# ---- block 1 ----
Block 1, signal wires on met4:
Scale bar: 20 um. Supply wires on this layer in grey.
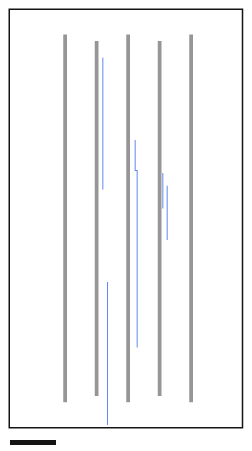

==> config.mk <==
export PLATFORM = sky130hd
export DESIGN_NAME = bioee_vector_player
export DESIGN_NICKNAME = d
export VERILOG_FILES = /design/src/rtl/bioee_vector_player.sv
export SDC_FILE = /design/constraint.sdc
export NUM_CORES = 1
export LEC_CHECK = 0
export CAP_MARGIN = 20
export CORE_ASPECT_RATIO = 2
export CORE_MARGIN = 10
export CORE_UTILIZATION = 32
export CTS_CLUSTER_SIZE = 25
export DETAILED_ROUTE_END_ITERATION = 8
export HOLD_SLACK_MARGIN = 0.15
export PLACE_DENSITY_LB_ADDON = 0.15
export SYNTH_ARGS = -nofsm -noshare
export SYNTH_HDL_FRONTEND = slang
export SYNTH_SLANG_ARGS = --single-unit
==> constraint.sdc <==
create_clock -name vectorclk -period 4.4 [get_ports vectorclk]
set_input_delay 0.66 -clock vectorclk [delete_from_list [all_inputs] [get_ports vectorclk]]
set_output_delay 0.66 -clock vectorclk [all_outputs]
set_load 0.03 [all_outputs]
==> src/rtl/bioee_vector_player.sv <==
// bioee_vector_player
//   Paced playback engine on the read side of the BioEE vector FIFO
//   (vectorclk domain). Pops one 32-bit word at a time and holds it on
//   vectoroutput for clk_div + 2 cycles, holds the last vector on FIFO
//   underflow and counts underflow stall cycles (saturating).
//
// Ports
//   vectorclk        sole clock
//   vectorreset      asynchronous active-high reset (shared with the FIFO)
//   start / stop     single-cycle control pulses (stop wins when both high)
//   clk_div          PLAY-state hold cycles per vector, latched at LOAD
//   fifo_dout        FIFO read data, valid the cycle after fifo_rd_en
//   fifo_empty       FIFO empty flag
//   fifo_rd_en       FIFO read enable (FETCH only, never while empty)
//   vectoroutput     registered vector to the device under test
//   vector_strobe    one-cycle pulse with each new vectoroutput value
//   busy             state != IDLE
//   underflow        registered; high while stalled on an empty FIFO
//   underflow_count  saturating count of underflow stall cycles
//
// Build option
//   BIOEE_VPLAYER_IDLE_ZERO_EN : when defined, entering IDLE through stop
//   clears vectoroutput (one cycle late when stop lands in LOAD, so the
//   popped word is still shown). When undefined the last vector is held.
//
// State table
//   state   | meaning
//   IDLE    | not playing, waiting for start
//   FETCH   | request next word; retries every cycle while empty
//   LOAD    | popped word is on fifo_dout; register it and latch clk_div
//   PLAY    | hold current vector for div_lim cycles

module bioee_vector_player #(
  parameter int DIV_WIDTH = 16,
  parameter int CNT_WIDTH = 16
) (
  input  logic                 vectorclk,
  input  logic                 vectorreset,
  input  logic                 start,
  input  logic                 stop,
  input  logic [DIV_WIDTH-1:0] clk_div,
  input  logic [31:0]          fifo_dout,
  input  logic                 fifo_empty,
  output logic                 fifo_rd_en,
  output logic [31:0]          vectoroutput,
  output logic                 vector_strobe,
  output logic                 busy,
  output logic                 underflow,
  output logic [CNT_WIDTH-1:0] underflow_count
);

  typedef enum logic [1:0] {
    S_IDLE  = 2'd0,
    S_FETCH = 2'd1,
    S_LOAD  = 2'd2,
    S_PLAY  = 2'd3
  } state_t;

  state_t               state;
  state_t               state_nxt;
  logic                 have_vec;
  logic [DIV_WIDTH-1:0] div_lim;
  logic [DIV_WIDTH-1:0] div_cnt;
  logic                 play_done;
  logic                 go;
  logic                 load_en;
  logic                 stall;
`ifdef BIOEE_VPLAYER_IDLE_ZERO_EN
  logic                 zero_pend;
  logic                 stop_clear;
`endif

  // PLAY is only entered with div_lim >= 1, so div_lim - 1 never wraps there.
  assign play_done = (div_cnt == div_lim - DIV_WIDTH'(1));

  // State register
  always_ff @(posedge vectorclk or posedge vectorreset) begin
    if (vectorreset) state <= S_IDLE;
    else             state <= state_nxt;
  end

  // Next-state logic
  always_comb begin
    state_nxt = state;
    unique case (state)
      S_IDLE: begin
        if (start && !stop) state_nxt = S_FETCH;
      end
      S_FETCH: begin
        if (stop)             state_nxt = S_IDLE;
        else if (!fifo_empty) state_nxt = S_LOAD;
      end
      S_LOAD: begin
        // The load itself always completes; stop only redirects the exit.
        if (stop)                 state_nxt = S_IDLE;
        else if (clk_div == '0)   state_nxt = S_FETCH;
        else                      state_nxt = S_PLAY;
      end
      S_PLAY: begin
        if (stop)           state_nxt = S_IDLE;
        else if (play_done) state_nxt = S_FETCH;
      end
      default: state_nxt = S_IDLE;
    endcase
  end

  // Output / control decode
  always_comb begin
    fifo_rd_en = (state == S_FETCH) && !fifo_empty && !stop;
    busy       = (state != S_IDLE);
    go         = (state == S_IDLE) && start && !stop;
    load_en    = (state == S_LOAD);
    // An empty FIFO before the first vector is a normal start-up wait, not an underflow.
    stall      = (state == S_FETCH) && fifo_empty && have_vec && !stop;
  end

`ifdef BIOEE_VPLAYER_IDLE_ZERO_EN
  assign stop_clear = stop && ((state == S_FETCH) || (state == S_PLAY));
`endif

  // Datapath registers
  always_ff @(posedge vectorclk or posedge vectorreset) begin
    if (vectorreset) begin
      vectoroutput    <= '0;
      vector_strobe   <= 1'b0;
      underflow       <= 1'b0;
      underflow_count <= '0;
      have_vec        <= 1'b0;
      div_lim         <= '0;
      div_cnt         <= '0;
`ifdef BIOEE_VPLAYER_IDLE_ZERO_EN
      zero_pend       <= 1'b0;
`endif
    end else begin
      vector_strobe <= load_en;

      if (load_en) begin
        vectoroutput <= fifo_dout;
        div_lim      <= clk_div;
        div_cnt      <= '0;
      end else if (state == S_PLAY) begin
        div_cnt <= div_cnt + DIV_WIDTH'(1);
      end

`ifdef BIOEE_VPLAYER_IDLE_ZERO_EN
      // zero_pend covers stop-in-LOAD: the word is shown for one cycle first.
      zero_pend <= load_en && stop;
      if (zero_pend || stop_clear) vectoroutput <= '0;
`endif

      if (go)           have_vec <= 1'b0;
      else if (load_en) have_vec <= 1'b1;

      if (go || load_en || stop) underflow <= 1'b0;
      else if (stall)            underflow <= 1'b1;

      if (go)                                        underflow_count <= '0;
      else if (stall && (underflow_count != '1))     underflow_count <= underflow_count + CNT_WIDTH'(1);
    end
  end

endmodule

# ---- block 2 ----
<file path="config.mk">
export PLATFORM = sky130hd
export DESIGN_NAME = matvec_engine
export DESIGN_NICKNAME = d
export VERILOG_FILES = /design/src/rtl/matvec_engine.sv
export SDC_FILE = /design/constraint.sdc
export NUM_CORES = 2
export LEC_CHECK = 0
export ABC_AREA = 1
export CAP_MARGIN = 20
export CELL_PAD_IN_SITES_DETAIL_PLACEMENT = 1
export CELL_PAD_IN_SITES_GLOBAL_PLACEMENT = 1
export CORE_MARGIN = 8
export CORE_UTILIZATION = 45
export DETAILED_ROUTE_END_ITERATION = 8
export GPL_ROUTABILITY_DRIVEN = 1
export PLACE_DENSITY = 0.85
export REMOVE_ABC_BUFFERS = 1
export SYNTH_ARGS = -nofsm -noshare
export SYNTH_HDL_FRONTEND = slang
export SYNTH_SLANG_ARGS = --single-unit
</file>
<file path="constraint.sdc">
create_clock -name clk -period 9.05 [get_ports clk]
set_clock_uncertainty 0.2 [all_clocks]
set_input_delay 2.715 -clock clk [delete_from_list [all_inputs] [get_ports clk]]
set_output_delay 2.715 -clock clk [all_outputs]
set_load 0.01 [all_outputs]
</file>
<file path="src/rtl/matvec_engine.sv">
`default_nettype none
// +--------------------------------------------------------------------------+
// | matvec_engine                                                            |
// | ROWS-lane saturating MAC engine: streams COLS beats, returns C = A*B.    |
// | Revision: 1.0                                                            |
// +--------------------------------------------------------------------------+
module matvec_engine #(
  parameter int ROWS   = 8,
  parameter int COLS   = 8,
  parameter int DATA_W = 8,
  parameter int ACC_W  = 24
) (
  input  logic                                         clk,
  input  logic                                         rst,
  input  logic                                         start,
  input  logic                                         signed_mode,
  input  logic                                         abort,
  input  logic                                         in_valid,
  output logic                                         in_ready,
  input  logic [ROWS*DATA_W-1:0]                       in_a,
  input  logic [DATA_W-1:0]                            in_b,
  output logic                                         out_valid,
  input  logic                                         out_ready,
  output logic [ACC_W-1:0]                             out_data,
  output logic [((ROWS > 1) ? $clog2(ROWS) : 1)-1:0]   out_row,
  output logic                                         out_last,
  output logic                                         busy,
  output logic                                         done,
  output logic                                         ovf
);
  localparam int c_row_w  = (ROWS > 1) ? $clog2(ROWS) : 1;
  localparam int c_cnt_w  = $clog2(COLS + 1);
  localparam int c_prod_w = 2 * DATA_W;

  localparam logic [c_cnt_w-1:0] c_cols      = c_cnt_w'(COLS);
  localparam logic [c_cnt_w-1:0] c_last_beat = c_cnt_w'(COLS - 1);
  localparam logic [c_row_w-1:0] c_last_row  = c_row_w'(ROWS - 1);
  localparam logic [ACC_W-1:0]   c_smax      = {1'b0, {(ACC_W-1){1'b1}}};
  localparam logic [ACC_W-1:0]   c_smin      = {1'b1, {(ACC_W-1){1'b0}}};
  localparam logic [ACC_W-1:0]   c_umax      = {ACC_W{1'b1}};

  localparam logic [1:0] c_st_idle   = 2'd0;
  localparam logic [1:0] c_st_accum  = 2'd1;
  localparam logic [1:0] c_st_drain  = 2'd2;
  localparam logic [1:0] c_st_output = 2'd3;

  logic [1:0]               r_state;
  logic [c_cnt_w-1:0]       r_beat_cnt;
  logic                     r_drain_cnt;
  logic [c_row_w-1:0]       r_out_row;
  logic                     r_signed;
  logic                     r_p_valid;
  logic                     r_done;
  logic                     r_ovf;
  logic [ROWS*c_prod_w-1:0] r_prod;
  logic [ROWS*ACC_W-1:0]    r_acc;

  logic [ROWS*c_prod_w-1:0] w_prod_next;
  logic [ROWS*ACC_W-1:0]    w_acc_next;
  logic [ROWS-1:0]          w_sat;
  logic [c_prod_w-1:0]      w_b_ext;
  logic [ACC_W-1:0]         w_out_data;
  logic                     w_in_ready;
  logic                     w_accept;
  logic                     w_abort;
  logic                     w_out_fire;

  assign w_in_ready = (r_state == c_st_accum) && (r_beat_cnt < c_cols);
  assign w_accept   = in_valid && w_in_ready && !abort;
  assign w_abort    = abort && (r_state != c_st_idle);
  assign w_out_fire = out_valid && out_ready && !abort;
  assign w_b_ext    = {{DATA_W{r_signed & in_b[DATA_W-1]}}, in_b};

  // Operands are sign/zero-extended to the product width so one unsigned
  // multiplier serves both modes; the low 2*DATA_W bits are exact.
  for (genvar r = 0; r < ROWS; r++) begin : g_lane
    logic [DATA_W-1:0]   w_a;
    logic [c_prod_w-1:0] w_a_ext;
    logic [c_prod_w-1:0] w_p;
    logic [ACC_W:0]      w_p_ext;
    logic [ACC_W:0]      w_acc_ext;
    logic [ACC_W:0]      w_sum;

    assign w_a       = in_a[r*DATA_W +: DATA_W];
    assign w_a_ext   = {{DATA_W{r_signed & w_a[DATA_W-1]}}, w_a};
    assign w_prod_next[r*c_prod_w +: c_prod_w] = w_a_ext * w_b_ext;

    assign w_p       = r_prod[r*c_prod_w +: c_prod_w];
    assign w_p_ext   = {{(ACC_W+1-c_prod_w){r_signed & w_p[c_prod_w-1]}}, w_p};
    assign w_acc_ext = {r_signed & r_acc[r*ACC_W+ACC_W-1], r_acc[r*ACC_W +: ACC_W]};
    assign w_sum     = w_acc_ext + w_p_ext;
    assign w_sat[r]  = r_signed ? (w_sum[ACC_W] ^ w_sum[ACC_W-1]) : w_sum[ACC_W];
    assign w_acc_next[r*ACC_W +: ACC_W] = !w_sat[r] ? w_sum[ACC_W-1:0] :
                                          (!r_signed ? c_umax :
                                          (w_sum[ACC_W] ? c_smin : c_smax));
  end

  always_comb begin
    w_out_data = '0;
    for (int r = 0; r < ROWS; r++) begin
      if (r_out_row == c_row_w'(r)) w_out_data = r_acc[r*ACC_W +: ACC_W];
    end
  end

  assign in_ready  = w_in_ready;
  assign out_valid = (r_state == c_st_output);
  assign out_data  = out_valid ? w_out_data : '0;
  assign out_row   = r_out_row;
  assign out_last  = out_valid && (r_out_row == c_last_row);
  assign busy      = (r_state != c_st_idle);
  assign done      = r_done;
  assign ovf       = r_ovf;

  always_ff @(posedge clk) begin
    if (rst) begin
      r_state     <= c_st_idle;
      r_beat_cnt  <= '0;
      r_drain_cnt <= 1'b0;
      r_out_row   <= '0;
      r_signed    <= 1'b0;
      r_p_valid   <= 1'b0;
      r_done      <= 1'b0;
      r_ovf       <= 1'b0;
      r_prod      <= '0;
      r_acc       <= '0;
    end else begin
      r_done    <= 1'b0;
      r_p_valid <= w_accept;
      if (w_accept) r_prod <= w_prod_next;
      if (r_p_valid && !w_abort) begin
        r_acc <= w_acc_next;
        if (|w_sat) r_ovf <= 1'b1;
      end
      case (r_state)
        c_st_idle: begin
          if (start) begin
            r_state    <= c_st_accum;
            r_acc      <= '0;
            r_beat_cnt <= '0;
            r_ovf      <= 1'b0;
            r_signed   <= signed_mode;
          end
        end
        c_st_accum: begin
          if (w_abort) begin
            r_state <= c_st_idle;
          end else if (w_accept) begin
            r_beat_cnt <= r_beat_cnt + c_cnt_w'(1);
            if (r_beat_cnt == c_last_beat) begin
              r_state     <= c_st_drain;
              r_drain_cnt <= 1'b0;
            end
          end
        end
        c_st_drain: begin
          // Two flush cycles let the last product reach its accumulator.
          if (w_abort) r_state <= c_st_idle;
          else if (r_drain_cnt) r_state <= c_st_output;
          else r_drain_cnt <= 1'b1;
        end
        c_st_output: begin
          if (w_abort) begin
            r_state   <= c_st_idle;
            r_out_row <= '0;
          end else if (w_out_fire) begin
            if (r_out_row == c_last_row) begin
              r_state   <= c_st_idle;
              r_out_row <= '0;
              r_done    <= 1'b1;
            end else begin
              r_out_row <= r_out_row + c_row_w'(1);
            end
          end
        end
        default: r_state <= c_st_idle;
      endcase
    end
  end
endmodule
`default_nettype wire

</file>

## Gallery

Placement view.
panel A
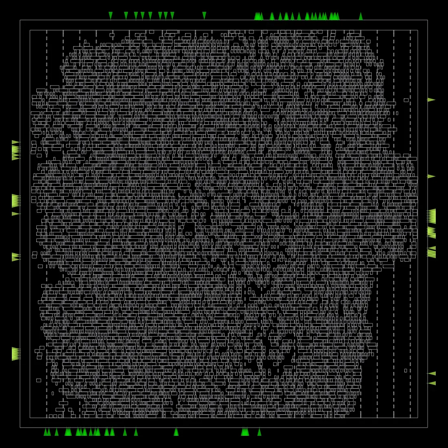
panel B
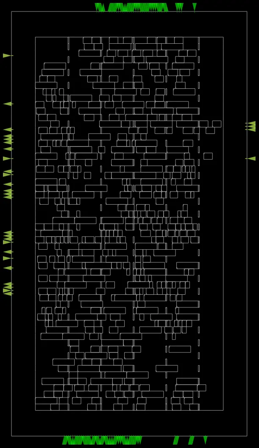
| picture | from |
|---|---|
| panel B | block 1 |
| panel A | block 2 |
Of these, most cells: panel A
Of these, most sequential cells: panel A

Block 2, signal wires on met4:
Scale bar: 100 um. Supply wires on this layer in grey.
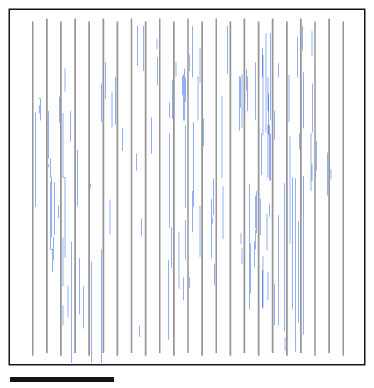
share of all routed wire: 3.4%
nets with wire on the layer: 89
main direction: vertical

==> results.txt, block 2 <==
run results: status=completed, Nets=7763, DP Worst Slack=0.115 ns, Synth flops=334, Total Wirelength=between 150000 and 200000 um, Hold Vio Cnt, Final=0, hold path depth=2, total leakage power=0.0278 uW, final setup TNS=0 ns, hold path startpoint=r_prod[16]$_SDFFE_PP0P_, critical path depth in cells=23, family with the most delay on the worst path=adder cells, Chip Width=between 300 and 400 um, cts bufs inserted=43, clock slew at reported path FFs=around 0.06 ns, Clock Sink Count=334, Tmin final=8.35 ns, Top Layout Cells=1652 x nand2_1, 1270 x inv_1, 515 x a21oi_1, Worst setup EP type=flip-flop, Met2 Routed Length=76200 um, clock network power share=22.5%, Yosys top cell area share=21.7%
==> block 2: area by class of cell <==
cell class	instances	area, um^2
fillers	13600	53600
multi-input cells	4852	34600
flip-flops and latches	334	6690
inverters	1293	4860
well taps	1391	1740
repair buffers	185	1710
clock buffers	59	1250
clock inverters	21	338
diodes	5	12.5
==> block 2: worst min-delay path, stage by stage (launching register included) <==
cell     delay (ns)
dfxtp_1        0.31
nand2_1        0.06
a21oi_1        0.06
==> block 2: metrics by stage <==
stage	cells	power (uW)	cell area, um^2
finish	8140	8640	51200
global route	8138	9390	51200
CTS	8135	8670	51200
detailed placement	8055	6650	49600
global placement	8055	6340	49600
floorplan	6479	5160	46100
==> block 2: sequential cells by signal (all words and copies together), names as in the netlist <==
| register | count |
|---|---|
| r_prod | 128 |
| r_p_valid | 1 |
| r_acc | 192 |
| ovf | 1 |
| out_row | 3 |
| r_beat_cnt | 4 |
| r_drain_cnt | 1 |
| r_signed | 1 |
| r_state | 2 |
| done | 1 |
Block 1, sequential cells grouped by signal name:
Other sequential cells in the stronger grey, the rest of the logic in the fainter grey.
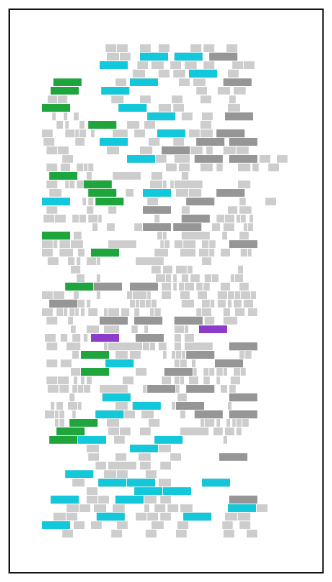
| name in the netlist | colour | sequential cells |
|---|---|---|
| `underflow_count` | green | 16 |
| `vectoroutput` | cyan | 32 |
| `state` | purple | 2 |
not coloured: 35
FF/Latch Area: 0.00213 mm^2
Final Util: 44.7%
Flop+latch power: 1220 uW
sequential cell area share: 37.9%

About 'signal wires on met4' of block 1:
share of all routed wire: 2.2%
main direction: vertical
longest straight run: 76.1 um
nets with wire on the layer: 5
wire length on this layer: 246 um
total number of vias: 3179
Total Wirelength: 11400 um

==> results.txt, block 1 <==
run results: largest area contributor in the netlist=dfrtp_1, adder share=less than 1%, Final setup viols=0, Flop pwr share=38.2%, fraction of area in multi-input gates=33.0%, max-cap violation count=0, Tmin final=2.85 ns, max layer used=met4, Worst setup EP type=output port, Chip Width=99.7 um, Post-Synthesis Cell Area=0.00407 mm^2, Die Ht=179 um, clock tree buffer depth=2, largest net degree at the start of global routing=about 40, Compound Share, Synth=6.86%, cell-internal power=between 2000 and 2500 uW, wire length on met1=about 3900 um, top cell types by occurrence after synthesis=85 x dfrtp_1, 45 x mux2_2, 29 x nor2_1, sequential element share of the synthesized area=52.3%, clock network power share=24.3%, GR Util met2=25.2%, CTS Root Cell=clkbuf_16, Commonest flop=dfrtp_1, P_sw=roughly 1100 uW, hold slack=0.506 ns, Slew headroom=29.2%, DIE AREA=around 0.018 mm^2, post-route antenna net violation count=0, Worst-Margin Slew=between 1 and 1.5 ns, CP peak stage delay=~0.72 ns, status=completed, bufs w/o clock=roughly 110, Non-clock buffer share=around a fifth, yosys cell count=368, multi-input gates=258, top cell category=sequential cells, n_diodes=0, global-route wire length before repair=around 18000 um, initial antenna violation count=0, Flops=approximately 85, Clock Sink Count=85, Pins Over Slew Limit=0, Max power group=registers
## block 1: final timing paths
kind                                              start                           end  cells past startpoint
min reg2reg                vectoroutput[22]$_DFFE_PP0P_  vectoroutput[22]$_DFFE_PP0P_                      1
max in group asynchronous                   vectorreset       div_lim[15]$_DFFE_PP0P_                      3
max reg2reg                        state[1]$_DFFE_PP0P_  vectoroutput[26]$_DFFE_PP0P_                      3
min in group asynchronous                   vectorreset  vectoroutput[16]$_DFFE_PP0P_                      2
min                        vectoroutput[22]$_DFFE_PP0P_  vectoroutput[22]$_DFFE_PP0P_                      1
max                                                stop                    fifo_rd_en                      3
## block 1: registers in the layout, summed over array words and instances (netlist names)
signal	count
state	2
underflow	1
underflow_count	16
vectoroutput	32
div_lim	16
vector_strobe	1
div_cnt	16
have_vec	1
## block 1: metrics by stage
step / util (%) / total power (uW) / setup WS [ns] / instance area [um^2] / instances
finish: 44.7 / 3200 / 1.55 / 5610 / 630
global placement: 42.1 / 2420 / 1.56 / 5290 / 613
CTS: 44.6 / 3240 / 1.53 / 5600 / 629
floorplan: - / 1940 / 1.55 / 4070 / 368
global route: 44.7 / 3370 / 1.47 / 5610 / 630
detailed placement: 42.1 / 2450 / 1.55 / 5290 / 613

# ---- block 3 ----
Block 3, sequential cells grouped by signal name:
Other sequential cells in the stronger grey, the rest of the logic in the fainter grey.
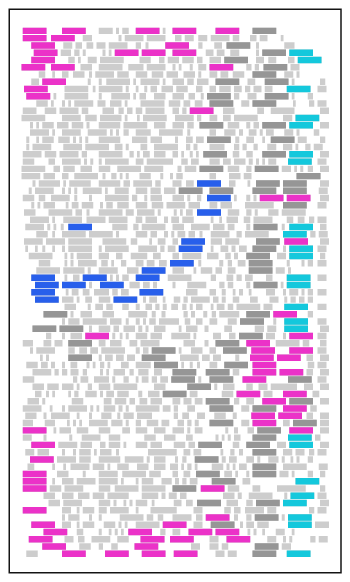

--- src/rtl/ycbcr_pkg.sv ---
// Shared constants and types for the YCbCr 4:4:4 to RGB888 conversion path.
// Latency: n/a (definitions only).
// Backpressure: n/a (definitions only).
package ycbcr_pkg;

    // Q8 colour-difference coefficients (1.402, 0.344, 0.714, 1.772 scaled by 256)
    localparam int K_R_CR    = 359;
    localparam int K_G_CB    = 88;
    localparam int K_G_CR    = 183;
    localparam int K_B_CB    = 454;

    localparam int OFFSET_C  = 128;
    localparam int ROUND     = 128;
    localparam int FRAC_BITS = 8;
    localparam int PIPE_LAT  = 3;

    // Widest product is 454*-128 = -58112, so 18 signed bits cover every product.
    localparam int PROD_W    = 18;
    // Sums span -58112..123066; 19 signed bits leave headroom with no overflow.
    localparam int SUM_W     = 19;
    // Integer part of a sum after dropping the fraction bits.
    localparam int SAT_W     = SUM_W - FRAC_BITS;

    localparam int PIX_W     = 24;

    typedef logic signed [PROD_W-1:0] prod_t;
    typedef logic signed [SUM_W-1:0]  sum_t;

endpackage

--- src/rtl/ycbcr2rgb_sat_u8.sv ---
// Clamp of a signed integer to the unsigned 8-bit range 0..255.
// Latency: combinational, zero cycles.
// Backpressure: none, pure function of the input.
module sat_u8
    import ycbcr_pkg::*;
#(
    parameter int IN_W = SAT_W
) (
    input  logic signed [IN_W-1:0] din,
    output logic        [7:0]      dout
);

    // Negative values floor at 0; anything with bits above bit 7 saturates at 255.
    always_comb begin
        dout = din[7:0];
        if (din[IN_W-1]) begin
            dout = 8'h00;
        end else if (|din[IN_W-2:8]) begin
            dout = 8'hFF;
        end
    end

endmodule

--- src/rtl/ycbcr2rgb.sv ---
// Pipelined YCbCr 4:4:4 to RGB888 converter with time-aligned sideband and source pixel.
// Latency: fixed 3 cycles, one pixel per clock.
// Backpressure: none; free-running pipeline, clken/valid are only delayed.
module ycbcr2rgb
    import ycbcr_pkg::*;
#(
    parameter bit BLANK_ZERO = 1'b1
) (
    input  logic             clk,
    input  logic             rst_n,
    input  logic             ycbcr_vsync,
    input  logic             ycbcr_clken,
    input  logic             ycbcr_valid,
    input  logic [PIX_W-1:0] ycbcr_data,
    output logic             rgb_vsync,
    output logic             rgb_clken,
    output logic             rgb_valid,
    output logic [PIX_W-1:0] rgb_data,
    output logic [PIX_W-1:0] ycbcr_data_syn
);

    localparam prod_t K_R_CR_P = PROD_W'(K_R_CR);
    localparam prod_t K_G_CB_P = PROD_W'(K_G_CB);
    localparam prod_t K_G_CR_P = PROD_W'(K_G_CR);
    localparam prod_t K_B_CB_P = PROD_W'(K_B_CB);
    localparam sum_t  ROUND_S  = SUM_W'(ROUND);

    // Centred chroma, -128..127
    logic signed [8:0] cb_s;
    logic signed [8:0] cr_s;
    prod_t             cb_x;
    prod_t             cr_x;

    assign cb_s = 9'($signed({1'b0, ycbcr_data[15:8]}) - OFFSET_C);
    assign cr_s = 9'($signed({1'b0, ycbcr_data[7:0]}) - OFFSET_C);
    assign cb_x = PROD_W'(cb_s);
    assign cr_x = PROD_W'(cr_s);

    // Stage 1: luma in Q8 and the four chroma products
    logic [15:0] y_sh;
    prod_t       rcr;
    prod_t       gcb;
    prod_t       gcr;
    prod_t       bcb;

    // Stage 2: rounded Q8 channel sums
    sum_t        y_ext;
    sum_t        r_sum;
    sum_t        g_sum;
    sum_t        b_sum;

    assign y_ext = $signed({3'b000, y_sh});

    // Stage 3: integer part (floor) clamped to 8 bits
    logic [7:0]  r_sat;
    logic [7:0]  g_sat;
    logic [7:0]  b_sat;
    logic [PIX_W-1:0] rgb_q;

    // Sideband and source pixel delay lines
    logic [PIPE_LAT-1:0]       vsync_sr;
    logic [PIPE_LAT-1:0]       clken_sr;
    logic [PIPE_LAT-1:0]       valid_sr;
    logic [PIPE_LAT*PIX_W-1:0] data_sr;

    // Arithmetic pipeline: products, sums, then clamped result
    always_ff @(posedge clk or negedge rst_n) begin
        if (!rst_n) begin
            y_sh  <= '0;
            rcr   <= '0;
            gcb   <= '0;
            gcr   <= '0;
            bcb   <= '0;
            r_sum <= '0;
            g_sum <= '0;
            b_sum <= '0;
            rgb_q <= '0;
        end else begin
            y_sh  <= {ycbcr_data[23:16], 8'h00};
            rcr   <= K_R_CR_P * cr_x;
            gcb   <= K_G_CB_P * cb_x;
            gcr   <= K_G_CR_P * cr_x;
            bcb   <= K_B_CB_P * cb_x;
            r_sum <= y_ext + SUM_W'(rcr) + ROUND_S;
            g_sum <= y_ext - SUM_W'(gcb) - SUM_W'(gcr) + ROUND_S;
            b_sum <= y_ext + SUM_W'(bcb) + ROUND_S;
            rgb_q <= {r_sat, g_sat, b_sat};
        end
    end

    // Taking the top bits of a sum is the arithmetic shift right by FRAC_BITS.
    sat_u8 #(.IN_W(SAT_W)) u_sat_r (.din($signed(r_sum[SUM_W-1:FRAC_BITS])), .dout(r_sat));
    sat_u8 #(.IN_W(SAT_W)) u_sat_g (.din($signed(g_sum[SUM_W-1:FRAC_BITS])), .dout(g_sat));
    sat_u8 #(.IN_W(SAT_W)) u_sat_b (.din($signed(b_sum[SUM_W-1:FRAC_BITS])), .dout(b_sat));

    // Sideband and original pixel follow the arithmetic by exactly PIPE_LAT cycles
    always_ff @(posedge clk or negedge rst_n) begin
        if (!rst_n) begin
            vsync_sr <= '0;
            clken_sr <= '0;
            valid_sr <= '0;
            data_sr  <= '0;
        end else begin
            vsync_sr <= {vsync_sr[PIPE_LAT-2:0], ycbcr_vsync};
            clken_sr <= {clken_sr[PIPE_LAT-2:0], ycbcr_clken};
            valid_sr <= {valid_sr[PIPE_LAT-2:0], ycbcr_valid};
            data_sr  <= {data_sr[(PIPE_LAT-1)*PIX_W-1:0], ycbcr_data};
        end
    end

    assign rgb_vsync      = vsync_sr[PIPE_LAT-1];
    assign rgb_clken      = clken_sr[PIPE_LAT-1];
    assign rgb_valid      = valid_sr[PIPE_LAT-1];
    assign ycbcr_data_syn = data_sr[PIPE_LAT*PIX_W-1 -: PIX_W];

    // Blank the pixel bus outside active clken so the sink sees black between pixels.
    assign rgb_data = (BLANK_ZERO && !rgb_clken) ? '0 : rgb_q;

endmodule
--- config.mk ---
export PLATFORM = sky130hd
export DESIGN_NAME = ycbcr2rgb
export DESIGN_NICKNAME = d
export VERILOG_FILES = /design/src/rtl/ycbcr_pkg.sv /design/src/rtl/ycbcr2rgb_sat_u8.sv /design/src/rtl/ycbcr2rgb.sv
export SDC_FILE = /design/constraint.sdc
export NUM_CORES = 1
export LEC_CHECK = 0
export CAP_MARGIN = 10
export CELL_PAD_IN_SITES_DETAIL_PLACEMENT = 1
export CELL_PAD_IN_SITES_GLOBAL_PLACEMENT = 1
export CORE_ASPECT_RATIO = 1.75
export CORE_MARGIN = 4
export CORE_UTILIZATION = 52
export DETAILED_ROUTE_END_ITERATION = 10
export GPL_TIMING_DRIVEN = 0
export PLACE_DENSITY_LB_ADDON = 0.1
export SETUP_SLACK_MARGIN = 0.02
export SKIP_CTS_REPAIR_TIMING = 1
export SLEW_MARGIN = 20
export SYNTH_ARGS = -nofsm -noshare
export SYNTH_HDL_FRONTEND = slang
export SYNTH_HIERARCHICAL = 1
export SYNTH_SLANG_ARGS = --single-unit
export TNS_END_PERCENT = 20
--- constraint.sdc ---
create_clock -name clk -period 3.9 [get_ports clk]
set_input_delay 0.78 -clock clk [delete_from_list [all_inputs] [get_ports clk]]
set_output_delay 0.78 -clock clk [all_outputs]
set_load 0.01 [all_outputs]
# ---- block 4 ----
**src/rtl/array_port_arbiter_if.sv**
```systemverilog
// Handshake bundle for array_port_arbiter: per-requester valid/ready/data/last
// arrays on the input side and a single valid/ready beat channel on the output.
interface array_port_arbiter_if #(
   parameter int NUM_REQ = 6,
   parameter int DATA_W  = 8,
   parameter int SRC_W   = $clog2(NUM_REQ)
);
   logic              req_valid [NUM_REQ];
   logic [DATA_W-1:0] req_data  [NUM_REQ];
   logic              req_last  [NUM_REQ];
   logic              req_ready [NUM_REQ];
   logic              out_valid;
   logic [DATA_W-1:0] out_data;
   logic [SRC_W-1:0]  out_src;
   logic              out_ready;

   modport master (
      output req_valid, req_data, req_last, out_ready,
      input  req_ready, out_valid, out_data, out_src
   );

   modport slave (
      input  req_valid, req_data, req_last, out_ready,
      output req_ready, out_valid, out_data, out_src
   );
endinterface

```
**src/rtl/array_port_arbiter.sv**
```systemverilog
// Round-robin arbiter serialising NUM_REQ requesters into one registered
// valid/ready output stage, with an accepted-beat counter.
// Ports: clk, rst_n (async active-low); bus (slave modport: req_valid/
// req_data/req_last/req_ready arrays in, out_valid/out_data/out_src/out_ready
// out); xfer_count = beats accepted into the output register.
// Optional macro ARB_BURST_LOCK_EN: a requester keeps the grant from the
// first beat of a burst until its req_last beat is accepted.
module array_port_arbiter #(
   parameter int NUM_REQ = 6,
   parameter int DATA_W  = 8,
   parameter int SRC_W   = $clog2(NUM_REQ),
   parameter int CNT_W   = 16
) (
   input  logic               clk,
   input  logic               rst_n,
   array_port_arbiter_if.slave bus,
   output logic [CNT_W-1:0]   xfer_count
);

   logic              out_valid_q, out_valid_d;
   logic [DATA_W-1:0] out_data_q, out_data_d;
   logic [SRC_W-1:0]  out_src_q, out_src_d;
   logic [SRC_W-1:0]  ptr_q, ptr_d;
   logic [CNT_W-1:0]  cnt_q, cnt_d;

   logic              slot_free;
   logic              win_found;
   logic              grant;
   logic [SRC_W-1:0]  win_idx;
   logic [SRC_W:0]    scan_c;

`ifdef ARB_BURST_LOCK_EN
   typedef enum logic {UNLOCKED, LOCKED} lock_e;
   lock_e            lock_q, lock_d;
   logic [SRC_W-1:0] owner_q, owner_d;
`else
   logic [NUM_REQ-1:0] unused_last;
   for (genvar g = 0; g < NUM_REQ; g++) begin : g_unused
      assign unused_last[g] = bus.req_last[g];
   end
`endif

   assign slot_free = !out_valid_q || bus.out_ready;

   // Cyclic search starting just after the last winner. scan_c is one bit
   // wider than an index so ptr+k never overflows before the wrap.
   always_comb begin
      win_found = 1'b0;
      win_idx   = '0;
      scan_c    = '0;
      for (int k = 1; k <= NUM_REQ; k++) begin
         scan_c = {1'b0, ptr_q} + (SRC_W+1)'(k);
         if (scan_c >= (SRC_W+1)'(NUM_REQ)) begin
            scan_c = scan_c - (SRC_W+1)'(NUM_REQ);
         end
         if (!win_found && bus.req_valid[scan_c[SRC_W-1:0]]) begin
            win_found = 1'b1;
            win_idx   = scan_c[SRC_W-1:0];
         end
      end
`ifdef ARB_BURST_LOCK_EN
      // A locked burst owns the channel even while its valid is low.
      if (lock_q == LOCKED) begin
         win_idx   = owner_q;
         win_found = bus.req_valid[owner_q];
      end
`endif
   end

   assign grant = slot_free && win_found;

   always_comb begin
      for (int i = 0; i < NUM_REQ; i++) begin
         bus.req_ready[i] = grant && (win_idx == SRC_W'(i));
      end
   end

   always_comb begin
      out_valid_d = out_valid_q;
      out_data_d  = out_data_q;
      out_src_d   = out_src_q;
      ptr_d       = ptr_q;
      cnt_d       = cnt_q;
      if (grant) begin
         out_valid_d = 1'b1;
         out_data_d  = bus.req_data[win_idx];
         out_src_d   = win_idx;
         ptr_d       = win_idx;
         cnt_d       = cnt_q + 1'b1;
      end else if (bus.out_ready) begin
         out_valid_d = 1'b0;
      end
   end

`ifdef ARB_BURST_LOCK_EN
   always_comb begin
      lock_d  = lock_q;
      owner_d = owner_q;
      unique case (lock_q)
         UNLOCKED: begin
            if (grant && !bus.req_last[win_idx]) begin
               lock_d  = LOCKED;
               owner_d = win_idx;
            end
         end
         LOCKED: begin
            if (grant && bus.req_last[win_idx]) begin
               lock_d = UNLOCKED;
            end
         end
      endcase
   end

   always_ff @(posedge clk or negedge rst_n) begin
      if (!rst_n) begin
         lock_q  <= UNLOCKED;
         owner_q <= '0;
      end else begin
         lock_q  <= lock_d;
         owner_q <= owner_d;
      end
   end
`endif

   always_ff @(posedge clk or negedge rst_n) begin
      if (!rst_n) begin
         out_valid_q <= 1'b0;
         out_data_q  <= '0;
         out_src_q   <= '0;
         ptr_q       <= SRC_W'(NUM_REQ-1);
         cnt_q       <= '0;
      end else begin
         out_valid_q <= out_valid_d;
         out_data_q  <= out_data_d;
         out_src_q   <= out_src_d;
         ptr_q       <= ptr_d;
         cnt_q       <= cnt_d;
      end
   end

   assign bus.out_valid = out_valid_q;
   assign bus.out_data  = out_data_q;
   assign bus.out_src   = out_src_q;
   assign xfer_count    = cnt_q;

endmodule

```
**src/flat_wrapper.sv**
```systemverilog
// flat-port wrapper written by rule: the top's interface ports become plain ports
module array_port_arbiter_flat 
#(
   parameter int NUM_REQ = 6,
   parameter int DATA_W  = 8,
   parameter int SRC_W   = $clog2(NUM_REQ),
   parameter int CNT_W   = 16
)
  (clk, rst_n, xfer_count, bus_req_valid, bus_req_data, bus_req_last, bus_out_ready, bus_req_ready, bus_out_valid, bus_out_data, bus_out_src);
  array_port_arbiter_if #(.NUM_REQ(NUM_REQ), .DATA_W(DATA_W), .SRC_W(SRC_W)) bus_i ();
  input  logic clk;
  input  logic rst_n;
  output logic [CNT_W-1:0] xfer_count;
  input wire logic [$bits(bus_i.req_valid)-1:0] bus_req_valid;
  input wire logic [$bits(bus_i.req_data)-1:0] bus_req_data;
  input wire logic [$bits(bus_i.req_last)-1:0] bus_req_last;
  input wire logic [$bits(bus_i.out_ready)-1:0] bus_out_ready;
  output wire logic [$bits(bus_i.req_ready)-1:0] bus_req_ready;
  output wire logic [$bits(bus_i.out_valid)-1:0] bus_out_valid;
  output wire logic [$bits(bus_i.out_data)-1:0] bus_out_data;
  output wire logic [$bits(bus_i.out_src)-1:0] bus_out_src;
  assign bus_i.req_valid = {>>{bus_req_valid}};
  assign bus_i.req_data = {>>{bus_req_data}};
  assign bus_i.req_last = {>>{bus_req_last}};
  assign bus_i.out_ready = bus_out_ready;
  assign bus_req_ready = {>>{bus_i.req_ready}};
  assign bus_out_valid = bus_i.out_valid;
  assign bus_out_data = bus_i.out_data;
  assign bus_out_src = bus_i.out_src;
  array_port_arbiter #(.NUM_REQ(NUM_REQ), .DATA_W(DATA_W), .SRC_W(SRC_W), .CNT_W(CNT_W)) u_core (.clk(clk), .rst_n(rst_n), .bus(bus_i), .xfer_count(xfer_count));
endmodule
```
**config.mk**
```make
export PLATFORM = sky130hd
export DESIGN_NAME = array_port_arbiter_flat
export DESIGN_NICKNAME = d
export VERILOG_FILES = /design/src/rtl/array_port_arbiter_if.sv /design/src/rtl/array_port_arbiter.sv /design/src/flat_wrapper.sv
export SDC_FILE = /design/constraint.sdc
export NUM_CORES = 1
export LEC_CHECK = 0
export ABC_AREA = 0
export CAP_MARGIN = 40
export CELL_PAD_IN_SITES_DETAIL_PLACEMENT = 1
export CELL_PAD_IN_SITES_GLOBAL_PLACEMENT = 1
export CORE_MARGIN = 2
export CORE_UTILIZATION = 36
export CTS_CLUSTER_DIAMETER = 40
export CTS_CLUSTER_SIZE = 8
export DETAILED_ROUTE_END_ITERATION = 16
export GPL_TIMING_DRIVEN = 0
export MAX_ROUTING_LAYER = met4
export PLACE_DENSITY_LB_ADDON = 0.1
export SLEW_MARGIN = 15
export SYNTH_ARGS = -nofsm -noshare
export SYNTH_HDL_FRONTEND = slang
export SYNTH_SLANG_ARGS = --single-unit
export TNS_END_PERCENT = 1
```
**constraint.sdc**
```tcl
create_clock -name clk -period 7.7 [get_ports clk]
set_clock_uncertainty 0.2 [all_clocks]
set_input_delay 1.925 -clock clk [delete_from_list [all_inputs] [get_ports clk]]
set_output_delay 1.925 -clock clk [all_outputs]
set_load 0.01 [all_outputs]
```
# ---- block 5 ----
==> src/rtl/somador_serial.sv <==
// Bit-serial N-bit unsigned adder: one full-adder step per clock, LSB first,
// carry kept in a flop, result and final carry published with a one-cycle pronto pulse.
module somador_serial #(
    parameter int N = 4
) (
    input  logic         clk,
    input  logic         rst_n,
    input  logic         inicio,
    input  logic [N-1:0] a,
    input  logic [N-1:0] b,
    output logic [N-1:0] soma,
    output logic         cout,
    output logic         ocupado,
    output logic         pronto
);

    localparam int CW = $clog2(N) + 1;

    typedef enum logic [1:0] {OCIOSO, SOMANDO, FIM} estado_t;

    estado_t        estado_q;
    logic [N-1:0]   a_q, b_q, sum_q, soma_q;
    logic [N-1:0]   sum_d;
    logic [CW-1:0]  cnt_q;
    logic           c_q, cout_q, ocupado_q, pronto_q;
    logic           s_bit, c_nxt;

    // The full-adder cell operating on the current LSBs and the stored carry.
    assign s_bit = a_q[0] ^ b_q[0] ^ c_q;
    assign c_nxt = (a_q[0] & b_q[0]) | (a_q[0] & c_q) | (b_q[0] & c_q);

    // New sum bit enters from the MSB side so that after N steps bit 0 lands at LSB.
    always_comb begin
        sum_d        = sum_q >> 1;
        sum_d[N-1]   = s_bit;
    end

    always_ff @(posedge clk) begin
        if (!rst_n) begin
            estado_q  <= OCIOSO;
            a_q       <= '0;
            b_q       <= '0;
            sum_q     <= '0;
            soma_q    <= '0;
            cnt_q     <= '0;
            c_q       <= 1'b0;
            cout_q    <= 1'b0;
            ocupado_q <= 1'b0;
            pronto_q  <= 1'b0;
        end else begin
            case (estado_q)
                OCIOSO: begin
                    pronto_q <= 1'b0;
                    if (inicio) begin
                        a_q       <= a;
                        b_q       <= b;
                        c_q       <= 1'b0;
                        cnt_q     <= '0;
                        sum_q     <= '0;
                        ocupado_q <= 1'b1;
                        estado_q  <= SOMANDO;
                    end
                end
                SOMANDO: begin
                    sum_q <= sum_d;
                    a_q   <= a_q >> 1;
                    b_q   <= b_q >> 1;
                    c_q   <= c_nxt;
                    cnt_q <= cnt_q + 1'b1;
                    if (cnt_q == CW'(N - 1)) begin
                        soma_q    <= sum_d;
                        cout_q    <= c_nxt;
                        ocupado_q <= 1'b0;
                        pronto_q  <= 1'b1;
                        estado_q  <= FIM;
                    end
                end
                FIM: begin
                    pronto_q <= 1'b0;
                    estado_q <= OCIOSO;
                end
                default: begin
                    ocupado_q <= 1'b0;
                    pronto_q  <= 1'b0;
                    estado_q  <= OCIOSO;
                end
            endcase
        end
    end

    assign soma    = soma_q;
    assign cout    = cout_q;
    assign ocupado = ocupado_q;
    assign pronto  = pronto_q;

endmodule

==> config.mk <==
export PLATFORM = sky130hd
export DESIGN_NAME = somador_serial
export DESIGN_NICKNAME = d
export VERILOG_FILES = /design/src/rtl/somador_serial.sv
export SDC_FILE = /design/constraint.sdc
export NUM_CORES = 1
export LEC_CHECK = 0
export ABC_AREA = 1
export CAP_MARGIN = 0
export CORE_ASPECT_RATIO = 0.7
export CORE_MARGIN = 4
export CORE_UTILIZATION = 46
export DETAILED_ROUTE_END_ITERATION = 12
export GPL_TIMING_DRIVEN = 0
export PLACE_DENSITY = 0.82
export RECOVER_POWER = 50
export SLEW_MARGIN = 25
export SYNTH_ARGS = -nofsm -noshare
export SYNTH_HDL_FRONTEND = slang
export SYNTH_SLANG_ARGS = --single-unit
export TNS_END_PERCENT = 20
==> constraint.sdc <==
create_clock -name clk -period 1.2 [get_ports clk]
set_input_delay 0.18 -clock clk [delete_from_list [all_inputs] [get_ports clk]]
set_output_delay 0.18 -clock clk [all_outputs]
set_load 0.01 [all_outputs]
# ---- block 6 ----
`src/rtl/lru_refill_controller_pkg.sv`:
```
// Shared types, sizes and helpers for the 4-way cache miss/refill sequencer.
package lru_refill_controller_pkg;

  localparam int unsigned WAYS       = 4;
  localparam int unsigned ADDR_W     = 16;
  localparam int unsigned LINE_WORDS = 4;
  localparam int unsigned BEAT_W     = $clog2(LINE_WORDS);

  typedef enum logic [2:0] {
    S_IDLE        = 3'd0,
    S_LOOKUP      = 3'd1,
    S_REFILL_REQ  = 3'd2,
    S_REFILL_DATA = 3'd3,
    S_FILL_DONE   = 3'd4
  } state_t;

  // Isolate the lowest set bit; zero in gives zero out.
  function automatic logic [WAYS-1:0] lowest_set(input logic [WAYS-1:0] v);
    return v & (~v + WAYS'(1));
  endfunction

  function automatic logic [ADDR_W-1:0] line_align(input logic [ADDR_W-1:0] a);
    return a & ~ADDR_W'(LINE_WORDS - 1);
  endfunction

endpackage

```
`src/rtl/lru_refill_controller_if.sv`:
```
// CPU lookup, tag/LRU array, memory and data-array fill signals of the refill controller.
interface lru_refill_controller_if;
  import lru_refill_controller_pkg::*;

  logic              req_valid;
  logic              req_ready;
  logic [ADDR_W-1:0] req_addr;
  logic [WAYS-1:0]   hit_way;
  logic [WAYS-1:0]   lru_rows;
  logic [WAYS-1:0]   lru_touch;
  logic              inv_all;
  logic              mem_req;
  logic [ADDR_W-1:0] mem_addr;
  logic              mem_ack;
  logic              mem_beat;
  logic              fill_we;
  logic [WAYS-1:0]   fill_way;
  logic [BEAT_W-1:0] fill_beat;
  logic              resp_valid;
  logic              resp_hit;
  logic [WAYS-1:0]   resp_way;
  logic              err_multi;

  // Environment side: CPU port, tag/LRU arrays and memory.
  modport master (
    output req_valid, req_addr, hit_way, lru_rows, inv_all, mem_ack, mem_beat,
    input  req_ready, lru_touch, mem_req, mem_addr, fill_we, fill_way, fill_beat,
           resp_valid, resp_hit, resp_way, err_multi
  );

  // Controller side.
  modport slave (
    input  req_valid, req_addr, hit_way, lru_rows, inv_all, mem_ack, mem_beat,
    output req_ready, lru_touch, mem_req, mem_addr, fill_we, fill_way, fill_beat,
           resp_valid, resp_hit, resp_way, err_multi
  );

endinterface

```
`src/rtl/lru_refill_controller_victim_select.sv`:
```
// Victim choice: first invalid way, else first least-recent way, else way 0.
module lru_refill_controller_victim_select
  import lru_refill_controller_pkg::*;
(
  input  logic [WAYS-1:0] valid,
  input  logic [WAYS-1:0] lru_rows,
  output logic [WAYS-1:0] victim_c
);

  logic [WAYS-1:0] free_c;
  logic [WAYS-1:0] old_c;

  assign free_c = ~valid;
  assign old_c  = ~lru_rows;

  // An all-ones row set is an illegal matrix; fall back to way 0.
  always_comb begin
    victim_c = WAYS'(1);
    if (free_c != '0) begin
      victim_c = lowest_set(free_c);
    end else if (old_c != '0) begin
      victim_c = lowest_set(old_c);
    end
  end

endmodule

```
`src/rtl/lru_refill_controller.sv`:
```
// Miss/refill sequencer for the 4-way cache: lookup, LRU touch, victim refill, response.
module lru_refill_controller
  import lru_refill_controller_pkg::*;
(
  input  logic                  clk,
  input  logic                  reset,
  lru_refill_controller_if.slave bus
);

  state_t            state_q, state_d;
  logic [WAYS-1:0]   valid_q, valid_d;
  logic [WAYS-1:0]   victim_q, victim_d;
  logic [ADDR_W-1:0] addr_q, addr_d;
  logic [BEAT_W-1:0] beat_q, beat_d;
  logic              err_multi_q, err_multi_d;

  logic [WAYS-1:0]   victim_c;
  logic [WAYS-1:0]   hit_first_c;
  logic              hit_multi_c;

  lru_refill_controller_victim_select u_victim_select (
    .valid    (valid_q),
    .lru_rows (bus.lru_rows),
    .victim_c (victim_c)
  );

  assign hit_first_c   = lowest_set(bus.hit_way);
  assign hit_multi_c   = (bus.hit_way & (bus.hit_way - WAYS'(1))) != '0;
  assign bus.err_multi = err_multi_q;

  always_ff @(posedge clk or posedge reset) begin
    if (reset) begin
      state_q     <= S_IDLE;
      valid_q     <= '0;
      victim_q    <= '0;
      addr_q      <= '0;
      beat_q      <= '0;
      err_multi_q <= 1'b0;
    end else begin
      state_q     <= state_d;
      valid_q     <= valid_d;
      victim_q    <= victim_d;
      addr_q      <= addr_d;
      beat_q      <= beat_d;
      err_multi_q <= err_multi_d;
    end
  end

  // Outputs decode from state so reset drops them without waiting for a clock.
  always_comb begin
    state_d        = state_q;
    valid_d        = valid_q;
    victim_d       = victim_q;
    addr_d         = addr_q;
    beat_d         = beat_q;
    err_multi_d    = err_multi_q;
    bus.req_ready  = 1'b0;
    bus.lru_touch  = '0;
    bus.mem_req    = 1'b0;
    bus.mem_addr   = '0;
    bus.fill_we    = 1'b0;
    bus.fill_way   = '0;
    bus.fill_beat  = '0;
    bus.resp_valid = 1'b0;
    bus.resp_hit   = 1'b0;
    bus.resp_way   = '0;

    case (state_q)
      S_IDLE: begin
        if (bus.inv_all) begin
          valid_d = '0;
        end else begin
          bus.req_ready = !reset;
          if (bus.req_valid) begin
            addr_d  = bus.req_addr;
            state_d = S_LOOKUP;
          end
        end
      end

      S_LOOKUP: begin
        if (bus.hit_way != '0) begin
          bus.lru_touch  = hit_first_c;
          bus.resp_valid = 1'b1;
          bus.resp_hit   = 1'b1;
          bus.resp_way   = hit_first_c;
          if (hit_multi_c) begin
            err_multi_d = 1'b1;
          end
          state_d = S_IDLE;
        end else begin
          victim_d = victim_c;
          state_d  = S_REFILL_REQ;
        end
      end

      S_REFILL_REQ: begin
        bus.mem_req  = 1'b1;
        bus.mem_addr = line_align(addr_q);
        if (bus.mem_ack) begin
          beat_d  = '0;
          state_d = S_REFILL_DATA;
        end
      end

      S_REFILL_DATA: begin
        if (bus.mem_beat) begin
          bus.fill_we   = 1'b1;
          bus.fill_way  = victim_q;
          bus.fill_beat = beat_q;
          beat_d        = beat_q + BEAT_W'(1);
          if (beat_q == BEAT_W'(LINE_WORDS - 1)) begin
            state_d = S_FILL_DONE;
          end
        end
      end

      S_FILL_DONE: begin
        bus.lru_touch  = victim_q;
        bus.resp_valid = 1'b1;
        bus.resp_way   = victim_q;
        valid_d        = valid_q | victim_q;
        state_d        = S_IDLE;
      end

      default: begin
        state_d = S_IDLE;
      end
    endcase
  end

endmodule

```
`src/flat_wrapper.sv`:
```
// flat-port wrapper written by rule: the top's interface ports become plain ports
module lru_refill_controller_flat import lru_refill_controller_pkg::*;
  (clk, reset, bus_req_valid, bus_req_addr, bus_hit_way, bus_lru_rows, bus_inv_all, bus_mem_ack, bus_mem_beat, bus_req_ready, bus_lru_touch, bus_mem_req, bus_mem_addr, bus_fill_we, bus_fill_way, bus_fill_beat, bus_resp_valid, bus_resp_hit, bus_resp_way, bus_err_multi);
  lru_refill_controller_if bus_i ();
  input  logic clk;
  input  logic reset;
  input wire logic [$bits(bus_i.req_valid)-1:0] bus_req_valid;
  input wire logic [$bits(bus_i.req_addr)-1:0] bus_req_addr;
  input wire logic [$bits(bus_i.hit_way)-1:0] bus_hit_way;
  input wire logic [$bits(bus_i.lru_rows)-1:0] bus_lru_rows;
  input wire logic [$bits(bus_i.inv_all)-1:0] bus_inv_all;
  input wire logic [$bits(bus_i.mem_ack)-1:0] bus_mem_ack;
  input wire logic [$bits(bus_i.mem_beat)-1:0] bus_mem_beat;
  output wire logic [$bits(bus_i.req_ready)-1:0] bus_req_ready;
  output wire logic [$bits(bus_i.lru_touch)-1:0] bus_lru_touch;
  output wire logic [$bits(bus_i.mem_req)-1:0] bus_mem_req;
  output wire logic [$bits(bus_i.mem_addr)-1:0] bus_mem_addr;
  output wire logic [$bits(bus_i.fill_we)-1:0] bus_fill_we;
  output wire logic [$bits(bus_i.fill_way)-1:0] bus_fill_way;
  output wire logic [$bits(bus_i.fill_beat)-1:0] bus_fill_beat;
  output wire logic [$bits(bus_i.resp_valid)-1:0] bus_resp_valid;
  output wire logic [$bits(bus_i.resp_hit)-1:0] bus_resp_hit;
  output wire logic [$bits(bus_i.resp_way)-1:0] bus_resp_way;
  output wire logic [$bits(bus_i.err_multi)-1:0] bus_err_multi;
  assign bus_i.req_valid = bus_req_valid;
  assign bus_i.req_addr = bus_req_addr;
  assign bus_i.hit_way = bus_hit_way;
  assign bus_i.lru_rows = bus_lru_rows;
  assign bus_i.inv_all = bus_inv_all;
  assign bus_i.mem_ack = bus_mem_ack;
  assign bus_i.mem_beat = bus_mem_beat;
  assign bus_req_ready = bus_i.req_ready;
  assign bus_lru_touch = bus_i.lru_touch;
  assign bus_mem_req = bus_i.mem_req;
  assign bus_mem_addr = bus_i.mem_addr;
  assign bus_fill_we = bus_i.fill_we;
  assign bus_fill_way = bus_i.fill_way;
  assign bus_fill_beat = bus_i.fill_beat;
  assign bus_resp_valid = bus_i.resp_valid;
  assign bus_resp_hit = bus_i.resp_hit;
  assign bus_resp_way = bus_i.resp_way;
  assign bus_err_multi = bus_i.err_multi;
  lru_refill_controller u_core (.clk(clk), .reset(reset), .bus(bus_i));
endmodule
```
`config.mk`:
```
export PLATFORM = sky130hd
export DESIGN_NAME = lru_refill_controller_flat
export DESIGN_NICKNAME = d
export VERILOG_FILES = /design/src/rtl/lru_refill_controller_pkg.sv /design/src/rtl/lru_refill_controller_if.sv /design/src/rtl/lru_refill_controller_victim_select.sv /design/src/rtl/lru_refill_controller.sv /design/src/flat_wrapper.sv
export SDC_FILE = /design/constraint.sdc
export NUM_CORES = 1
export LEC_CHECK = 0
export CORE_ASPECT_RATIO = 0.75
export CORE_MARGIN = 10
export CORE_UTILIZATION = 40
export CTS_BUF_LIST = sky130_fd_sc_hd__clkbuf_8
export CTS_CLUSTER_DIAMETER = 30
export DETAILED_ROUTE_END_ITERATION = 6
export GPL_ROUTABILITY_DRIVEN = 0
export GPL_TIMING_DRIVEN = 0
export PLACE_DENSITY = 0.86
export SLEW_MARGIN = 30
export SYNTH_ARGS = -nofsm -noshare
export SYNTH_HDL_FRONTEND = slang
export SYNTH_SLANG_ARGS = --single-unit
export TNS_END_PERCENT = 30
```
`constraint.sdc`:
```
create_clock -name clk -period 1.9 [get_ports clk]
set_input_delay 0.38 -clock clk [delete_from_list [all_inputs] [get_ports clk]]
set_output_delay 0.38 -clock clk [all_outputs]
set_load 0.01 [all_outputs]
```
Block 5, clock network drawn from the DEF:
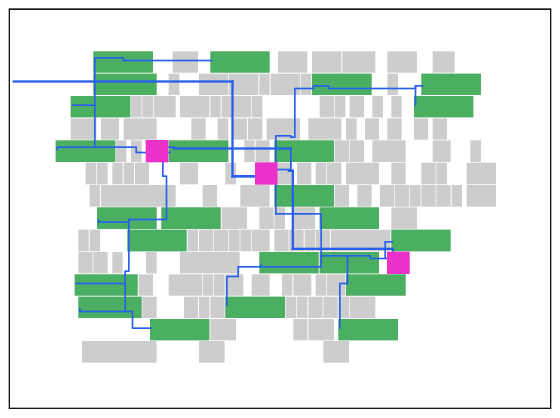
[flip-flops] green | count: 24
[clock-net drivers] magenta | count: 3
[clock wires] blue | length: 264 um
routed clock nets: 4
clock distribution power: 344 uW
Worst-Skew Late Latency: 0.31 ns
clk_skew: 0.00274 ns
clock network power share: 24.2%

==> results.txt, block 5 <==
run results: Tmin final=1.20 ns, Slew headroom=a little under three quarters, status=finished with violations, Yosys top cell area share=44.5%, Final setup viols=1, failing checks=setup timing, CP Cell Sequence=ha_4 -> ha_4 -> inv_2 -> nor2_4 -> inv_4 -> nor2_1 -> nor2_1, drt wl/cell=approximately 12 um, Synth flops=24, R2R Path End=soma[3]$_SDFFE_PN0P_, Netlist cell types=21, total leakage power=0.000565 uW, remaining global-route overflow=0, final setup TNS=-0.0000528 ns, initial antenna violation count=0, HP Class=input pin to flip-flop, P_sw=370 uW, min setup slack post-route=-0.0000528 ns, total number of vias=929, Tcrit/Tclk final=100%, inverter count=16, bufs w/o clock=23, DP Area=approximately 0.0013 mm^2, Log Warnings=28, first drt pass iteration count=4
-- block 5: per-stage QoR --
stage	utilization [%]	hold WS, ns	setup WS, ns
after floorplan	-	0.322	0.0486
after global placement	58.4	0.440	-0.0856
after detailed placement	58.4	0.451	-0.114
after CTS	59.3	0.242	-0.0183
after global routing	61.3	0.274	-0.0760
final	61.3	0.275	-0.0000528
-- block 5: power by group through the flow --
stage / registers [uW] / logic [uW] / clock network (uW)
6_report: 852 / 226 / 344
2_1_floorplan: 864 / 148 / 0
4_1_cts: 849 / 219 / 362
5_1_grt: 857 / 250 / 380
3_3_place_gp: 864 / 212 / 0
3_5_place_dp: 866 / 219 / 0
-- block 5: layer usage --
| layer | vias to the layer above | share of wire, % | GRT usage, % |
|---|---|---|---|
| met5 | - | 0 | 0 |
| met2 | 13 | 48 | 24.1 |
| met1 | 436 | 47 | 19.0 |
| met4 | 0 | 0.91 | 4.14 |
| met3 | 4 | 4.3 | 5.79 |
| li1 | 476 | - | - |
-- block 5: state kept, by name, summed over array words and instances (netlist names) --
signal and count:
a_q 4, b_q 4, cnt_q 3, pronto 1, sum_q 3, soma 4, estado_q 2, cout 1
ocupado 1, c_q 1
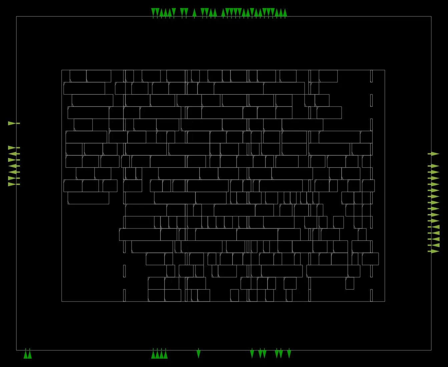
Block 6: placement view
cell row count: 19
Core ar.: 0.00373 mm^2
Flops: 28

==> results.txt, block 6 <==
run results: post-route antenna net violation count=0, final setup TNS=-0.941 ns, fraction of area in multi-input gates=35.9%, Syn Inst Count=148, Ys Warns=0, hold path depth=3, R2R Path End=u_core.valid_q[0]$_DFFE_PP0P_, Peak Freq=503 MHz, Top Layout Cells=27 x dfrtp_1, 24 x clkdlybuf4s50_1, 20 x buf_6, CP Launch Point=u_core.state_q[2]$_DFFE_PP0P_, Vias/cell=4.93, bufs w/o clock=81, CTS tree=done, RSZ-0062 raised after global routing=true, Flop pwr share=33.8%, worst path arrival time=between 1.5 and 2 ns, min setup slack post-route=-0.0863 ns, layout cells sized above 1=a little over two fifths, switching share of power=33.5%, post-CTS resize count=129, status=finished with violations, Max VDD drop=~0.98 mV, Nets=254, failing checks=setup timing, Die Ht=74.5 um, slowest CP cell=dfrtp_1, CTS Root Cell=clkbuf_8, CP peak stage delay=0.42 ns, hold endpoint=u_core.bus.err_multi$_DFFE_PP0P_, FF/Latch Area=702 um^2, Tmin final=~2 ns, Critical Path RT=1.52 ns, kind of critical path=flip-flop to output port, synth-to-layout area growth=52.0%, top cells, area=dfrtp_1 44%, mux2_4 9.5%, and2_1 9.1%, mux2_2 6.4%, a21oi_1 5.0%, Post-Synthesis Cell Area=0.00159 mm^2, clock network power share=11.4%, Final Power=2800 uW, Final setup viols=20
## block 6: power groups by stage
stage	combinational (uW)	sequential (uW)	clock, uW
6_report	1530	947	320
5_1_grt	1660	977	349
4_1_cts	1340	927	331
3_5_place_dp	1290	934	0
3_3_place_gp	1270	917	0
2_1_floorplan	755	891	0
## block 6: cells by family after synthesis
logic type / synth area share, %
AND-OR/OR-AND: 10.1
multiplexers: 15.9
adder cells (fa/ha/maj): 1.42
flip-flops: 44.2
buffers and inverters: 5.68
AND/OR/NAND/NOR: 22.6
other: 0.236
## block 6: tightest hold or removal path, stage by stage
cell and delay [ns]:
clkbuf_2 0.12, nor2_1 0.11, o21bai_1 0.07
## block 6: metal layers
| metal | track usage, % | vias up |
|---|---|---|
| li1 | - | 660 |
| met1 | 16.5 | 645 |
| met2 | 20.6 | 38 |
| met3 | 4.02 | 2 |
| met4 | 2.56 | 0 |
| met5 | 0 | - |
## block 6: sequential cells by signal, indices dropped and copies added, names as in the netlist
name	flops
u_core.addr_q	14
u_core.valid_q	4
u_core.victim_q	4
u_core.beat_q	2
u_core.bus.err_multi	1
u_core.state_q	3
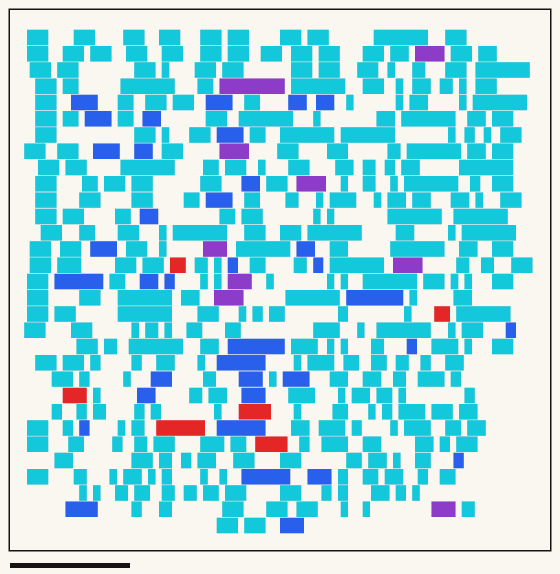
Block 4: cells by drive strength
Scale bar: 20 um.
| size | colour | cells |
|---|---|---|
| x2 | blue | 36 |
| x1 and smaller | cyan | 336 |
| x3 and x4 | red | 6 |
| x6 and larger | purple | 9 |
Final Instance Area: 0.00382 mm^2
min setup slack post-route: 0.0775 ns
synth-to-layout area growth: 42.5%

==> results.txt, block 4 <==
run results: status=completed, Vias/cell=5.53, Yosys top cell area share=approximately a quarter, Log Warnings=41, CP Cell Sequence=clkdlybuf4s50_1 -> mux2_2 -> nor2_1 -> a2111oi_0 -> buf_1 -> nor3_1 -> nand4_1 -> and2_1 -> clkbuf_1 -> nand2_1 -> nor3_1 -> clkdlybuf4s50_1, Crit Path Max Fanout=10, Final Power=2170 uW, Flops=30, hold path startpoint=u_core.xfer_count[15]$_DFFE_PN0P_, CP Launch Point=bus_req_valid[3], Reg2Reg Depth=15, clock network area share=around 2.8%, top cells, area=dfrtp_1 26%, mux2i_1 7.5%, ha_1 5.1%, xnor2_1 4.6%, mux4_2 3.4%, Peak Freq=131 MHz, Pins Over Slew Limit=0, cell row count=31, DP Worst Slack=-0.0725 ns
-- block 4: state kept, by name, indices dropped and copies added (netlist names) --
signal / count
u_core.xfer_count: 16
u_core.bus.out_src: 2
u_core.ptr_q: 3
u_core.bus.out_data: 8
u_core.bus.out_valid: 1
-- block 4: kinds of logic (layout without fill, tap and decap cells) --
kind of cell	after synthesis	after routing	share of synthesized area, %
compound gates	79	79	24.3
xor+xnor	20	20	6.54
fa+ha+maj	11	11	5.14
buf+inv	25	125	4.72
flops	30	30	28.1
mux	31	31	14.1
simple gates	91	91	17.1
-- block 4: cell usage after synthesis (all sizes together) (3+ instances only) --
library cell,instances
xor2,6
a211oi,15
xnor2,14
a21oi,9
nand2b,5
ha,11
o211ai,3
nor2,23
and3,3
mux2i,20
inv,10
dfrtp,28
a21o,4
mux4,4
and2,7
o21ai,5
nand4,6
clkbuf,8
nand2,22
mux2,7
a31o,9
buf,7
a21boi,10
nor3,7
nand3,9
-- block 4: power breakdown --
group	total [uW]	leakage (uW)	internal (uW)	switching (uW)
clock	158	0.0000524	96.7	61.1
sequential	274	0.000369	221	53.2
combinational	1730	0.00115	763	971
Block 3, placement view:
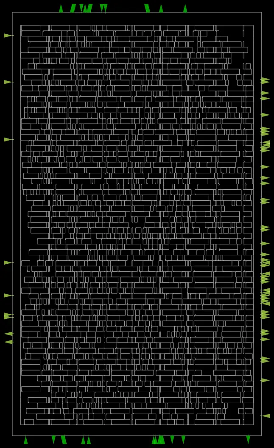
Final Util: 65.4%
Non-Filler Instances: 1519
layout filler cell count: 2317

Notes on 'sequential cells grouped by signal name' of block 3 above:
| name in the netlist | colour | sequential cells |
|---|---|---|
| `rgb_q` | cyan | 24 |
| `data_sr` | magenta | 69 |
| `gcr` | blue | 18 |

==> results.txt, block 3 <==
run results: P_sw=4500 uW, biggest registers after layout=data_sr x69, rgb_q x24, gcr x18, Final setup viols=18, clk_skew=0.00859 ns, yosys cell count=1081, sequential element share of the synthesized area=39.0%, Main logic family=adder cells, top cell types by occurrence after synthesis=194 x inv_1, 192 x ha_1, 190 x dfrtp_1, Met2 Routed Length=16800 um, post-route antenna net violation count=0, Comb pwr share=57.5%, Initial Util=53.1%, Placed Cells incl. Taps=1461, failing checks=setup timing, max reg flops=a little under 70, Vias/cell=5.30, Synth Area per Inst=~11 um^2, Compound Share, Synth=8.16%, Flop pwr share=approximately a quarter, I/O Buffers=79, Reg2Reg Depth=8, min setup slack post-route=-0.357 ns, status=finished with violations, Flop+latch power=approximately 2800 uW, GRT busiest layer=met2, family with the most delay on the worst path=adder cells, Worst-Margin Slew=0.718 ns, WP buf/inv=5, total leakage power=0.00722 uW, Syn Inst Count=~1100, pwr/cell area=734 mW/mm^2
==> block 3: layout make-up <==
class	count	area, um^2	share of cell area [%]
buffer	37	270	1.80
clock buffer	17	425	2.84
clock inverter	15	220	1.47
inverter	194	757	5.05
multi-input combinational	660	7070	47.2
sequential	190	4750	31.7
tap	300	375	2.51
timing repair buffer	106	1110	7.40
==> block 3: cell usage in the layout, fill, tap and decap left out, types with 26 or more instances in the layout <==
cell type	count
clkdlybuf4s50_1	62
buf_4	51
inv_1	167
ha_4	31
dfrtp_1	190
xnor2_1	51
and2_1	26
nor2_1	48
a21oi_1	37
ha_1	160
fa_1	59
==> block 3: worst paths after layout <==
kind                                         endpoint  slack, ns
worst max register to register    g_sum[15]$_DFF_PN0_       1.06
worst min register to register  data_sr[52]$_DFF_PN0_       0.35
max in group asynchronous            gcr[0]$_DFF_PN0_       2.63
worst max-delay path                gcr[16]$_DFF_PN0_      -0.36
min in group clk                data_sr[52]$_DFF_PN0_       0.35
worst min-delay path               rgb_q[0]$_DFF_PN0_       0.35

# ---- block 7 ----
Block 7, clock network drawn from the DEF:
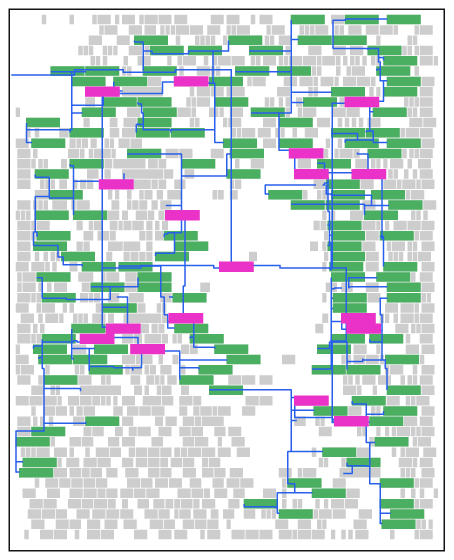

<file path="config.mk">
export PLATFORM = sky130hd
export DESIGN_NAME = slink_generic_rx_router
export DESIGN_NICKNAME = d
export VERILOG_FILES = /design/src/rtl/slink_generic_rx_router.sv
export SDC_FILE = /design/constraint.sdc
export NUM_CORES = 1
export LEC_CHECK = 0
export ABC_CLOCK_PERIOD_IN_PS = 5100
export CAP_MARGIN = 30
export CORE_ASPECT_RATIO = 1.25
export CORE_UTILIZATION = 41
export DETAILED_ROUTE_END_ITERATION = 16
export GPL_TIMING_DRIVEN = 1
export HOLD_SLACK_MARGIN = 0.06
export PLACE_DENSITY = 0.81
export SETUP_SLACK_MARGIN = 0.3
export SLEW_MARGIN = 40
export SYNTH_ARGS = -nofsm -noshare
export SYNTH_HDL_FRONTEND = slang
export SYNTH_SLANG_ARGS = --single-unit
</file>
<file path="constraint.sdc">
create_clock -name clk -period 5.1 [get_ports clk]
set_clock_uncertainty 0.15 [all_clocks]
set_input_delay 1.02 -clock clk [delete_from_list [all_inputs] [get_ports clk]]
set_output_delay 1.02 -clock clk [all_outputs]
set_load 0.005 [all_outputs]
</file>
<file path="src/rtl/slink_generic_rx_router.sv">
// slink_generic_rx_router
// Receive-side router: decodes each S-Link RX packet header, selects the
// lowest-index channel whose programmed data ID matches, and steers the
// header strobe plus every payload beat of that packet to that channel.
// Unmatched packets are dropped. All channel-facing outputs are registered,
// so there is one cycle of latency.
// Optional build macro: SLINK_RX_ROUTER_STATS_EN enables the saturating
// drop_count / proto_err_count counters; otherwise both read as 16'h0.
module slink_generic_rx_router #(
  parameter int NUM_CHANNELS      = 8,
  parameter int RX_APP_DATA_WIDTH = 64
) (
  input  logic                          clk,
  input  logic                          reset,
  input  logic                          enable,
  input  logic [NUM_CHANNELS*8-1:0]     ch_data_id,
  input  logic [NUM_CHANNELS-1:0]       ch_id_valid,
  input  logic                          rx_sop,
  input  logic [7:0]                    rx_data_id,
  input  logic [15:0]                   rx_word_count,
  input  logic [RX_APP_DATA_WIDTH-1:0]  rx_app_data,
  input  logic                          rx_valid,
  input  logic                          rx_crc_corrupted,
  output logic [NUM_CHANNELS-1:0]       rx_sop_ch,
  output logic [NUM_CHANNELS-1:0]       rx_valid_ch,
  output logic [7:0]                    rx_data_id_o,
  output logic [15:0]                   rx_word_count_o,
  output logic [RX_APP_DATA_WIDTH-1:0]  rx_app_data_o,
  output logic [NUM_CHANNELS-1:0]       rx_crc_corrupted_ch,
  output logic [15:0]                   drop_count,
  output logic [15:0]                   proto_err_count
);

  localparam int          SEL_W = (NUM_CHANNELS > 1) ? $clog2(NUM_CHANNELS) : 1;
  localparam logic [15:0] BPB   = 16'(RX_APP_DATA_WIDTH / 8);

  typedef enum logic [0:0] {
    ST_IDLE    = 1'b0,
    ST_PAYLOAD = 1'b1
  } state_t;

  state_t                        r_state, w_state_nxt;
  logic [SEL_W-1:0]              r_sel, w_sel_nxt;
  logic [15:0]                   r_remaining, w_remaining_nxt;
  logic                          r_en_meta, r_en;

  logic [NUM_CHANNELS-1:0]       r_sop_ch, w_sop_ch_nxt;
  logic [NUM_CHANNELS-1:0]       r_valid_ch, w_valid_ch_nxt;
  logic [NUM_CHANNELS-1:0]       r_crc_ch, w_crc_ch_nxt;
  logic [7:0]                    r_data_id, w_data_id_nxt;
  logic [15:0]                   r_wc, w_wc_nxt;
  logic [RX_APP_DATA_WIDTH-1:0]  r_data, w_data_nxt;

  logic                          w_hdr, w_short, w_match, w_hit;
  logic [SEL_W-1:0]              w_match_idx;
  logic                          w_drop_inc, w_proto_inc;

  assign w_hdr   = rx_sop & rx_valid;
  assign w_short = (rx_data_id <= 8'h1F) || (rx_word_count == 16'h0000);

  // Two-flop synchronizer for the asynchronous enable input
  always_ff @(posedge clk or posedge reset) begin
    if (reset) begin
      r_en_meta <= 1'b0;
      r_en      <= 1'b0;
    end else begin
      r_en_meta <= enable;
      r_en      <= r_en_meta;
    end
  end

  // Lowest-index channel whose valid programmed ID equals the header ID
  always_comb begin
    w_match     = 1'b0;
    w_match_idx = '0;
    w_hit       = 1'b0;
    for (int n = NUM_CHANNELS - 1; n >= 0; n--) begin
      w_hit       = ch_id_valid[n] && (ch_data_id[n*8 +: 8] == rx_data_id);
      w_match_idx = w_hit ? SEL_W'(n) : w_match_idx;
      w_match     = w_match | w_hit;
    end
  end

  // FSM next state and next values of every registered output
  always_comb begin
    w_state_nxt     = r_state;
    w_sel_nxt       = r_sel;
    w_remaining_nxt = r_remaining;
    w_sop_ch_nxt    = '0;
    w_valid_ch_nxt  = '0;
    w_crc_ch_nxt    = '0;
    w_data_id_nxt   = r_data_id;
    w_wc_nxt        = r_wc;
    w_data_nxt      = r_data;
    w_drop_inc      = 1'b0;
    w_proto_inc     = 1'b0;
    if (!r_en) begin
      // disabled: abandon any packet, ignore inputs
      w_state_nxt     = ST_IDLE;
      w_remaining_nxt = 16'h0000;
    end else if (w_hdr) begin
      // a header in PAYLOAD truncates the packet in flight
      w_proto_inc     = (r_state == ST_PAYLOAD);
      w_data_id_nxt   = rx_data_id;
      w_wc_nxt        = rx_word_count;
      w_state_nxt     = ST_IDLE;
      w_remaining_nxt = 16'h0000;
      if (w_match) begin
        w_sop_ch_nxt[w_match_idx] = 1'b1;
        if (w_short) begin
          w_state_nxt = ST_IDLE;
        end else begin
          w_state_nxt     = ST_PAYLOAD;
          w_sel_nxt       = w_match_idx;
          w_remaining_nxt = rx_word_count;
        end
      end else begin
        // dropped packet stays in IDLE so its beats are ignored
        w_drop_inc = 1'b1;
      end
    end else if (rx_valid && (r_state == ST_PAYLOAD)) begin
      w_valid_ch_nxt[r_sel] = 1'b1;
      w_data_nxt            = rx_app_data;
      if (r_remaining <= BPB) begin
        w_crc_ch_nxt[r_sel] = rx_crc_corrupted;
        w_remaining_nxt     = 16'h0000;
        w_state_nxt         = ST_IDLE;
      end else begin
        w_remaining_nxt = r_remaining - BPB;
      end
    end else begin
      w_state_nxt = r_state;
    end
  end

  // FSM state, selected channel and remaining-byte counter
  always_ff @(posedge clk or posedge reset) begin
    if (reset) begin
      r_state     <= ST_IDLE;
      r_sel       <= '0;
      r_remaining <= 16'h0000;
    end else begin
      r_state     <= w_state_nxt;
      r_sel       <= w_sel_nxt;
      r_remaining <= w_remaining_nxt;
    end
  end

  // Registered channel strobes and shared header/payload outputs
  always_ff @(posedge clk or posedge reset) begin
    if (reset) begin
      r_sop_ch   <= '0;
      r_valid_ch <= '0;
      r_crc_ch   <= '0;
      r_data_id  <= 8'h00;
      r_wc       <= 16'h0000;
      r_data     <= '0;
    end else begin
      r_sop_ch   <= w_sop_ch_nxt;
      r_valid_ch <= w_valid_ch_nxt;
      r_crc_ch   <= w_crc_ch_nxt;
      r_data_id  <= w_data_id_nxt;
      r_wc       <= w_wc_nxt;
      r_data     <= w_data_nxt;
    end
  end

  assign rx_sop_ch           = r_sop_ch;
  assign rx_valid_ch         = r_valid_ch;
  assign rx_crc_corrupted_ch = r_crc_ch;
  assign rx_data_id_o        = r_data_id;
  assign rx_word_count_o     = r_wc;
  assign rx_app_data_o       = r_data;

`ifdef SLINK_RX_ROUTER_STATS_EN
  logic [15:0] r_drop_cnt, r_proto_cnt;

  // Saturating drop and truncation counters, cleared only by reset
  always_ff @(posedge clk or posedge reset) begin
    if (reset) begin
      r_drop_cnt  <= 16'h0000;
      r_proto_cnt <= 16'h0000;
    end else begin
      if (w_drop_inc && (r_drop_cnt != 16'hFFFF)) begin
        r_drop_cnt <= r_drop_cnt + 16'h0001;
      end else begin
        r_drop_cnt <= r_drop_cnt;
      end
      if (w_proto_inc && (r_proto_cnt != 16'hFFFF)) begin
        r_proto_cnt <= r_proto_cnt + 16'h0001;
      end else begin
        r_proto_cnt <= r_proto_cnt;
      end
    end
  end

  assign drop_count      = r_drop_cnt;
  assign proto_err_count = r_proto_cnt;
`else
  logic w_unused_stats;
  assign w_unused_stats  = w_drop_inc ^ w_proto_inc;
  assign drop_count      = 16'h0000;
  assign proto_err_count = 16'h0000;
`endif

endmodule

</file>
# ---- block 8 ----
File: config.mk
export PLATFORM = sky130hd
export DESIGN_NAME = fifo_uart_tx
export DESIGN_NICKNAME = d
export VERILOG_FILES = /design/src/rtl/fifo_uart_pkg.sv /design/src/rtl/uart_bit_timer.sv /design/src/rtl/fifo_uart_tx.sv
export SDC_FILE = /design/constraint.sdc
export NUM_CORES = 1
export LEC_CHECK = 0
export CAP_MARGIN = 5
export CELL_PAD_IN_SITES_DETAIL_PLACEMENT = 1
export CELL_PAD_IN_SITES_GLOBAL_PLACEMENT = 1
export CORE_ASPECT_RATIO = 2
export CORE_MARGIN = 3
export CORE_UTILIZATION = 45
export CTS_CLUSTER_DIAMETER = 50
export DETAILED_ROUTE_END_ITERATION = 16
export PLACE_DENSITY = 0.83
export SYNTH_ARGS = -nofsm -noshare
export SYNTH_HDL_FRONTEND = slang
export SYNTH_HIERARCHICAL = 1
export SYNTH_SLANG_ARGS = --single-unit
export TNS_END_PERCENT = 30
File: constraint.sdc
create_clock -name clk -period 3.9 [get_ports clk]
set_clock_uncertainty 0.2 [all_clocks]
set_input_delay 0.78 -clock clk [delete_from_list [all_inputs] [get_ports clk]]
set_output_delay 0.78 -clock clk [all_outputs]
set_load 0.01 [all_outputs]
File: src/rtl/fifo_uart_pkg.sv
// Shared types for the FIFO-fed UART transmitter: FSM states, parity modes, frame sizing.
// Pure declarations; no timing or flow-control behaviour lives here.
package fifo_uart_pkg;

    typedef enum logic [2:0] {
        ST_IDLE   = 3'd0,
        ST_FETCH  = 3'd1,
        ST_START  = 3'd2,
        ST_DATA   = 3'd3,
        ST_PARITY = 3'd4,
        ST_STOP   = 3'd5
    } uart_tx_state_e;

    localparam logic PARITY_EVEN = 1'b0;
    localparam logic PARITY_ODD  = 1'b1;

    // Serial bits in one frame: start + data + optional parity + stop bits.
    function automatic int unsigned frame_bits(input int unsigned data_bits,
                                               input logic        parity_en,
                                               input logic        two_stop);
        return 1 + data_bits + (parity_en ? 1 : 0) + (two_stop ? 2 : 1);
    endfunction

endpackage

File: src/rtl/uart_bit_timer.sv
// Bit-period down-counter: o_tick marks the last cycle of each (div+1)-cycle bit, reloading itself.
// Divisor is captured on i_load and held until the next load; no backpressure.
module uart_bit_timer #(
    parameter int G_DIVWIDTH = 16
) (
    input  logic                  clk,
    input  logic                  srst,
    input  logic                  i_load,
    input  logic [G_DIVWIDTH-1:0] i_div,
    input  logic                  i_run,
    output logic                  o_tick
);

    localparam logic [G_DIVWIDTH-1:0] CNT_ONE = G_DIVWIDTH'(1);

    logic [G_DIVWIDTH-1:0] r_div;
    logic [G_DIVWIDTH-1:0] r_cnt;

    always_ff @(posedge clk) begin
        if (srst) begin
            r_div <= '0;
            r_cnt <= '0;
        end else if (i_load) begin
            r_div <= i_div;
            r_cnt <= i_div;
        end else if (i_run) begin
            if (r_cnt == '0) begin
                r_cnt <= r_div;
            end else begin
                r_cnt <= r_cnt - CNT_ONE;
            end
        end
    end

    assign o_tick = i_run && (r_cnt == '0);

endmodule

File: src/rtl/fifo_uart_tx.sv
// Pops bytes from a standard-read FIFO and serialises them as UART frames; txd falls 2 cycles after the pop.
// Pops only when idle, enabled and non-empty (never during reset); each frame runs to completion once started.
module fifo_uart_tx
    import fifo_uart_pkg::*;
#(
    parameter int G_DATAWIDTH = 8,
    parameter int G_DIVWIDTH  = 16
) (
    input  logic                   clk,
    input  logic                   srst,
    input  logic                   i_enable,
    input  logic [G_DIVWIDTH-1:0]  i_clkdiv,
    input  logic                   i_parity_en,
    input  logic                   i_parity_odd,
    input  logic                   i_two_stop,
    input  logic                   i_fifo_empty,
    output logic                   o_fifo_rd_en,
    input  logic [G_DATAWIDTH-1:0] i_fifo_dout,
    output logic                   o_txd,
    output logic                   o_busy,
    output logic                   o_frame_done
);

    localparam int CW = (G_DATAWIDTH > 1) ? $clog2(G_DATAWIDTH) : 1;
    localparam logic [CW-1:0] LAST_BIT = CW'(G_DATAWIDTH - 1);
    localparam logic [CW-1:0] BIT_ONE  = CW'(1);

    uart_tx_state_e         r_state;
    logic [G_DATAWIDTH-1:0] r_shift;
    logic [CW-1:0]          r_bitcnt;
    logic                   r_stopcnt;
    logic                   r_par_en;
    logic                   r_two_stop;
    logic                   r_par_bit;
    logic                   r_txd;
    logic                   r_frame_done;

    uart_tx_state_e         w_state_nxt;
    logic [G_DATAWIDTH-1:0] w_shift_nxt;
    logic [CW-1:0]          w_bitcnt_nxt;
    logic                   w_stopcnt_nxt;
    logic                   w_txd_nxt;
    logic                   w_timer_load;
    logic                   w_timer_run;
    logic                   w_tick;
    logic                   w_rd_en;

    // Gating with srst makes a simultaneous reset and pop resolve in favour of reset.
    assign w_rd_en     = (r_state == ST_IDLE) && i_enable && !i_fifo_empty && !srst;
    assign w_timer_run = (r_state == ST_START) || (r_state == ST_DATA) ||
                         (r_state == ST_PARITY) || (r_state == ST_STOP);

    uart_bit_timer #(
        .G_DIVWIDTH (G_DIVWIDTH)
    ) u_bit_timer (
        .clk    (clk),
        .srst   (srst),
        .i_load (w_timer_load),
        .i_div  (i_clkdiv),
        .i_run  (w_timer_run),
        .o_tick (w_tick)
    );

    always_comb begin
        w_state_nxt   = r_state;
        w_shift_nxt   = r_shift;
        w_bitcnt_nxt  = r_bitcnt;
        w_stopcnt_nxt = r_stopcnt;
        w_timer_load  = 1'b0;
        w_txd_nxt     = 1'b1;

        case (r_state)
            ST_IDLE: begin
                if (w_rd_en) w_state_nxt = ST_FETCH;
            end
            ST_FETCH: begin
                w_shift_nxt   = i_fifo_dout;
                w_bitcnt_nxt  = '0;
                w_stopcnt_nxt = 1'b0;
                w_timer_load  = 1'b1;
                w_state_nxt   = ST_START;
            end
            ST_START: begin
                if (w_tick) w_state_nxt = ST_DATA;
            end
            ST_DATA: begin
                if (w_tick) begin
                    w_shift_nxt = r_shift >> 1;
                    if (r_bitcnt == LAST_BIT) begin
                        w_state_nxt = r_par_en ? ST_PARITY : ST_STOP;
                    end else begin
                        w_bitcnt_nxt = r_bitcnt + BIT_ONE;
                    end
                end
            end
            ST_PARITY: begin
                if (w_tick) w_state_nxt = ST_STOP;
            end
            ST_STOP: begin
                if (w_tick) begin
                    if (r_two_stop && !r_stopcnt) begin
                        w_stopcnt_nxt = 1'b1;
                    end else begin
                        w_state_nxt = ST_IDLE;
                    end
                end
            end
            default: w_state_nxt = ST_IDLE;
        endcase

        // Line level is derived from the next state so o_txd can be a plain register.
        case (w_state_nxt)
            ST_START:  w_txd_nxt = 1'b0;
            ST_DATA:   w_txd_nxt = w_shift_nxt[0];
            ST_PARITY: w_txd_nxt = r_par_bit;
            default:   w_txd_nxt = 1'b1;
        endcase
    end

    always_ff @(posedge clk) begin
        if (srst) begin
            r_state      <= ST_IDLE;
            r_shift      <= '0;
            r_bitcnt     <= '0;
            r_stopcnt    <= 1'b0;
            r_par_en     <= 1'b0;
            r_two_stop   <= 1'b0;
            r_par_bit    <= 1'b0;
            r_txd        <= 1'b1;
            r_frame_done <= 1'b0;
        end else begin
            r_state      <= w_state_nxt;
            r_shift      <= w_shift_nxt;
            r_bitcnt     <= w_bitcnt_nxt;
            r_stopcnt    <= w_stopcnt_nxt;
            r_txd        <= w_txd_nxt;
            r_frame_done <= (r_state == ST_STOP) && (w_state_nxt == ST_IDLE);
            if (r_state == ST_FETCH) begin
                r_par_en   <= i_parity_en;
                r_two_stop <= i_two_stop;
                r_par_bit  <= (^i_fifo_dout) ^ (i_parity_odd == PARITY_ODD);
            end
        end
    end

    assign o_fifo_rd_en = w_rd_en;
    assign o_txd        = r_txd;
    assign o_busy       = (r_state != ST_IDLE);
    assign o_frame_done = r_frame_done;

endmodule

# ---- block 9 ----
$ cat config.mk
export PLATFORM = sky130hd
export DESIGN_NAME = hamming_stream_dec
export DESIGN_NICKNAME = d
export VERILOG_FILES = /design/src/rtl/hamming_pkg.sv /design/src/rtl/hamming_syndrome.sv /design/src/rtl/hamming_stream_dec.sv
export SDC_FILE = /design/constraint.sdc
export NUM_CORES = 1
export LEC_CHECK = 0
export CAP_MARGIN = 0
export CELL_PAD_IN_SITES_DETAIL_PLACEMENT = 1
export CELL_PAD_IN_SITES_GLOBAL_PLACEMENT = 2
export CORE_ASPECT_RATIO = 0.9
export CORE_MARGIN = 4
export CORE_UTILIZATION = 25
export CTS_CLUSTER_DIAMETER = 60
export DETAILED_ROUTE_END_ITERATION = 10
export HOLD_SLACK_MARGIN = 0.02
export PLACE_DENSITY = 0.83
export SETUP_SLACK_MARGIN = 0.15
export SLEW_MARGIN = 20
export SYNTH_ARGS = -nofsm -noshare
export SYNTH_HDL_FRONTEND = slang
export SYNTH_HIERARCHICAL = 1
export SYNTH_SLANG_ARGS = --single-unit
$ cat constraint.sdc
create_clock -name clk -period 1.51 [get_ports clk]
set_clock_uncertainty 0.1 [all_clocks]
set_input_delay 0.3775 -clock clk [delete_from_list [all_inputs] [get_ports clk]]
set_output_delay 0.3775 -clock clk [all_outputs]
set_load 0.03 [all_outputs]
$ cat src/rtl/hamming_pkg.sv
// Shared types and constant helpers for the streaming Hamming decoder.
// HAMMING_SECDED_EN adds a trailing overall-parity bit to the codeword.
package hamming_pkg;

    typedef enum logic [1:0] {
        ST_OK,
        ST_CORR,
        ST_UNCORR
    } dec_status_e;

    function automatic int cw_width(input int data_bit, input int parity_bit);
`ifdef HAMMING_SECDED_EN
        return data_bit + parity_bit + 1;
`else
        return data_bit + parity_bit;
`endif
    endfunction

    function automatic bit is_pow2(input int v);
        return (v > 0) && ((v & (v - 1)) == 0);
    endfunction

    // Hamming position of data index idx (idx 0 = lowest data position).
    function automatic int data_pos(input int idx);
        int cnt;
        int pos;
        cnt = 0;
        pos = 0;
        for (int p = 1; p < 128; p++) begin
            if (!is_pow2(p) && pos == 0) begin
                if (cnt == idx) pos = p;
                cnt++;
            end
        end
        return pos;
    endfunction

    // Legal only for the smallest P covering DATA_BIT+P+1 positions.
    function automatic bit params_ok(input int data_bit, input int parity_bit);
        if (data_bit < 4 || data_bit > 57) return 1'b0;
        if (parity_bit < 2 || parity_bit > 7) return 1'b0;
        if ((1 << parity_bit) < data_bit + parity_bit + 1) return 1'b0;
        if ((1 << (parity_bit - 1)) >= data_bit + parity_bit) return 1'b0;
        return 1'b1;
    endfunction

endpackage

$ cat src/rtl/hamming_syndrome.sv
// Combinational syndrome: XOR of the Hamming positions of all set bits.
// HAMMING_SECDED_EN adds o_ov, the XOR of every codeword bit.
module hamming_syndrome
    import hamming_pkg::*;
#(
    parameter  int DATA_BIT   = 8,
    parameter  int PARITY_BIT = 4,
    localparam int CW         = cw_width(DATA_BIT, PARITY_BIT)
) (
    input  logic [CW-1:0]         i_code,
`ifdef HAMMING_SECDED_EN
    output logic                  o_ov,
`endif
    output logic [PARITY_BIT-1:0] o_syndrome
);

    localparam int N = DATA_BIT + PARITY_BIT;

    always_comb begin
        o_syndrome = '0;
        for (int p = 1; p <= N; p++) begin
            if (i_code[CW-p]) o_syndrome = o_syndrome ^ PARITY_BIT'(p);
        end
    end

`ifdef HAMMING_SECDED_EN
    assign o_ov = ^i_code;
`endif

endmodule

$ cat src/rtl/hamming_stream_dec.sv
// Two-stage streaming Hamming SEC decoder with valid/ready flow control and
// a saturating corrected-word counter. HAMMING_SECDED_EN enables SECDED mode.
module hamming_stream_dec
    import hamming_pkg::*;
#(
    parameter  int DATA_BIT   = 8,
    parameter  int PARITY_BIT = 4,
    parameter  int CNT_W      = 8,
    localparam int CW         = cw_width(DATA_BIT, PARITY_BIT)
) (
    input  logic                  clk,
    input  logic                  rst,
    input  logic                  in_valid,
    output logic                  in_ready,
    input  logic [CW-1:0]         IN_code,
    output logic                  out_valid,
    input  logic                  out_ready,
    output logic [DATA_BIT-1:0]   OUT_code,
    output logic [PARITY_BIT-1:0] syndrome,
    output logic                  corrected,
    output logic                  uncorrectable,
    output logic [CNT_W-1:0]      err_cnt,
    input  logic                  cnt_clr
);

    localparam int                  N    = DATA_BIT + PARITY_BIT;
    localparam logic [PARITY_BIT-1:0] LP_N = PARITY_BIT'(N);

    generate
        if (!params_ok(DATA_BIT, PARITY_BIT)) begin : g_bad_params
            $fatal(1, "hamming_stream_dec: illegal DATA_BIT/PARITY_BIT pair");
        end
        if (CNT_W < 1) begin : g_bad_cnt
            $fatal(1, "hamming_stream_dec: CNT_W must be at least 1");
        end
    endgenerate

    logic                  w_advance;
    logic [PARITY_BIT-1:0] w_syn;
    logic                  r_s1_valid;
    logic [CW-1:0]         r_s1_code;
    logic [PARITY_BIT-1:0] r_s1_syn;
    dec_status_e           w_status;
    logic                  w_flip;
    logic [CW-1:0]         w_fixed;
    logic [DATA_BIT-1:0]   w_data;
    logic                  w_cnt_inc;
    logic                  r_out_valid;
    logic [DATA_BIT-1:0]   r_out_code;
    logic [PARITY_BIT-1:0] r_syn;
    logic                  r_corr;
    logic                  r_unc;
    logic [CNT_W-1:0]      r_cnt;
`ifdef HAMMING_SECDED_EN
    logic                  w_ov;
    logic                  r_s1_ov;
`endif

    // Both stages move together; a stalled output freezes the whole pipe.
    assign w_advance = !r_out_valid || out_ready;
    assign in_ready  = w_advance;

    hamming_syndrome #(
        .DATA_BIT   (DATA_BIT),
        .PARITY_BIT (PARITY_BIT)
    ) u_syndrome (
        .i_code     (IN_code),
`ifdef HAMMING_SECDED_EN
        .o_ov       (w_ov),
`endif
        .o_syndrome (w_syn)
    );

    always_ff @(posedge clk) begin
        if (rst) begin
            r_s1_valid <= 1'b0;
            r_s1_code  <= '0;
            r_s1_syn   <= '0;
`ifdef HAMMING_SECDED_EN
            r_s1_ov    <= 1'b0;
`endif
        end else if (w_advance) begin
            r_s1_valid <= in_valid;
            if (in_valid) begin
                r_s1_code <= IN_code;
                r_s1_syn  <= w_syn;
`ifdef HAMMING_SECDED_EN
                r_s1_ov   <= w_ov;
`endif
            end
        end
    end

    always_comb begin
        w_status = ST_OK;
        w_flip   = 1'b0;
`ifdef HAMMING_SECDED_EN
        // Zero syndrome with odd overall parity: only the parity bit was hit.
        if (r_s1_syn == '0) begin
            if (r_s1_ov) w_status = ST_CORR;
        end else if (!r_s1_ov || r_s1_syn > LP_N) begin
            w_status = ST_UNCORR;
        end else begin
            w_status = ST_CORR;
            w_flip   = 1'b1;
        end
`else
        if (r_s1_syn != '0) begin
            if (r_s1_syn > LP_N) begin
                w_status = ST_UNCORR;
            end else begin
                w_status = ST_CORR;
                w_flip   = 1'b1;
            end
        end
`endif
    end

    always_comb begin
        w_fixed = r_s1_code;
        for (int p = 1; p <= N; p++) begin
            if (w_flip && r_s1_syn == PARITY_BIT'(p)) w_fixed[CW-p] = ~r_s1_code[CW-p];
        end
    end

    // Lowest data position lands on the payload MSB.
    always_comb begin
        w_data = '0;
        for (int i = 0; i < DATA_BIT; i++) begin
            w_data[DATA_BIT-1-i] = w_fixed[CW-data_pos(i)];
        end
    end

    always_ff @(posedge clk) begin
        if (rst) begin
            r_out_valid <= 1'b0;
            r_out_code  <= '0;
            r_syn       <= '0;
            r_corr      <= 1'b0;
            r_unc       <= 1'b0;
        end else if (w_advance) begin
            r_out_valid <= r_s1_valid;
            if (r_s1_valid) begin
                r_out_code <= w_data;
                r_syn      <= r_s1_syn;
                r_corr     <= (w_status == ST_CORR);
                r_unc      <= (w_status == ST_UNCORR);
            end
        end
    end

    assign w_cnt_inc = r_out_valid && out_ready && r_corr;

    always_ff @(posedge clk) begin
        if (rst) begin
            r_cnt <= '0;
        end else if (cnt_clr) begin
            r_cnt <= '0;
        end else if (w_cnt_inc && r_cnt != '1) begin
            r_cnt <= r_cnt + CNT_W'(1);
        end
    end

    assign out_valid     = r_out_valid;
    assign OUT_code      = r_out_code;
    assign syndrome      = r_syn;
    assign corrected     = r_corr;
    assign uncorrectable = r_unc;
    assign err_cnt       = r_cnt;

endmodule
# ---- block 10 ----
`config.mk`:
```
export PLATFORM = sky130hd
export DESIGN_NAME = reg_vec_pipe
export DESIGN_NICKNAME = d
export VERILOG_FILES = /design/src/rtl/reg_vec_pipe.sv
export SDC_FILE = /design/constraint.sdc
export NUM_CORES = 1
export LEC_CHECK = 0
export ABC_AREA = 1
export ABC_CLOCK_PERIOD_IN_PS = 2100
export CAP_MARGIN = 40
export CORE_MARGIN = 1
export CORE_UTILIZATION = 46
export CTS_CLUSTER_SIZE = 12
export DETAILED_ROUTE_END_ITERATION = 8
export HOLD_SLACK_MARGIN = 0.08
export PLACE_DENSITY = 0.73
export REMOVE_ABC_BUFFERS = 1
export SYNTH_ARGS = -nofsm -noshare
export SYNTH_HDL_FRONTEND = slang
export SYNTH_SLANG_ARGS = --single-unit
```
`constraint.sdc`:
```
create_clock -name clk -period 2.1 [get_ports clk]
set_clock_uncertainty 0.05 [all_clocks]
set_input_delay 0.63 -clock clk [delete_from_list [all_inputs] [get_ports clk]]
set_output_delay 0.63 -clock clk [all_outputs]
set_load 0.02 [all_outputs]
```
`src/rtl/reg_vec_pipe.sv`:
```
// Multi-channel valid/ready register pipeline with per-channel stage-0 load enables and flush.
// Optional 16-bit output transfer counter (xfer_cnt) is built when REG_VEC_PIPE_CNT_EN is defined.
module reg_vec_pipe #(
  parameter int unsigned      WIDTH   = 3,
  parameter int unsigned      NCH     = 3,
  parameter int unsigned      DEPTH   = 2,
  parameter logic [WIDTH-1:0] RST_VAL = '0
) (
  input  logic                 clk,
  input  logic                 rst,
  input  logic                 in_valid,
  output logic                 in_ready,
  input  logic [NCH*WIDTH-1:0] in_data,
  input  logic [NCH-1:0]       ch_en,
  input  logic                 flush,
  output logic                 out_valid,
  input  logic                 out_ready,
  output logic [NCH*WIDTH-1:0] out_data
`ifdef REG_VEC_PIPE_CNT_EN
  ,
  output logic [15:0]          xfer_cnt
`endif
);

  localparam int unsigned DW = NCH * WIDTH;
  localparam int unsigned CW = 16;

  logic [DEPTH-1:0] r_v;
  logic [DW-1:0]    r_d [DEPTH];
  logic [DEPTH-1:0] w_adv;
  logic [DW-1:0]    w_d0_nxt;
  logic             w_in_xfer;

  // A stage advances when the consumer takes the word or any later stage has a bubble.
  always_comb begin : adv_chain
    logic l_acc;
    l_acc = out_ready | ~r_v[DEPTH-1];
    w_adv = '0;
    w_adv[DEPTH-1] = l_acc;
    for (int s = int'(DEPTH) - 2; s >= 0; s--) begin
      l_acc = l_acc | ~r_v[s+1];
      w_adv[s] = l_acc;
    end
  end

  assign in_ready  = w_adv[0] & ~flush;
  assign w_in_xfer = in_valid & in_ready;
  assign out_valid = r_v[DEPTH-1] & ~flush;
  assign out_data  = r_d[DEPTH-1];

  // Disabled channels keep their previous stage-0 contents.
  always_comb begin
    w_d0_nxt = r_d[0];
    for (int k = 0; k < int'(NCH); k++) begin
      if (ch_en[k]) begin
        w_d0_nxt[k*WIDTH +: WIDTH] = in_data[k*WIDTH +: WIDTH];
      end
    end
  end

  always_ff @(posedge clk) begin
    if (rst) begin
      r_v <= '0;
      for (int s = 0; s < int'(DEPTH); s++) begin
        r_d[s] <= {NCH{RST_VAL}};
      end
    end else if (flush) begin
      r_v <= '0;
    end else begin
      if (w_adv[0]) begin
        r_v[0] <= w_in_xfer;
        if (w_in_xfer) begin
          r_d[0] <= w_d0_nxt;
        end
      end
      for (int s = 1; s < int'(DEPTH); s++) begin
        if (w_adv[s]) begin
          r_v[s] <= r_v[s-1];
          if (r_v[s-1]) begin
            r_d[s] <= r_d[s-1];
          end
        end
      end
    end
  end

`ifdef REG_VEC_PIPE_CNT_EN
  logic          w_out_xfer;
  logic [CW-1:0] r_xfer_cnt;

  assign w_out_xfer = out_valid & out_ready;

  // Free-running wrap counter of accepted output words; flush has no effect on it.
  always_ff @(posedge clk) begin
    if (rst) begin
      r_xfer_cnt <= '0;
    end else if (w_out_xfer) begin
      r_xfer_cnt <= r_xfer_cnt + CW'(1);
    end
  end

  assign xfer_cnt = r_xfer_cnt;
`endif

endmodule

```
Block 9, cells by drive strength:
Scale bar: 20 um.
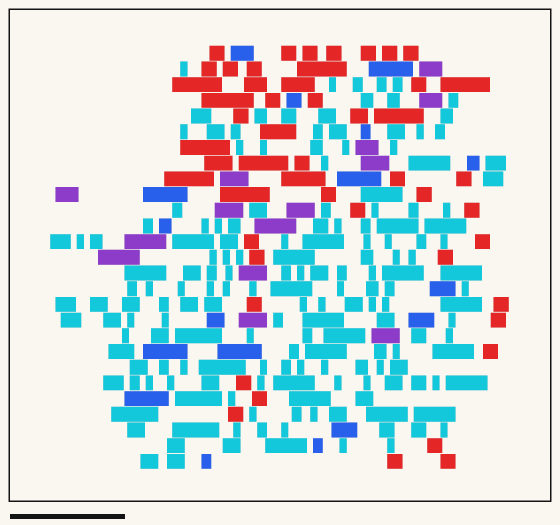
| size | colour | cells | most used |
|---|---|---|---|
| x3 and x4 | red | 50 | buf_4 |
| x6 and larger | purple | 14 | clkbuf_8 |
| x2 | blue | 17 | dfxtp_2 |
| x1 and smaller | cyan | 170 | nand2_1 |
min setup slack post-route: 0.0717 ns
Final Instance Area: 0.00246 mm^2

==> results.txt, block 9 <==
run results: status=completed, Chip Width=93.6 um, inverter count=1, clock network area share=3.92%, Critical Path RT=between 1.5 and 2 ns, Post-Synthesis Cell Area=0.00165 mm^2, Core ar.=0.00625 mm^2, Die Ht=85.0 um, Tmin final=roughly 1.4 ns, slowest CP cell=dfxtp_4, Syn Inst Count=between 150 and 200, CTS Root Cell=clkbuf_8, Crit Path Max Fanout=4, Synth flops=36, fraction of area in multi-input gates=39.2%, half-perimeter wire length after placement=~3300 um
block 9: through the flow:
stage | utilization [%] | cells
finish | 39.3 | 338
global route | 39.3 | 338
CTS | 38.0 | 333
detailed placement | 36.1 | 324
global placement | 36.1 | 324
floorplan | - | 192
block 9: routing by layer:
layer  GRT usage (%)  wire [um]  part of all wire (%)
met3            3.28        150                   3.3
met1            15.5       2120                    47
met2            17.9       2160                    48
met4            4.33         89                   2.0
met5               0          0                     0
block 9: tightest hold or removal path, delay by kind of cell:
kind | cells | cell delay (ns)
AND/OR/NAND/NOR | 1 | 0.06
buffers and inverters | 1 | 0.11
AND-OR/OR-AND | 1 | 0.05
block 9: timing repair:
action,CTS,global route
pin swaps,11,10
resized,28,17
setup endpoints to repair,39,22
buffers inserted,2,5
block 9: kinds of logic after synthesis:
group           share of synthesized area, %
flops                                   43.7
xor+xnor                                16.9
buf+inv                                 2.51
fa+ha+maj                              0.759
mux                                    0.607
compound gates                          13.0
simple gates                            22.5
block 9: synthesized netlist by cell type (3+ instances only):
library cell  count
xor2_1            9
xnor3_1           5
a21oi_1          22
nand3_1           3
nand2b_1          5
buf_2             3
nor2_1           23
nand2_1          40
and2_1            3
a211oi_1          8
xnor2_1          10
dfxtp_1          36
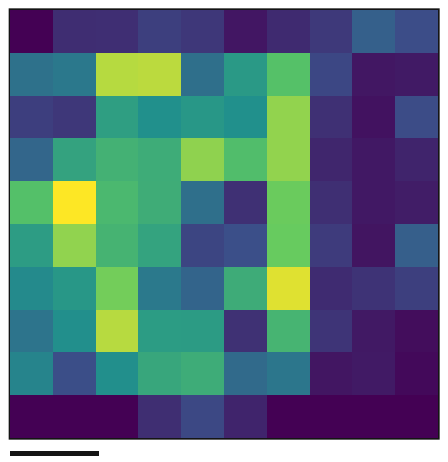
Block 10: routed metal per tile
Scale bar: 10 um. The die is cut into 10 by 10 equal tiles; dark purple is low, yellow is high, scaled to the fullest tile. Values are wire area over tile area, all layers added.
densest ninth of the die: left middle
tiles over half the peak: 33%
fullest tile: 0.26
nearly empty tiles: 8.0%
total number of vias: 632
Tot GR Track Use: 13.3%

==> results.txt, block 10 <==
run results: Flop pwr share=52.1%, Hold Vio Cnt, Final=0, Compound Share, Synth=12.5%, Max power group=registers, adder share=0%, Final Util=67.4%, Final Power=~900 uW, layout filler cell count=between 150 and 200, drt wl/cell=9.56 um, P_sw=176 uW, R2R Setup Slk=0.85 ns, half-perimeter wire length after placement=1050 um, Synth Area per Inst=between 10 and 15 um^2, AND/OR/NAND/NOR Cells, Area Fraction=10.8%, max-cap violation count=0, H-tree Lvls=1, switching share of power=19.8%, Worst setup EP type=output port, Syn Inst Count=89, total leakage power=~0.00057 uW, Final Instance Area=0.00134 mm^2, DP Worst Slack=-0.536 ns, hold path startpoint=r_v[0]$_SDFFE_PP0N_, chip area in the Yosys report=987 um^2, Comb pwr share=13.4%, initial antenna violation count=0, first drt pass iteration count=4, sequential element share of the synthesized area=58.8%, status=completed, I/O Buffers=27, Critical Path RT=between 1 and 1.5 ns, layout cells sized above 1=24.8%, biggest registers after layout=r_d x18, r_v x2, Residual DRC=0, DP Area=0.00127 mm^2, cell row count=16, CP Cell Sequence=clkdlybuf4s50_1, kind of critical path=flip-flop to output port, vias in the first global route=~600, Worst-Skew Late Latency=0.29 ns
[block 10: metal layers]
layer | global-route usage, % | share of wire, %
met4 | 5.88 | 0
met5 | 0 | 0
met2 | 25.4 | 55
met1 | 13.8 | 41
met3 | 2.83 | 3.9
[block 10: layout make-up]
| type | instances | area, um^2 | share of cell area [%] |
|---|---|---|---|
| well taps | 27 | 33.8 | 2.53 |
| clock inverters | 1 | 30.0 | 2.25 |
| flip-flops and latches | 20 | 581 | 43.5 |
| repair buffers | 35 | 344 | 25.8 |
| multi-input cells | 35 | 238 | 17.8 |
| clock buffers | 3 | 22.5 | 1.69 |
| inverters | 23 | 86.3 | 6.47 |
[block 10: cells in the mapped netlist (all sizes together)]
cell type | n | area share (%)
a21oi | 18 | 13
inv | 23 | 8.7
buf | 11 | 9.1
nand2 | 6 | 2.5
dfxtp | 2 | 4.1
nor2 | 4 | 1.8
edfxtp | 18 | 55
nor3 | 1 | 0.51
nand3 | 5 | 3.8
nand4 | 1 | 2.2
[block 10: kinds of logic (layout without fill, tap and decap cells)]
kind of cell	count (synthesis)	in the layout
DFF	20	20
AOI/OAI and AO/OA	18	18
buffers and inverters	34	62
and+or+nand+nor	17	17
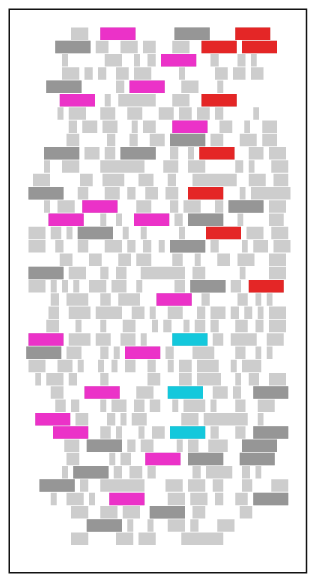
Block 8: sequential cells grouped by signal name
Other sequential cells in the stronger grey, the rest of the logic in the fainter grey.
| name in the netlist | colour | sequential cells |
|---|---|---|
| `r_bitcnt` | cyan | 3 |
| `r_shift` | red | 8 |
| `u_bit_timer/r_cnt` | magenta | 16 |
not coloured: 25
sequential cell area share: 32.6%
Final Util: 55.5%
Flop+latch power: 583 uW
FF/Latch Area: 0.00104 mm^2

==> results.txt, block 8 <==
run results: Clock Sink Count=52, Main logic family=AND-OR/OR-AND gates, Pins Over Slew Limit=0, Tmin final=around 3.1 ns, Nets=365, syn_nets=337, number of tapcells=61, synth-to-layout area growth=19.5%, Netlist cell types=54, initial antenna violation count=0, Log Warnings=27, Final Power=1410 uW, Startpoint Class=input pin, status=completed, drt wl/cell=between 15 and 20 um, Commonest flop=dfxtp_1, RSZ-0062 raised after global routing=false, R2R Path End=o_txd$_SDFF_PP1_, first drt pass iteration count=4, Max VDD drop=about 0.26 mV, Core ar.=0.00576 mm^2, Compound Share, Synth=21.0%
block 8: synth_stat cells (6+ instances only):
master    number  share of area, %
clkbuf_1      12               1.7
a21oi_1       12               2.2
a22oi_1       23               6.5
dfxtp_1       52                39
nand2_1       18               2.5
nor3_1        10               1.9
xnor2_1       13               4.3
mux2i_1       20               7.5
inv_1          6              0.84
o21ai_0       13               2.4
nor2_1        40               5.6
block 8: worst max-delay path, cell delays in order:
cell	delay, ns
clkdlybuf4s50_1	0.45
nor4b_4	0.33
clkdlybuf4s50_1	0.60
block 8: stage by stage:
stage,hold slack (ns),area (um^2)
2_1_floorplan,0.245,2670
3_3_place_gp,0.261,3050
3_5_place_dp,0.269,3050
4_1_cts,0.292,3190
5_1_grt,0.327,3190
6_report,0.294,3190
block 8: power breakdown:
part / total [uW] / internal (uW) / leakage, uW / switching (uW)
registers: 583 / 553 / 0.000421 / 29.2
clock network: 444 / 253 / 0.0000766 / 190
logic: 385 / 163 / 0.000611 / 222
total: 1410 / 970 / 0.00111 / 442
block 8: per-layer routing:
layer	part of all wire [%]	GRT usage, %
met5	0	0
met4	2.9	11.0
met3	2.5	3.71
met2	58	41.8
met1	36	22.1
Block 7, signal wires on met4:
Scale bar: 20 um. Supply wires on this layer in grey.
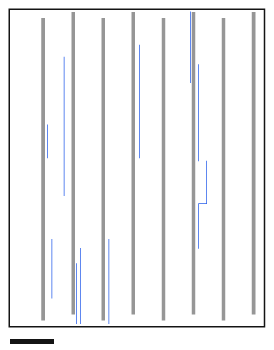
share of all routed wire: 2.0%
main direction: vertical
longest straight run: 62.6 um

Notes on 'clock network drawn from the DEF' of block 7 above:
[clock-net drivers] magenta | count: 17
[clock wires] blue | length: 1670 um
[flip-flops] green | count: 134
flops lie: all over the die
routed clock nets: 18
clock distribution power: 1290 uW
Worst-Skew Late Latency: 0.42 ns

==> results.txt, block 7 <==
run results: status=completed, Nets=1148, first drt pass iteration count=6, top cells, area=dfrtp_1 52%, nand2_1 16%, xnor2_1 4.9%, buf_4 4.1%, xor2_1 4.1%, WP buf/inv=1, Placed Cells incl. Taps=1174, final setup TNS=0 ns, fraction of area in multi-input gates=28.3%, Final Instance Area=0.00988 mm^2, Residual DRC=0, Worst setup EP type=flip-flop, drt wl/cell=~15 um, multi-input gates=541, multi-input combinational cell area=0.00280 mm^2, largest net degree at the start of global routing=74, Critical Path RT=5.25 ns, remaining global-route overflow=0, GRT busiest layer=met2, Syn Inst Count=713, hold bufs inserted after CTS=0, Synth Area per Inst=~9 um^2, slowest CP cell=clkdlybuf4s50_1, global-route wire length before repair=28700 um, largest area contributor in the netlist=dfrtp_1, cell row count=51, met3 Use GR=5.14%, Peak Freq=288 MHz, XOR Share, Synth=8.91%, Flop+latch power=between 1000 and 1500 uW, Die Ht=143 um, bufs w/o clock=roughly 280, Synth flops=134, Netlist cell types=60
-- block 7: synth_stat cells (3+ instances only) --
cell and count:
nor2_1 24, dfrtp_1 134, a21oi_1 12, nor3_1 20, buf_1 6, xnor2_1 36, buf_4 35, nor4_1 10
a22o_2 3, nand3_1 9, nand2_1 285, inv_1 5, nand4_1 15, nor2b_1 3, o21ai_0 13, xor2_1 30
buf_6 7, clkbuf_1 14
-- block 7: worst paths after layout --
check                                         start                            end  slack [ns]  cells past startpoint
worst max-delay path                  rx_data_id[5]     r_remaining[8]$_DFFE_PP0P_        1.63                      7
worst min-delay path            r_en_meta$_DFF_PP0_                 r_en$_DFF_PP0_        0.21                      0
worst max register to register       r_en$_DFF_PP0_     r_remaining[7]$_DFFE_PP0P_        2.74                      6
worst min register to register  r_en_meta$_DFF_PP0_                 r_en$_DFF_PP0_        0.21                      0
max in group asynchronous                     reset  rx_app_data_o[27]$_DFFE_PP0P_        3.02                      3
min in group asynchronous                     reset  rx_app_data_o[39]$_DFFE_PP0P_        0.91                      2

# ---- block 11 ----
Block 11, routed metal per tile:
Scale bar: 50 um. The die is cut into 25 by 25 equal tiles; dark purple is low, yellow is high, scaled to the fullest tile. Values are wire area over tile area, all layers added.
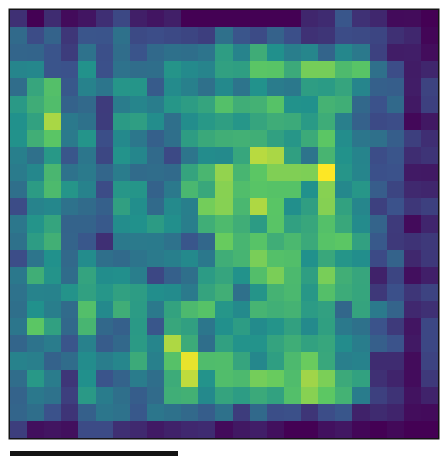
Block 11, placement view:
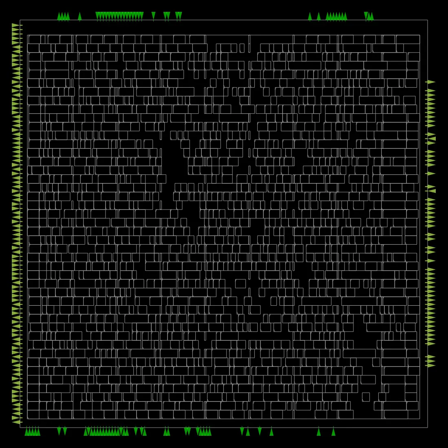
Block 11, signal wires on met4:
Scale bar: 50 um. Supply wires on this layer in grey.
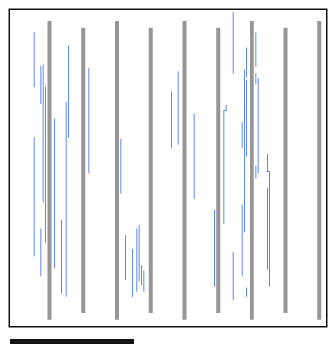
[src/rtl/mips_decode_execute_unit_if.sv]
// rtl/mips_decode_execute_unit_if.sv - instruction/operand inputs and decode/ALU/EX-stage outputs
interface mips_decode_execute_unit_if #(
    parameter int DATA_WIDTH = 32
);
    logic [31:0]           instruction;
    logic [DATA_WIDTH-1:0] read_data_1;
    logic [DATA_WIDTH-1:0] read_data_2;
    logic                  branch_eq;
    logic                  branch_ne;
    logic                  jump;
    logic                  memory_read;
    logic                  memory_write;
    logic                  memory_to_register;
    logic                  register_destination;
    logic                  register_write;
    logic                  alu_source;
    logic                  shift_upper;
    logic [1:0]            alu_opcode;
    logic [3:0]            alu_control_signal;
    logic [DATA_WIDTH-1:0] extended_immediate;
    logic [4:0]            write_address;
    logic [DATA_WIDTH-1:0] alu_result;
    logic                  zero_output;
    logic [DATA_WIDTH-1:0] ex_alu_result_q;
    logic                  ex_zero_q;
    logic                  ex_register_write_q;
    logic [4:0]            ex_write_address_q;

    modport master (
        output instruction, read_data_1, read_data_2,
        input  branch_eq, branch_ne, jump, memory_read, memory_write,
               memory_to_register, register_destination, register_write,
               alu_source, shift_upper, alu_opcode, alu_control_signal,
               extended_immediate, write_address, alu_result, zero_output,
               ex_alu_result_q, ex_zero_q, ex_register_write_q, ex_write_address_q
    );

    modport slave (
        input  instruction, read_data_1, read_data_2,
        output branch_eq, branch_ne, jump, memory_read, memory_write,
               memory_to_register, register_destination, register_write,
               alu_source, shift_upper, alu_opcode, alu_control_signal,
               extended_immediate, write_address, alu_result, zero_output,
               ex_alu_result_q, ex_zero_q, ex_register_write_q, ex_write_address_q
    );
endinterface

[src/rtl/mips_decode_execute_unit.sv]
// rtl/mips_decode_execute_unit.sv - MIPS main decoder, ALU control, 32-bit ALU and EX/MEM register
module mips_decode_execute_unit #(
    parameter int DATA_WIDTH = 32
) (
    input logic                     system_clock,
    input logic                     reset,
    mips_decode_execute_unit_if.slave bus
);
    logic [5:0]            w_opcode;
    logic [5:0]            w_funct;
    logic [15:0]           w_imm;
    logic                  w_branch_eq, w_branch_ne, w_jump, w_memory_read, w_memory_write;
    logic                  w_memory_to_register, w_register_destination, w_register_write;
    logic                  w_alu_source, w_shift_upper;
    logic [1:0]            w_alu_opcode;
    logic [3:0]            w_alu_control;
    logic [DATA_WIDTH-1:0] w_ext_imm, w_operand_a, w_operand_b, w_alu_result;
    logic [4:0]            w_write_address;
    logic                  w_zero;
    logic [4:0]            w_unused_rs;

    logic [DATA_WIDTH-1:0] r_ex_alu_result;
    logic                  r_ex_zero;
    logic                  r_ex_register_write;
    logic [4:0]            r_ex_write_address;

    assign w_opcode    = bus.instruction[31:26];
    assign w_funct     = bus.instruction[5:0];
    assign w_imm       = bus.instruction[15:0];
    assign w_unused_rs = bus.instruction[25:21];

    always_comb begin
        w_branch_eq            = 1'b0;
        w_branch_ne            = 1'b0;
        w_jump                 = 1'b0;
        w_memory_read          = 1'b0;
        w_memory_write         = 1'b0;
        w_memory_to_register   = 1'b0;
        w_register_destination = 1'b0;
        w_register_write       = 1'b0;
        w_alu_source           = 1'b0;
        w_shift_upper          = 1'b0;
        w_alu_opcode           = 2'b00;
        case (w_opcode)
            6'b000000: begin
                w_register_destination = 1'b1;
                w_register_write       = 1'b1;
                w_alu_opcode           = 2'b10;
            end
            6'b100011: begin
                w_alu_source         = 1'b1;
                w_memory_read        = 1'b1;
                w_memory_to_register = 1'b1;
                w_register_write     = 1'b1;
            end
            6'b101011: begin
                w_alu_source   = 1'b1;
                w_memory_write = 1'b1;
            end
            6'b000100: begin
                w_branch_eq  = 1'b1;
                w_alu_opcode = 2'b01;
            end
            6'b000101: begin
                w_branch_ne  = 1'b1;
                w_alu_opcode = 2'b01;
            end
            6'b001000: begin
                w_alu_source     = 1'b1;
                w_register_write = 1'b1;
            end
            6'b001111: begin
                w_alu_source     = 1'b1;
                w_register_write = 1'b1;
                w_shift_upper    = 1'b1;
            end
            6'b000010: w_jump = 1'b1;
            default: ;
        endcase
    end

    always_comb begin
        w_alu_control = 4'b0010;
        case (w_alu_opcode)
            2'b01: w_alu_control = 4'b0110;
            2'b10: begin
                case (w_funct)
                    6'b100010, 6'b100011: w_alu_control = 4'b0110;
                    6'b100100:            w_alu_control = 4'b0000;
                    6'b100101:            w_alu_control = 4'b0001;
                    6'b100110:            w_alu_control = 4'b0011;
                    6'b100111:            w_alu_control = 4'b1100;
                    6'b101010:            w_alu_control = 4'b0111;
                    6'b101011:            w_alu_control = 4'b1000;
                    default:              w_alu_control = 4'b0010;
                endcase
            end
            default: w_alu_control = 4'b0010;
        endcase
    end

    // lui relies on the ALU adding the pre-shifted immediate to rs=$0
    assign w_ext_imm = w_shift_upper ? {w_imm, {(DATA_WIDTH-16){1'b0}}}
                                     : {{(DATA_WIDTH-16){w_imm[15]}}, w_imm};
    assign w_operand_a = bus.read_data_1;
    assign w_operand_b = w_alu_source ? w_ext_imm : bus.read_data_2;

    always_comb begin
        w_alu_result = '0;
        case (w_alu_control)
            4'b0010: w_alu_result = w_operand_a + w_operand_b;
            4'b0110: w_alu_result = w_operand_a - w_operand_b;
            4'b0000: w_alu_result = w_operand_a & w_operand_b;
            4'b0001: w_alu_result = w_operand_a | w_operand_b;
            4'b0011: w_alu_result = w_operand_a ^ w_operand_b;
            4'b1100: w_alu_result = ~(w_operand_a | w_operand_b);
            4'b0111: w_alu_result = {{(DATA_WIDTH-1){1'b0}}, $signed(w_operand_a) < $signed(w_operand_b)};
            4'b1000: w_alu_result = {{(DATA_WIDTH-1){1'b0}}, w_operand_a < w_operand_b};
            default: w_alu_result = '0;
        endcase
    end

    assign w_zero          = (w_alu_result == '0);
    assign w_write_address = w_register_destination ? bus.instruction[15:11] : bus.instruction[20:16];

    always_ff @(posedge system_clock) begin
        if (reset) begin
            r_ex_alu_result     <= '0;
            r_ex_zero           <= 1'b0;
            r_ex_register_write <= 1'b0;
            r_ex_write_address  <= '0;
        end else begin
            r_ex_alu_result     <= w_alu_result;
            r_ex_zero           <= w_zero;
            r_ex_register_write <= w_register_write;
            r_ex_write_address  <= w_write_address;
        end
    end

    assign bus.branch_eq            = w_branch_eq;
    assign bus.branch_ne            = w_branch_ne;
    assign bus.jump                 = w_jump;
    assign bus.memory_read          = w_memory_read;
    assign bus.memory_write         = w_memory_write;
    assign bus.memory_to_register   = w_memory_to_register;
    assign bus.register_destination = w_register_destination;
    assign bus.register_write       = w_register_write;
    assign bus.alu_source           = w_alu_source;
    assign bus.shift_upper          = w_shift_upper;
    assign bus.alu_opcode           = w_alu_opcode;
    assign bus.alu_control_signal   = w_alu_control;
    assign bus.extended_immediate   = w_ext_imm;
    assign bus.write_address        = w_write_address;
    assign bus.alu_result           = w_alu_result;
    assign bus.zero_output          = w_zero;
    assign bus.ex_alu_result_q      = r_ex_alu_result;
    assign bus.ex_zero_q            = r_ex_zero;
    assign bus.ex_register_write_q  = r_ex_register_write;
    assign bus.ex_write_address_q   = r_ex_write_address;
endmodule

[src/flat_wrapper.sv]
// flat-port wrapper written by rule: the top's interface ports become plain ports
module mips_decode_execute_unit_flat 
#(
    parameter int DATA_WIDTH = 32
)
  (system_clock, reset, bus_instruction, bus_read_data_1, bus_read_data_2, bus_branch_eq, bus_branch_ne, bus_jump, bus_memory_read, bus_memory_write, bus_memory_to_register, bus_register_destination, bus_register_write, bus_alu_source, bus_shift_upper, bus_alu_opcode, bus_alu_control_signal, bus_extended_immediate, bus_write_address, bus_alu_result, bus_zero_output, bus_ex_alu_result_q, bus_ex_zero_q, bus_ex_register_write_q, bus_ex_write_address_q);
  mips_decode_execute_unit_if #(.DATA_WIDTH(DATA_WIDTH)) bus_i ();
  input logic system_clock;
  input logic reset;
  input wire logic [$bits(bus_i.instruction)-1:0] bus_instruction;
  input wire logic [$bits(bus_i.read_data_1)-1:0] bus_read_data_1;
  input wire logic [$bits(bus_i.read_data_2)-1:0] bus_read_data_2;
  output wire logic [$bits(bus_i.branch_eq)-1:0] bus_branch_eq;
  output wire logic [$bits(bus_i.branch_ne)-1:0] bus_branch_ne;
  output wire logic [$bits(bus_i.jump)-1:0] bus_jump;
  output wire logic [$bits(bus_i.memory_read)-1:0] bus_memory_read;
  output wire logic [$bits(bus_i.memory_write)-1:0] bus_memory_write;
  output wire logic [$bits(bus_i.memory_to_register)-1:0] bus_memory_to_register;
  output wire logic [$bits(bus_i.register_destination)-1:0] bus_register_destination;
  output wire logic [$bits(bus_i.register_write)-1:0] bus_register_write;
  output wire logic [$bits(bus_i.alu_source)-1:0] bus_alu_source;
  output wire logic [$bits(bus_i.shift_upper)-1:0] bus_shift_upper;
  output wire logic [$bits(bus_i.alu_opcode)-1:0] bus_alu_opcode;
  output wire logic [$bits(bus_i.alu_control_signal)-1:0] bus_alu_control_signal;
  output wire logic [$bits(bus_i.extended_immediate)-1:0] bus_extended_immediate;
  output wire logic [$bits(bus_i.write_address)-1:0] bus_write_address;
  output wire logic [$bits(bus_i.alu_result)-1:0] bus_alu_result;
  output wire logic [$bits(bus_i.zero_output)-1:0] bus_zero_output;
  output wire logic [$bits(bus_i.ex_alu_result_q)-1:0] bus_ex_alu_result_q;
  output wire logic [$bits(bus_i.ex_zero_q)-1:0] bus_ex_zero_q;
  output wire logic [$bits(bus_i.ex_register_write_q)-1:0] bus_ex_register_write_q;
  output wire logic [$bits(bus_i.ex_write_address_q)-1:0] bus_ex_write_address_q;
  assign bus_i.instruction = bus_instruction;
  assign bus_i.read_data_1 = bus_read_data_1;
  assign bus_i.read_data_2 = bus_read_data_2;
  assign bus_branch_eq = bus_i.branch_eq;
  assign bus_branch_ne = bus_i.branch_ne;
  assign bus_jump = bus_i.jump;
  assign bus_memory_read = bus_i.memory_read;
  assign bus_memory_write = bus_i.memory_write;
  assign bus_memory_to_register = bus_i.memory_to_register;
  assign bus_register_destination = bus_i.register_destination;
  assign bus_register_write = bus_i.register_write;
  assign bus_alu_source = bus_i.alu_source;
  assign bus_shift_upper = bus_i.shift_upper;
  assign bus_alu_opcode = bus_i.alu_opcode;
  assign bus_alu_control_signal = bus_i.alu_control_signal;
  assign bus_extended_immediate = bus_i.extended_immediate;
  assign bus_write_address = bus_i.write_address;
  assign bus_alu_result = bus_i.alu_result;
  assign bus_zero_output = bus_i.zero_output;
  assign bus_ex_alu_result_q = bus_i.ex_alu_result_q;
  assign bus_ex_zero_q = bus_i.ex_zero_q;
  assign bus_ex_register_write_q = bus_i.ex_register_write_q;
  assign bus_ex_write_address_q = bus_i.ex_write_address_q;
  mips_decode_execute_unit #(.DATA_WIDTH(DATA_WIDTH)) u_core (.system_clock(system_clock), .reset(reset), .bus(bus_i));
endmodule
[config.mk]
export PLATFORM = sky130hd
export DESIGN_NAME = mips_decode_execute_unit_flat
export DESIGN_NICKNAME = d
export VERILOG_FILES = /design/src/rtl/mips_decode_execute_unit_if.sv /design/src/rtl/mips_decode_execute_unit.sv /design/src/flat_wrapper.sv
export SDC_FILE = /design/constraint.sdc
export NUM_CORES = 1
export LEC_CHECK = 0
export CAP_MARGIN = 20
export CORE_MARGIN = 2
export CORE_UTILIZATION = 55
export DETAILED_ROUTE_END_ITERATION = 8
export PLACE_DENSITY = 0.89
export SYNTH_ARGS = -nofsm -noshare
export SYNTH_HDL_FRONTEND = slang
export SYNTH_SLANG_ARGS = --single-unit
[constraint.sdc]
create_clock -name system_clock -period 12.87 [get_ports system_clock]
set_clock_uncertainty 0.05 [all_clocks]
set_input_delay 1.9305 -clock system_clock [delete_from_list [all_inputs] [get_ports system_clock]]
set_output_delay 1.9305 -clock system_clock [all_outputs]
set_load 0.005 [all_outputs]
==> results.txt <==
run results: GR Util met2=roughly three fifths, top cell category=multi-input combinational cells, DP Area=between 0.01 and 0.015 mm^2, post-CTS resize count=0, cts bufs inserted=5, FF/Latch Area=slightly below 800 um^2, HP Class=input pin to flip-flop, M1 GR Usage=a little over half, CP peak stage delay=0.70 ns, flip-flops with a built-in enable=0, gpl congestion=1.02, CTS tree=done, bufs w/o clock=about 230, Critical Path RT=10.89 ns, Synth flops=39, wire length on met1=around 13000 um, status=completed, fraction of registers with async set or reset after synthesis=0%, Worst-Margin Slew=1.03 ns, n_diodes=0, inverter count=136, Final Instance Area=between 0.01 and 0.015 mm^2, Peak Freq=99.1 MHz, yosys cell count=1211, Top cell excl fill/tap=clkdlybuf4s50_1, final-layout clock buffer total=5, Compound Share, Synth=between 30% and 40%
About 'routed metal per tile' of block 11:
mean over tiles: 0.35
nearly empty tiles: 2.6%
tiles over half the peak: 37%
fullest tile: 0.85

About 'placement view' of block 11:
number of tapcells: 184
Flops: 39
Non-Filler Instances: 1551
cell row count: 44

About 'signal wires on met4' of block 11:
main direction: vertical
share of all routed wire: 3.4%
wire length on this layer: 1090 um
nets with wire on the layer: 33
Total Wirelength: 32400 um
total number of vias: 10000

==> state kept, by name, summed over array words and instances, names as in the netlist <==
name                            cells
u_core.bus.ex_alu_result_q         32
u_core.bus.ex_zero_q                1
u_core.bus.ex_write_address_q       5
u_core.bus.ex_register_write_q      1
==> synthesized netlist by cell type (all sizes together), types with 17 or more instances <==
library cell  number
o31ai             18
o211ai            17
nor2b             44
a21oi            109
xnor2             17
clkbuf            38
nand3             19
dfxtp             39
nand2             87
a21o              17
nor3              25
o21ai             54
nor2             120
inv              135
a221oi            30
buf               42
mux2i             19
o21a              24
nor4              32
ha               104
==> power breakdown <==
group / switching, uW / total (uW) / internal [uW]
Sequential: 3.37 / 140 / 136
Combinational: 275 / 499 / 224
Clock: 61.5 / 153 / 91.8
Total: 340 / 792 / 453
==> per-stage QoR <==
stage                     util (%)  setup slack [ns]  instances
after floorplan                  -              4.62       1211
after global placement        71.4              2.72       1542
after detailed placement      71.4              2.65       1542
after CTS                     72.5              2.63       1550
after global routing          72.6              2.34       1551
final                         72.6              2.78       1551
==> final timing paths <==
path / start / endpoint / depth (start not counted)
max: bus_instruction[26] / bus_zero_output / 18
min: bus_instruction[30] / u_core.bus.ex_register_write_q$_SDFF_PP0_ / 2


==> gallery <==
Clock network drawn from the DEF.
picture 1
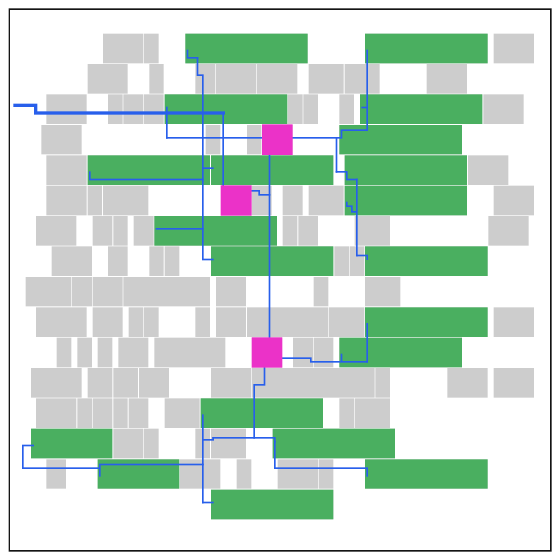
picture 2
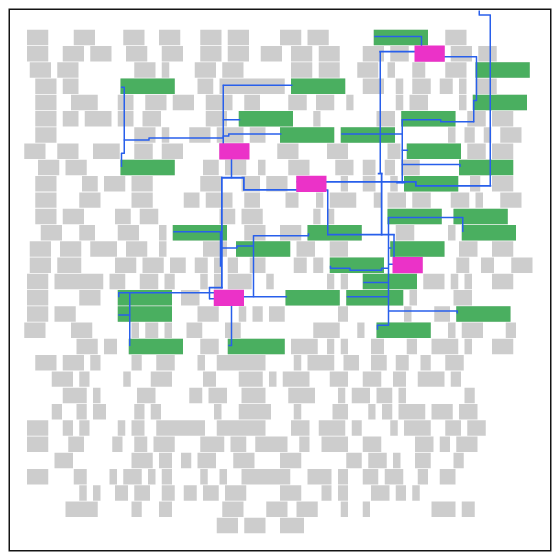
picture 3
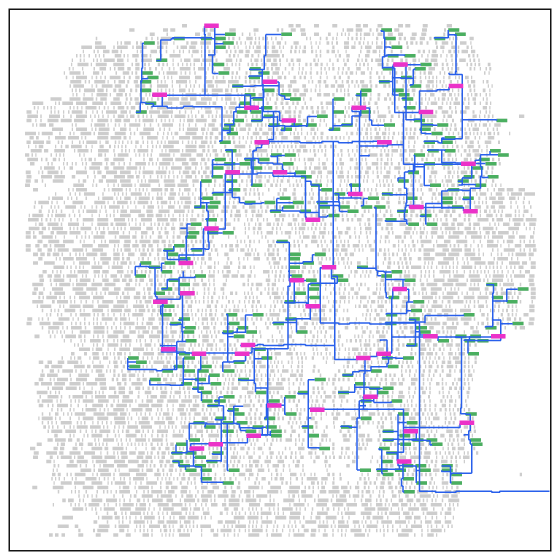
picture 4
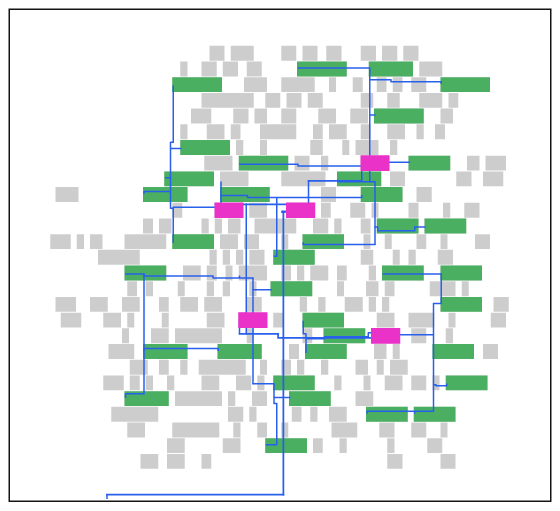
picture 5
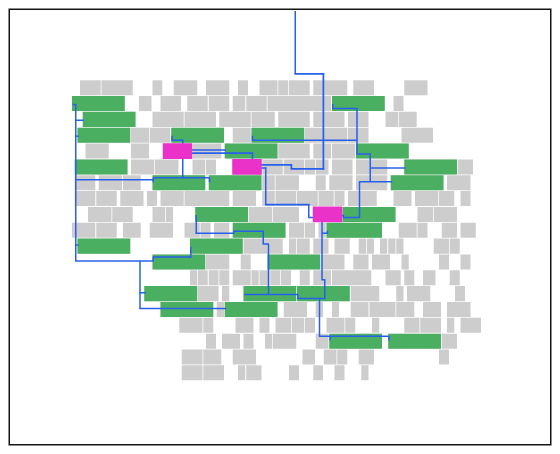
picture 6
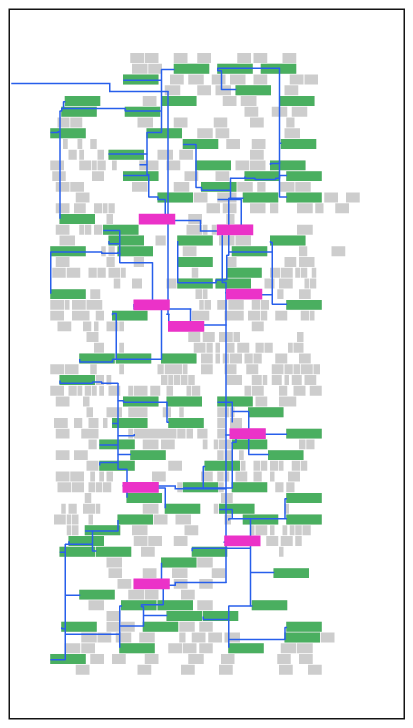
Block 9 is picture 4.
Block 2 is picture 3.
Block 4 is picture 2.
Block 1 is picture 6.
Block 6 is picture 5.
Block 10 is picture 1.
The one with the most sequential cells is picture 3.


==> gallery <==
Clock network drawn from the DEF.
Plate I
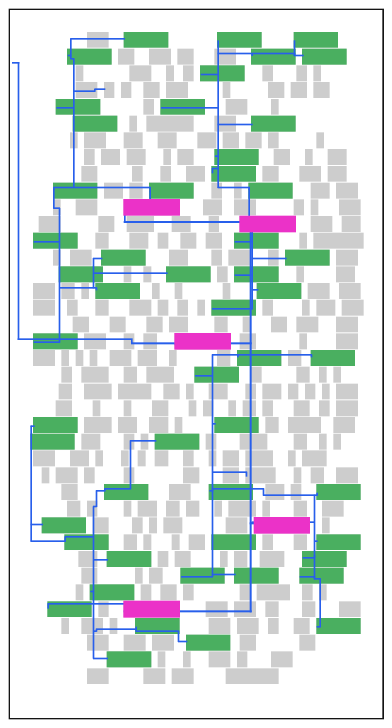
Plate II
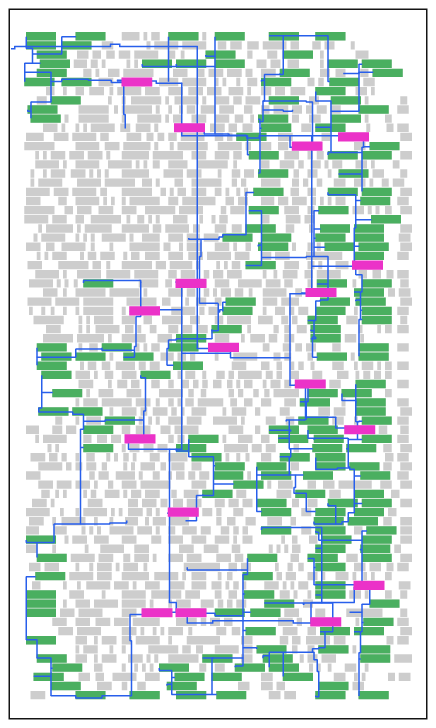
Plate III
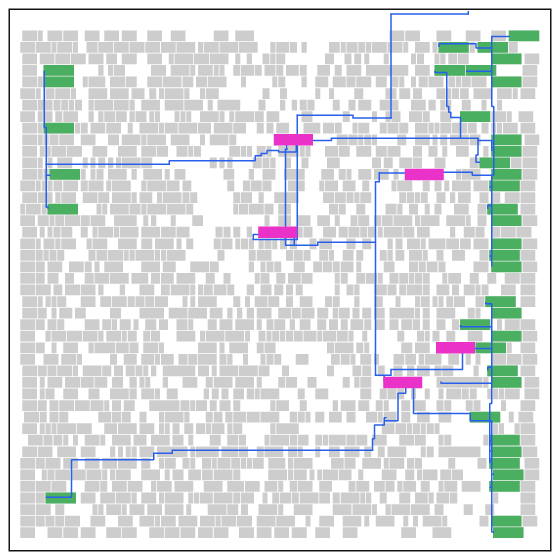
Block 3 is Plate II.
Block 11 is Plate III.
Block 8 is Plate I.
The one with the fewest sequential cells is Plate III.
The one with the most sequential cells is Plate II.

Key to Plate I:
[clock wires] blue | length: 655 um
[flip-flops] green | count: 52
[clock-net drivers] magenta | count: 5
flops lie: all over the die
routed clock nets: 6

Power is estimated from default activity; no workload was simulated.
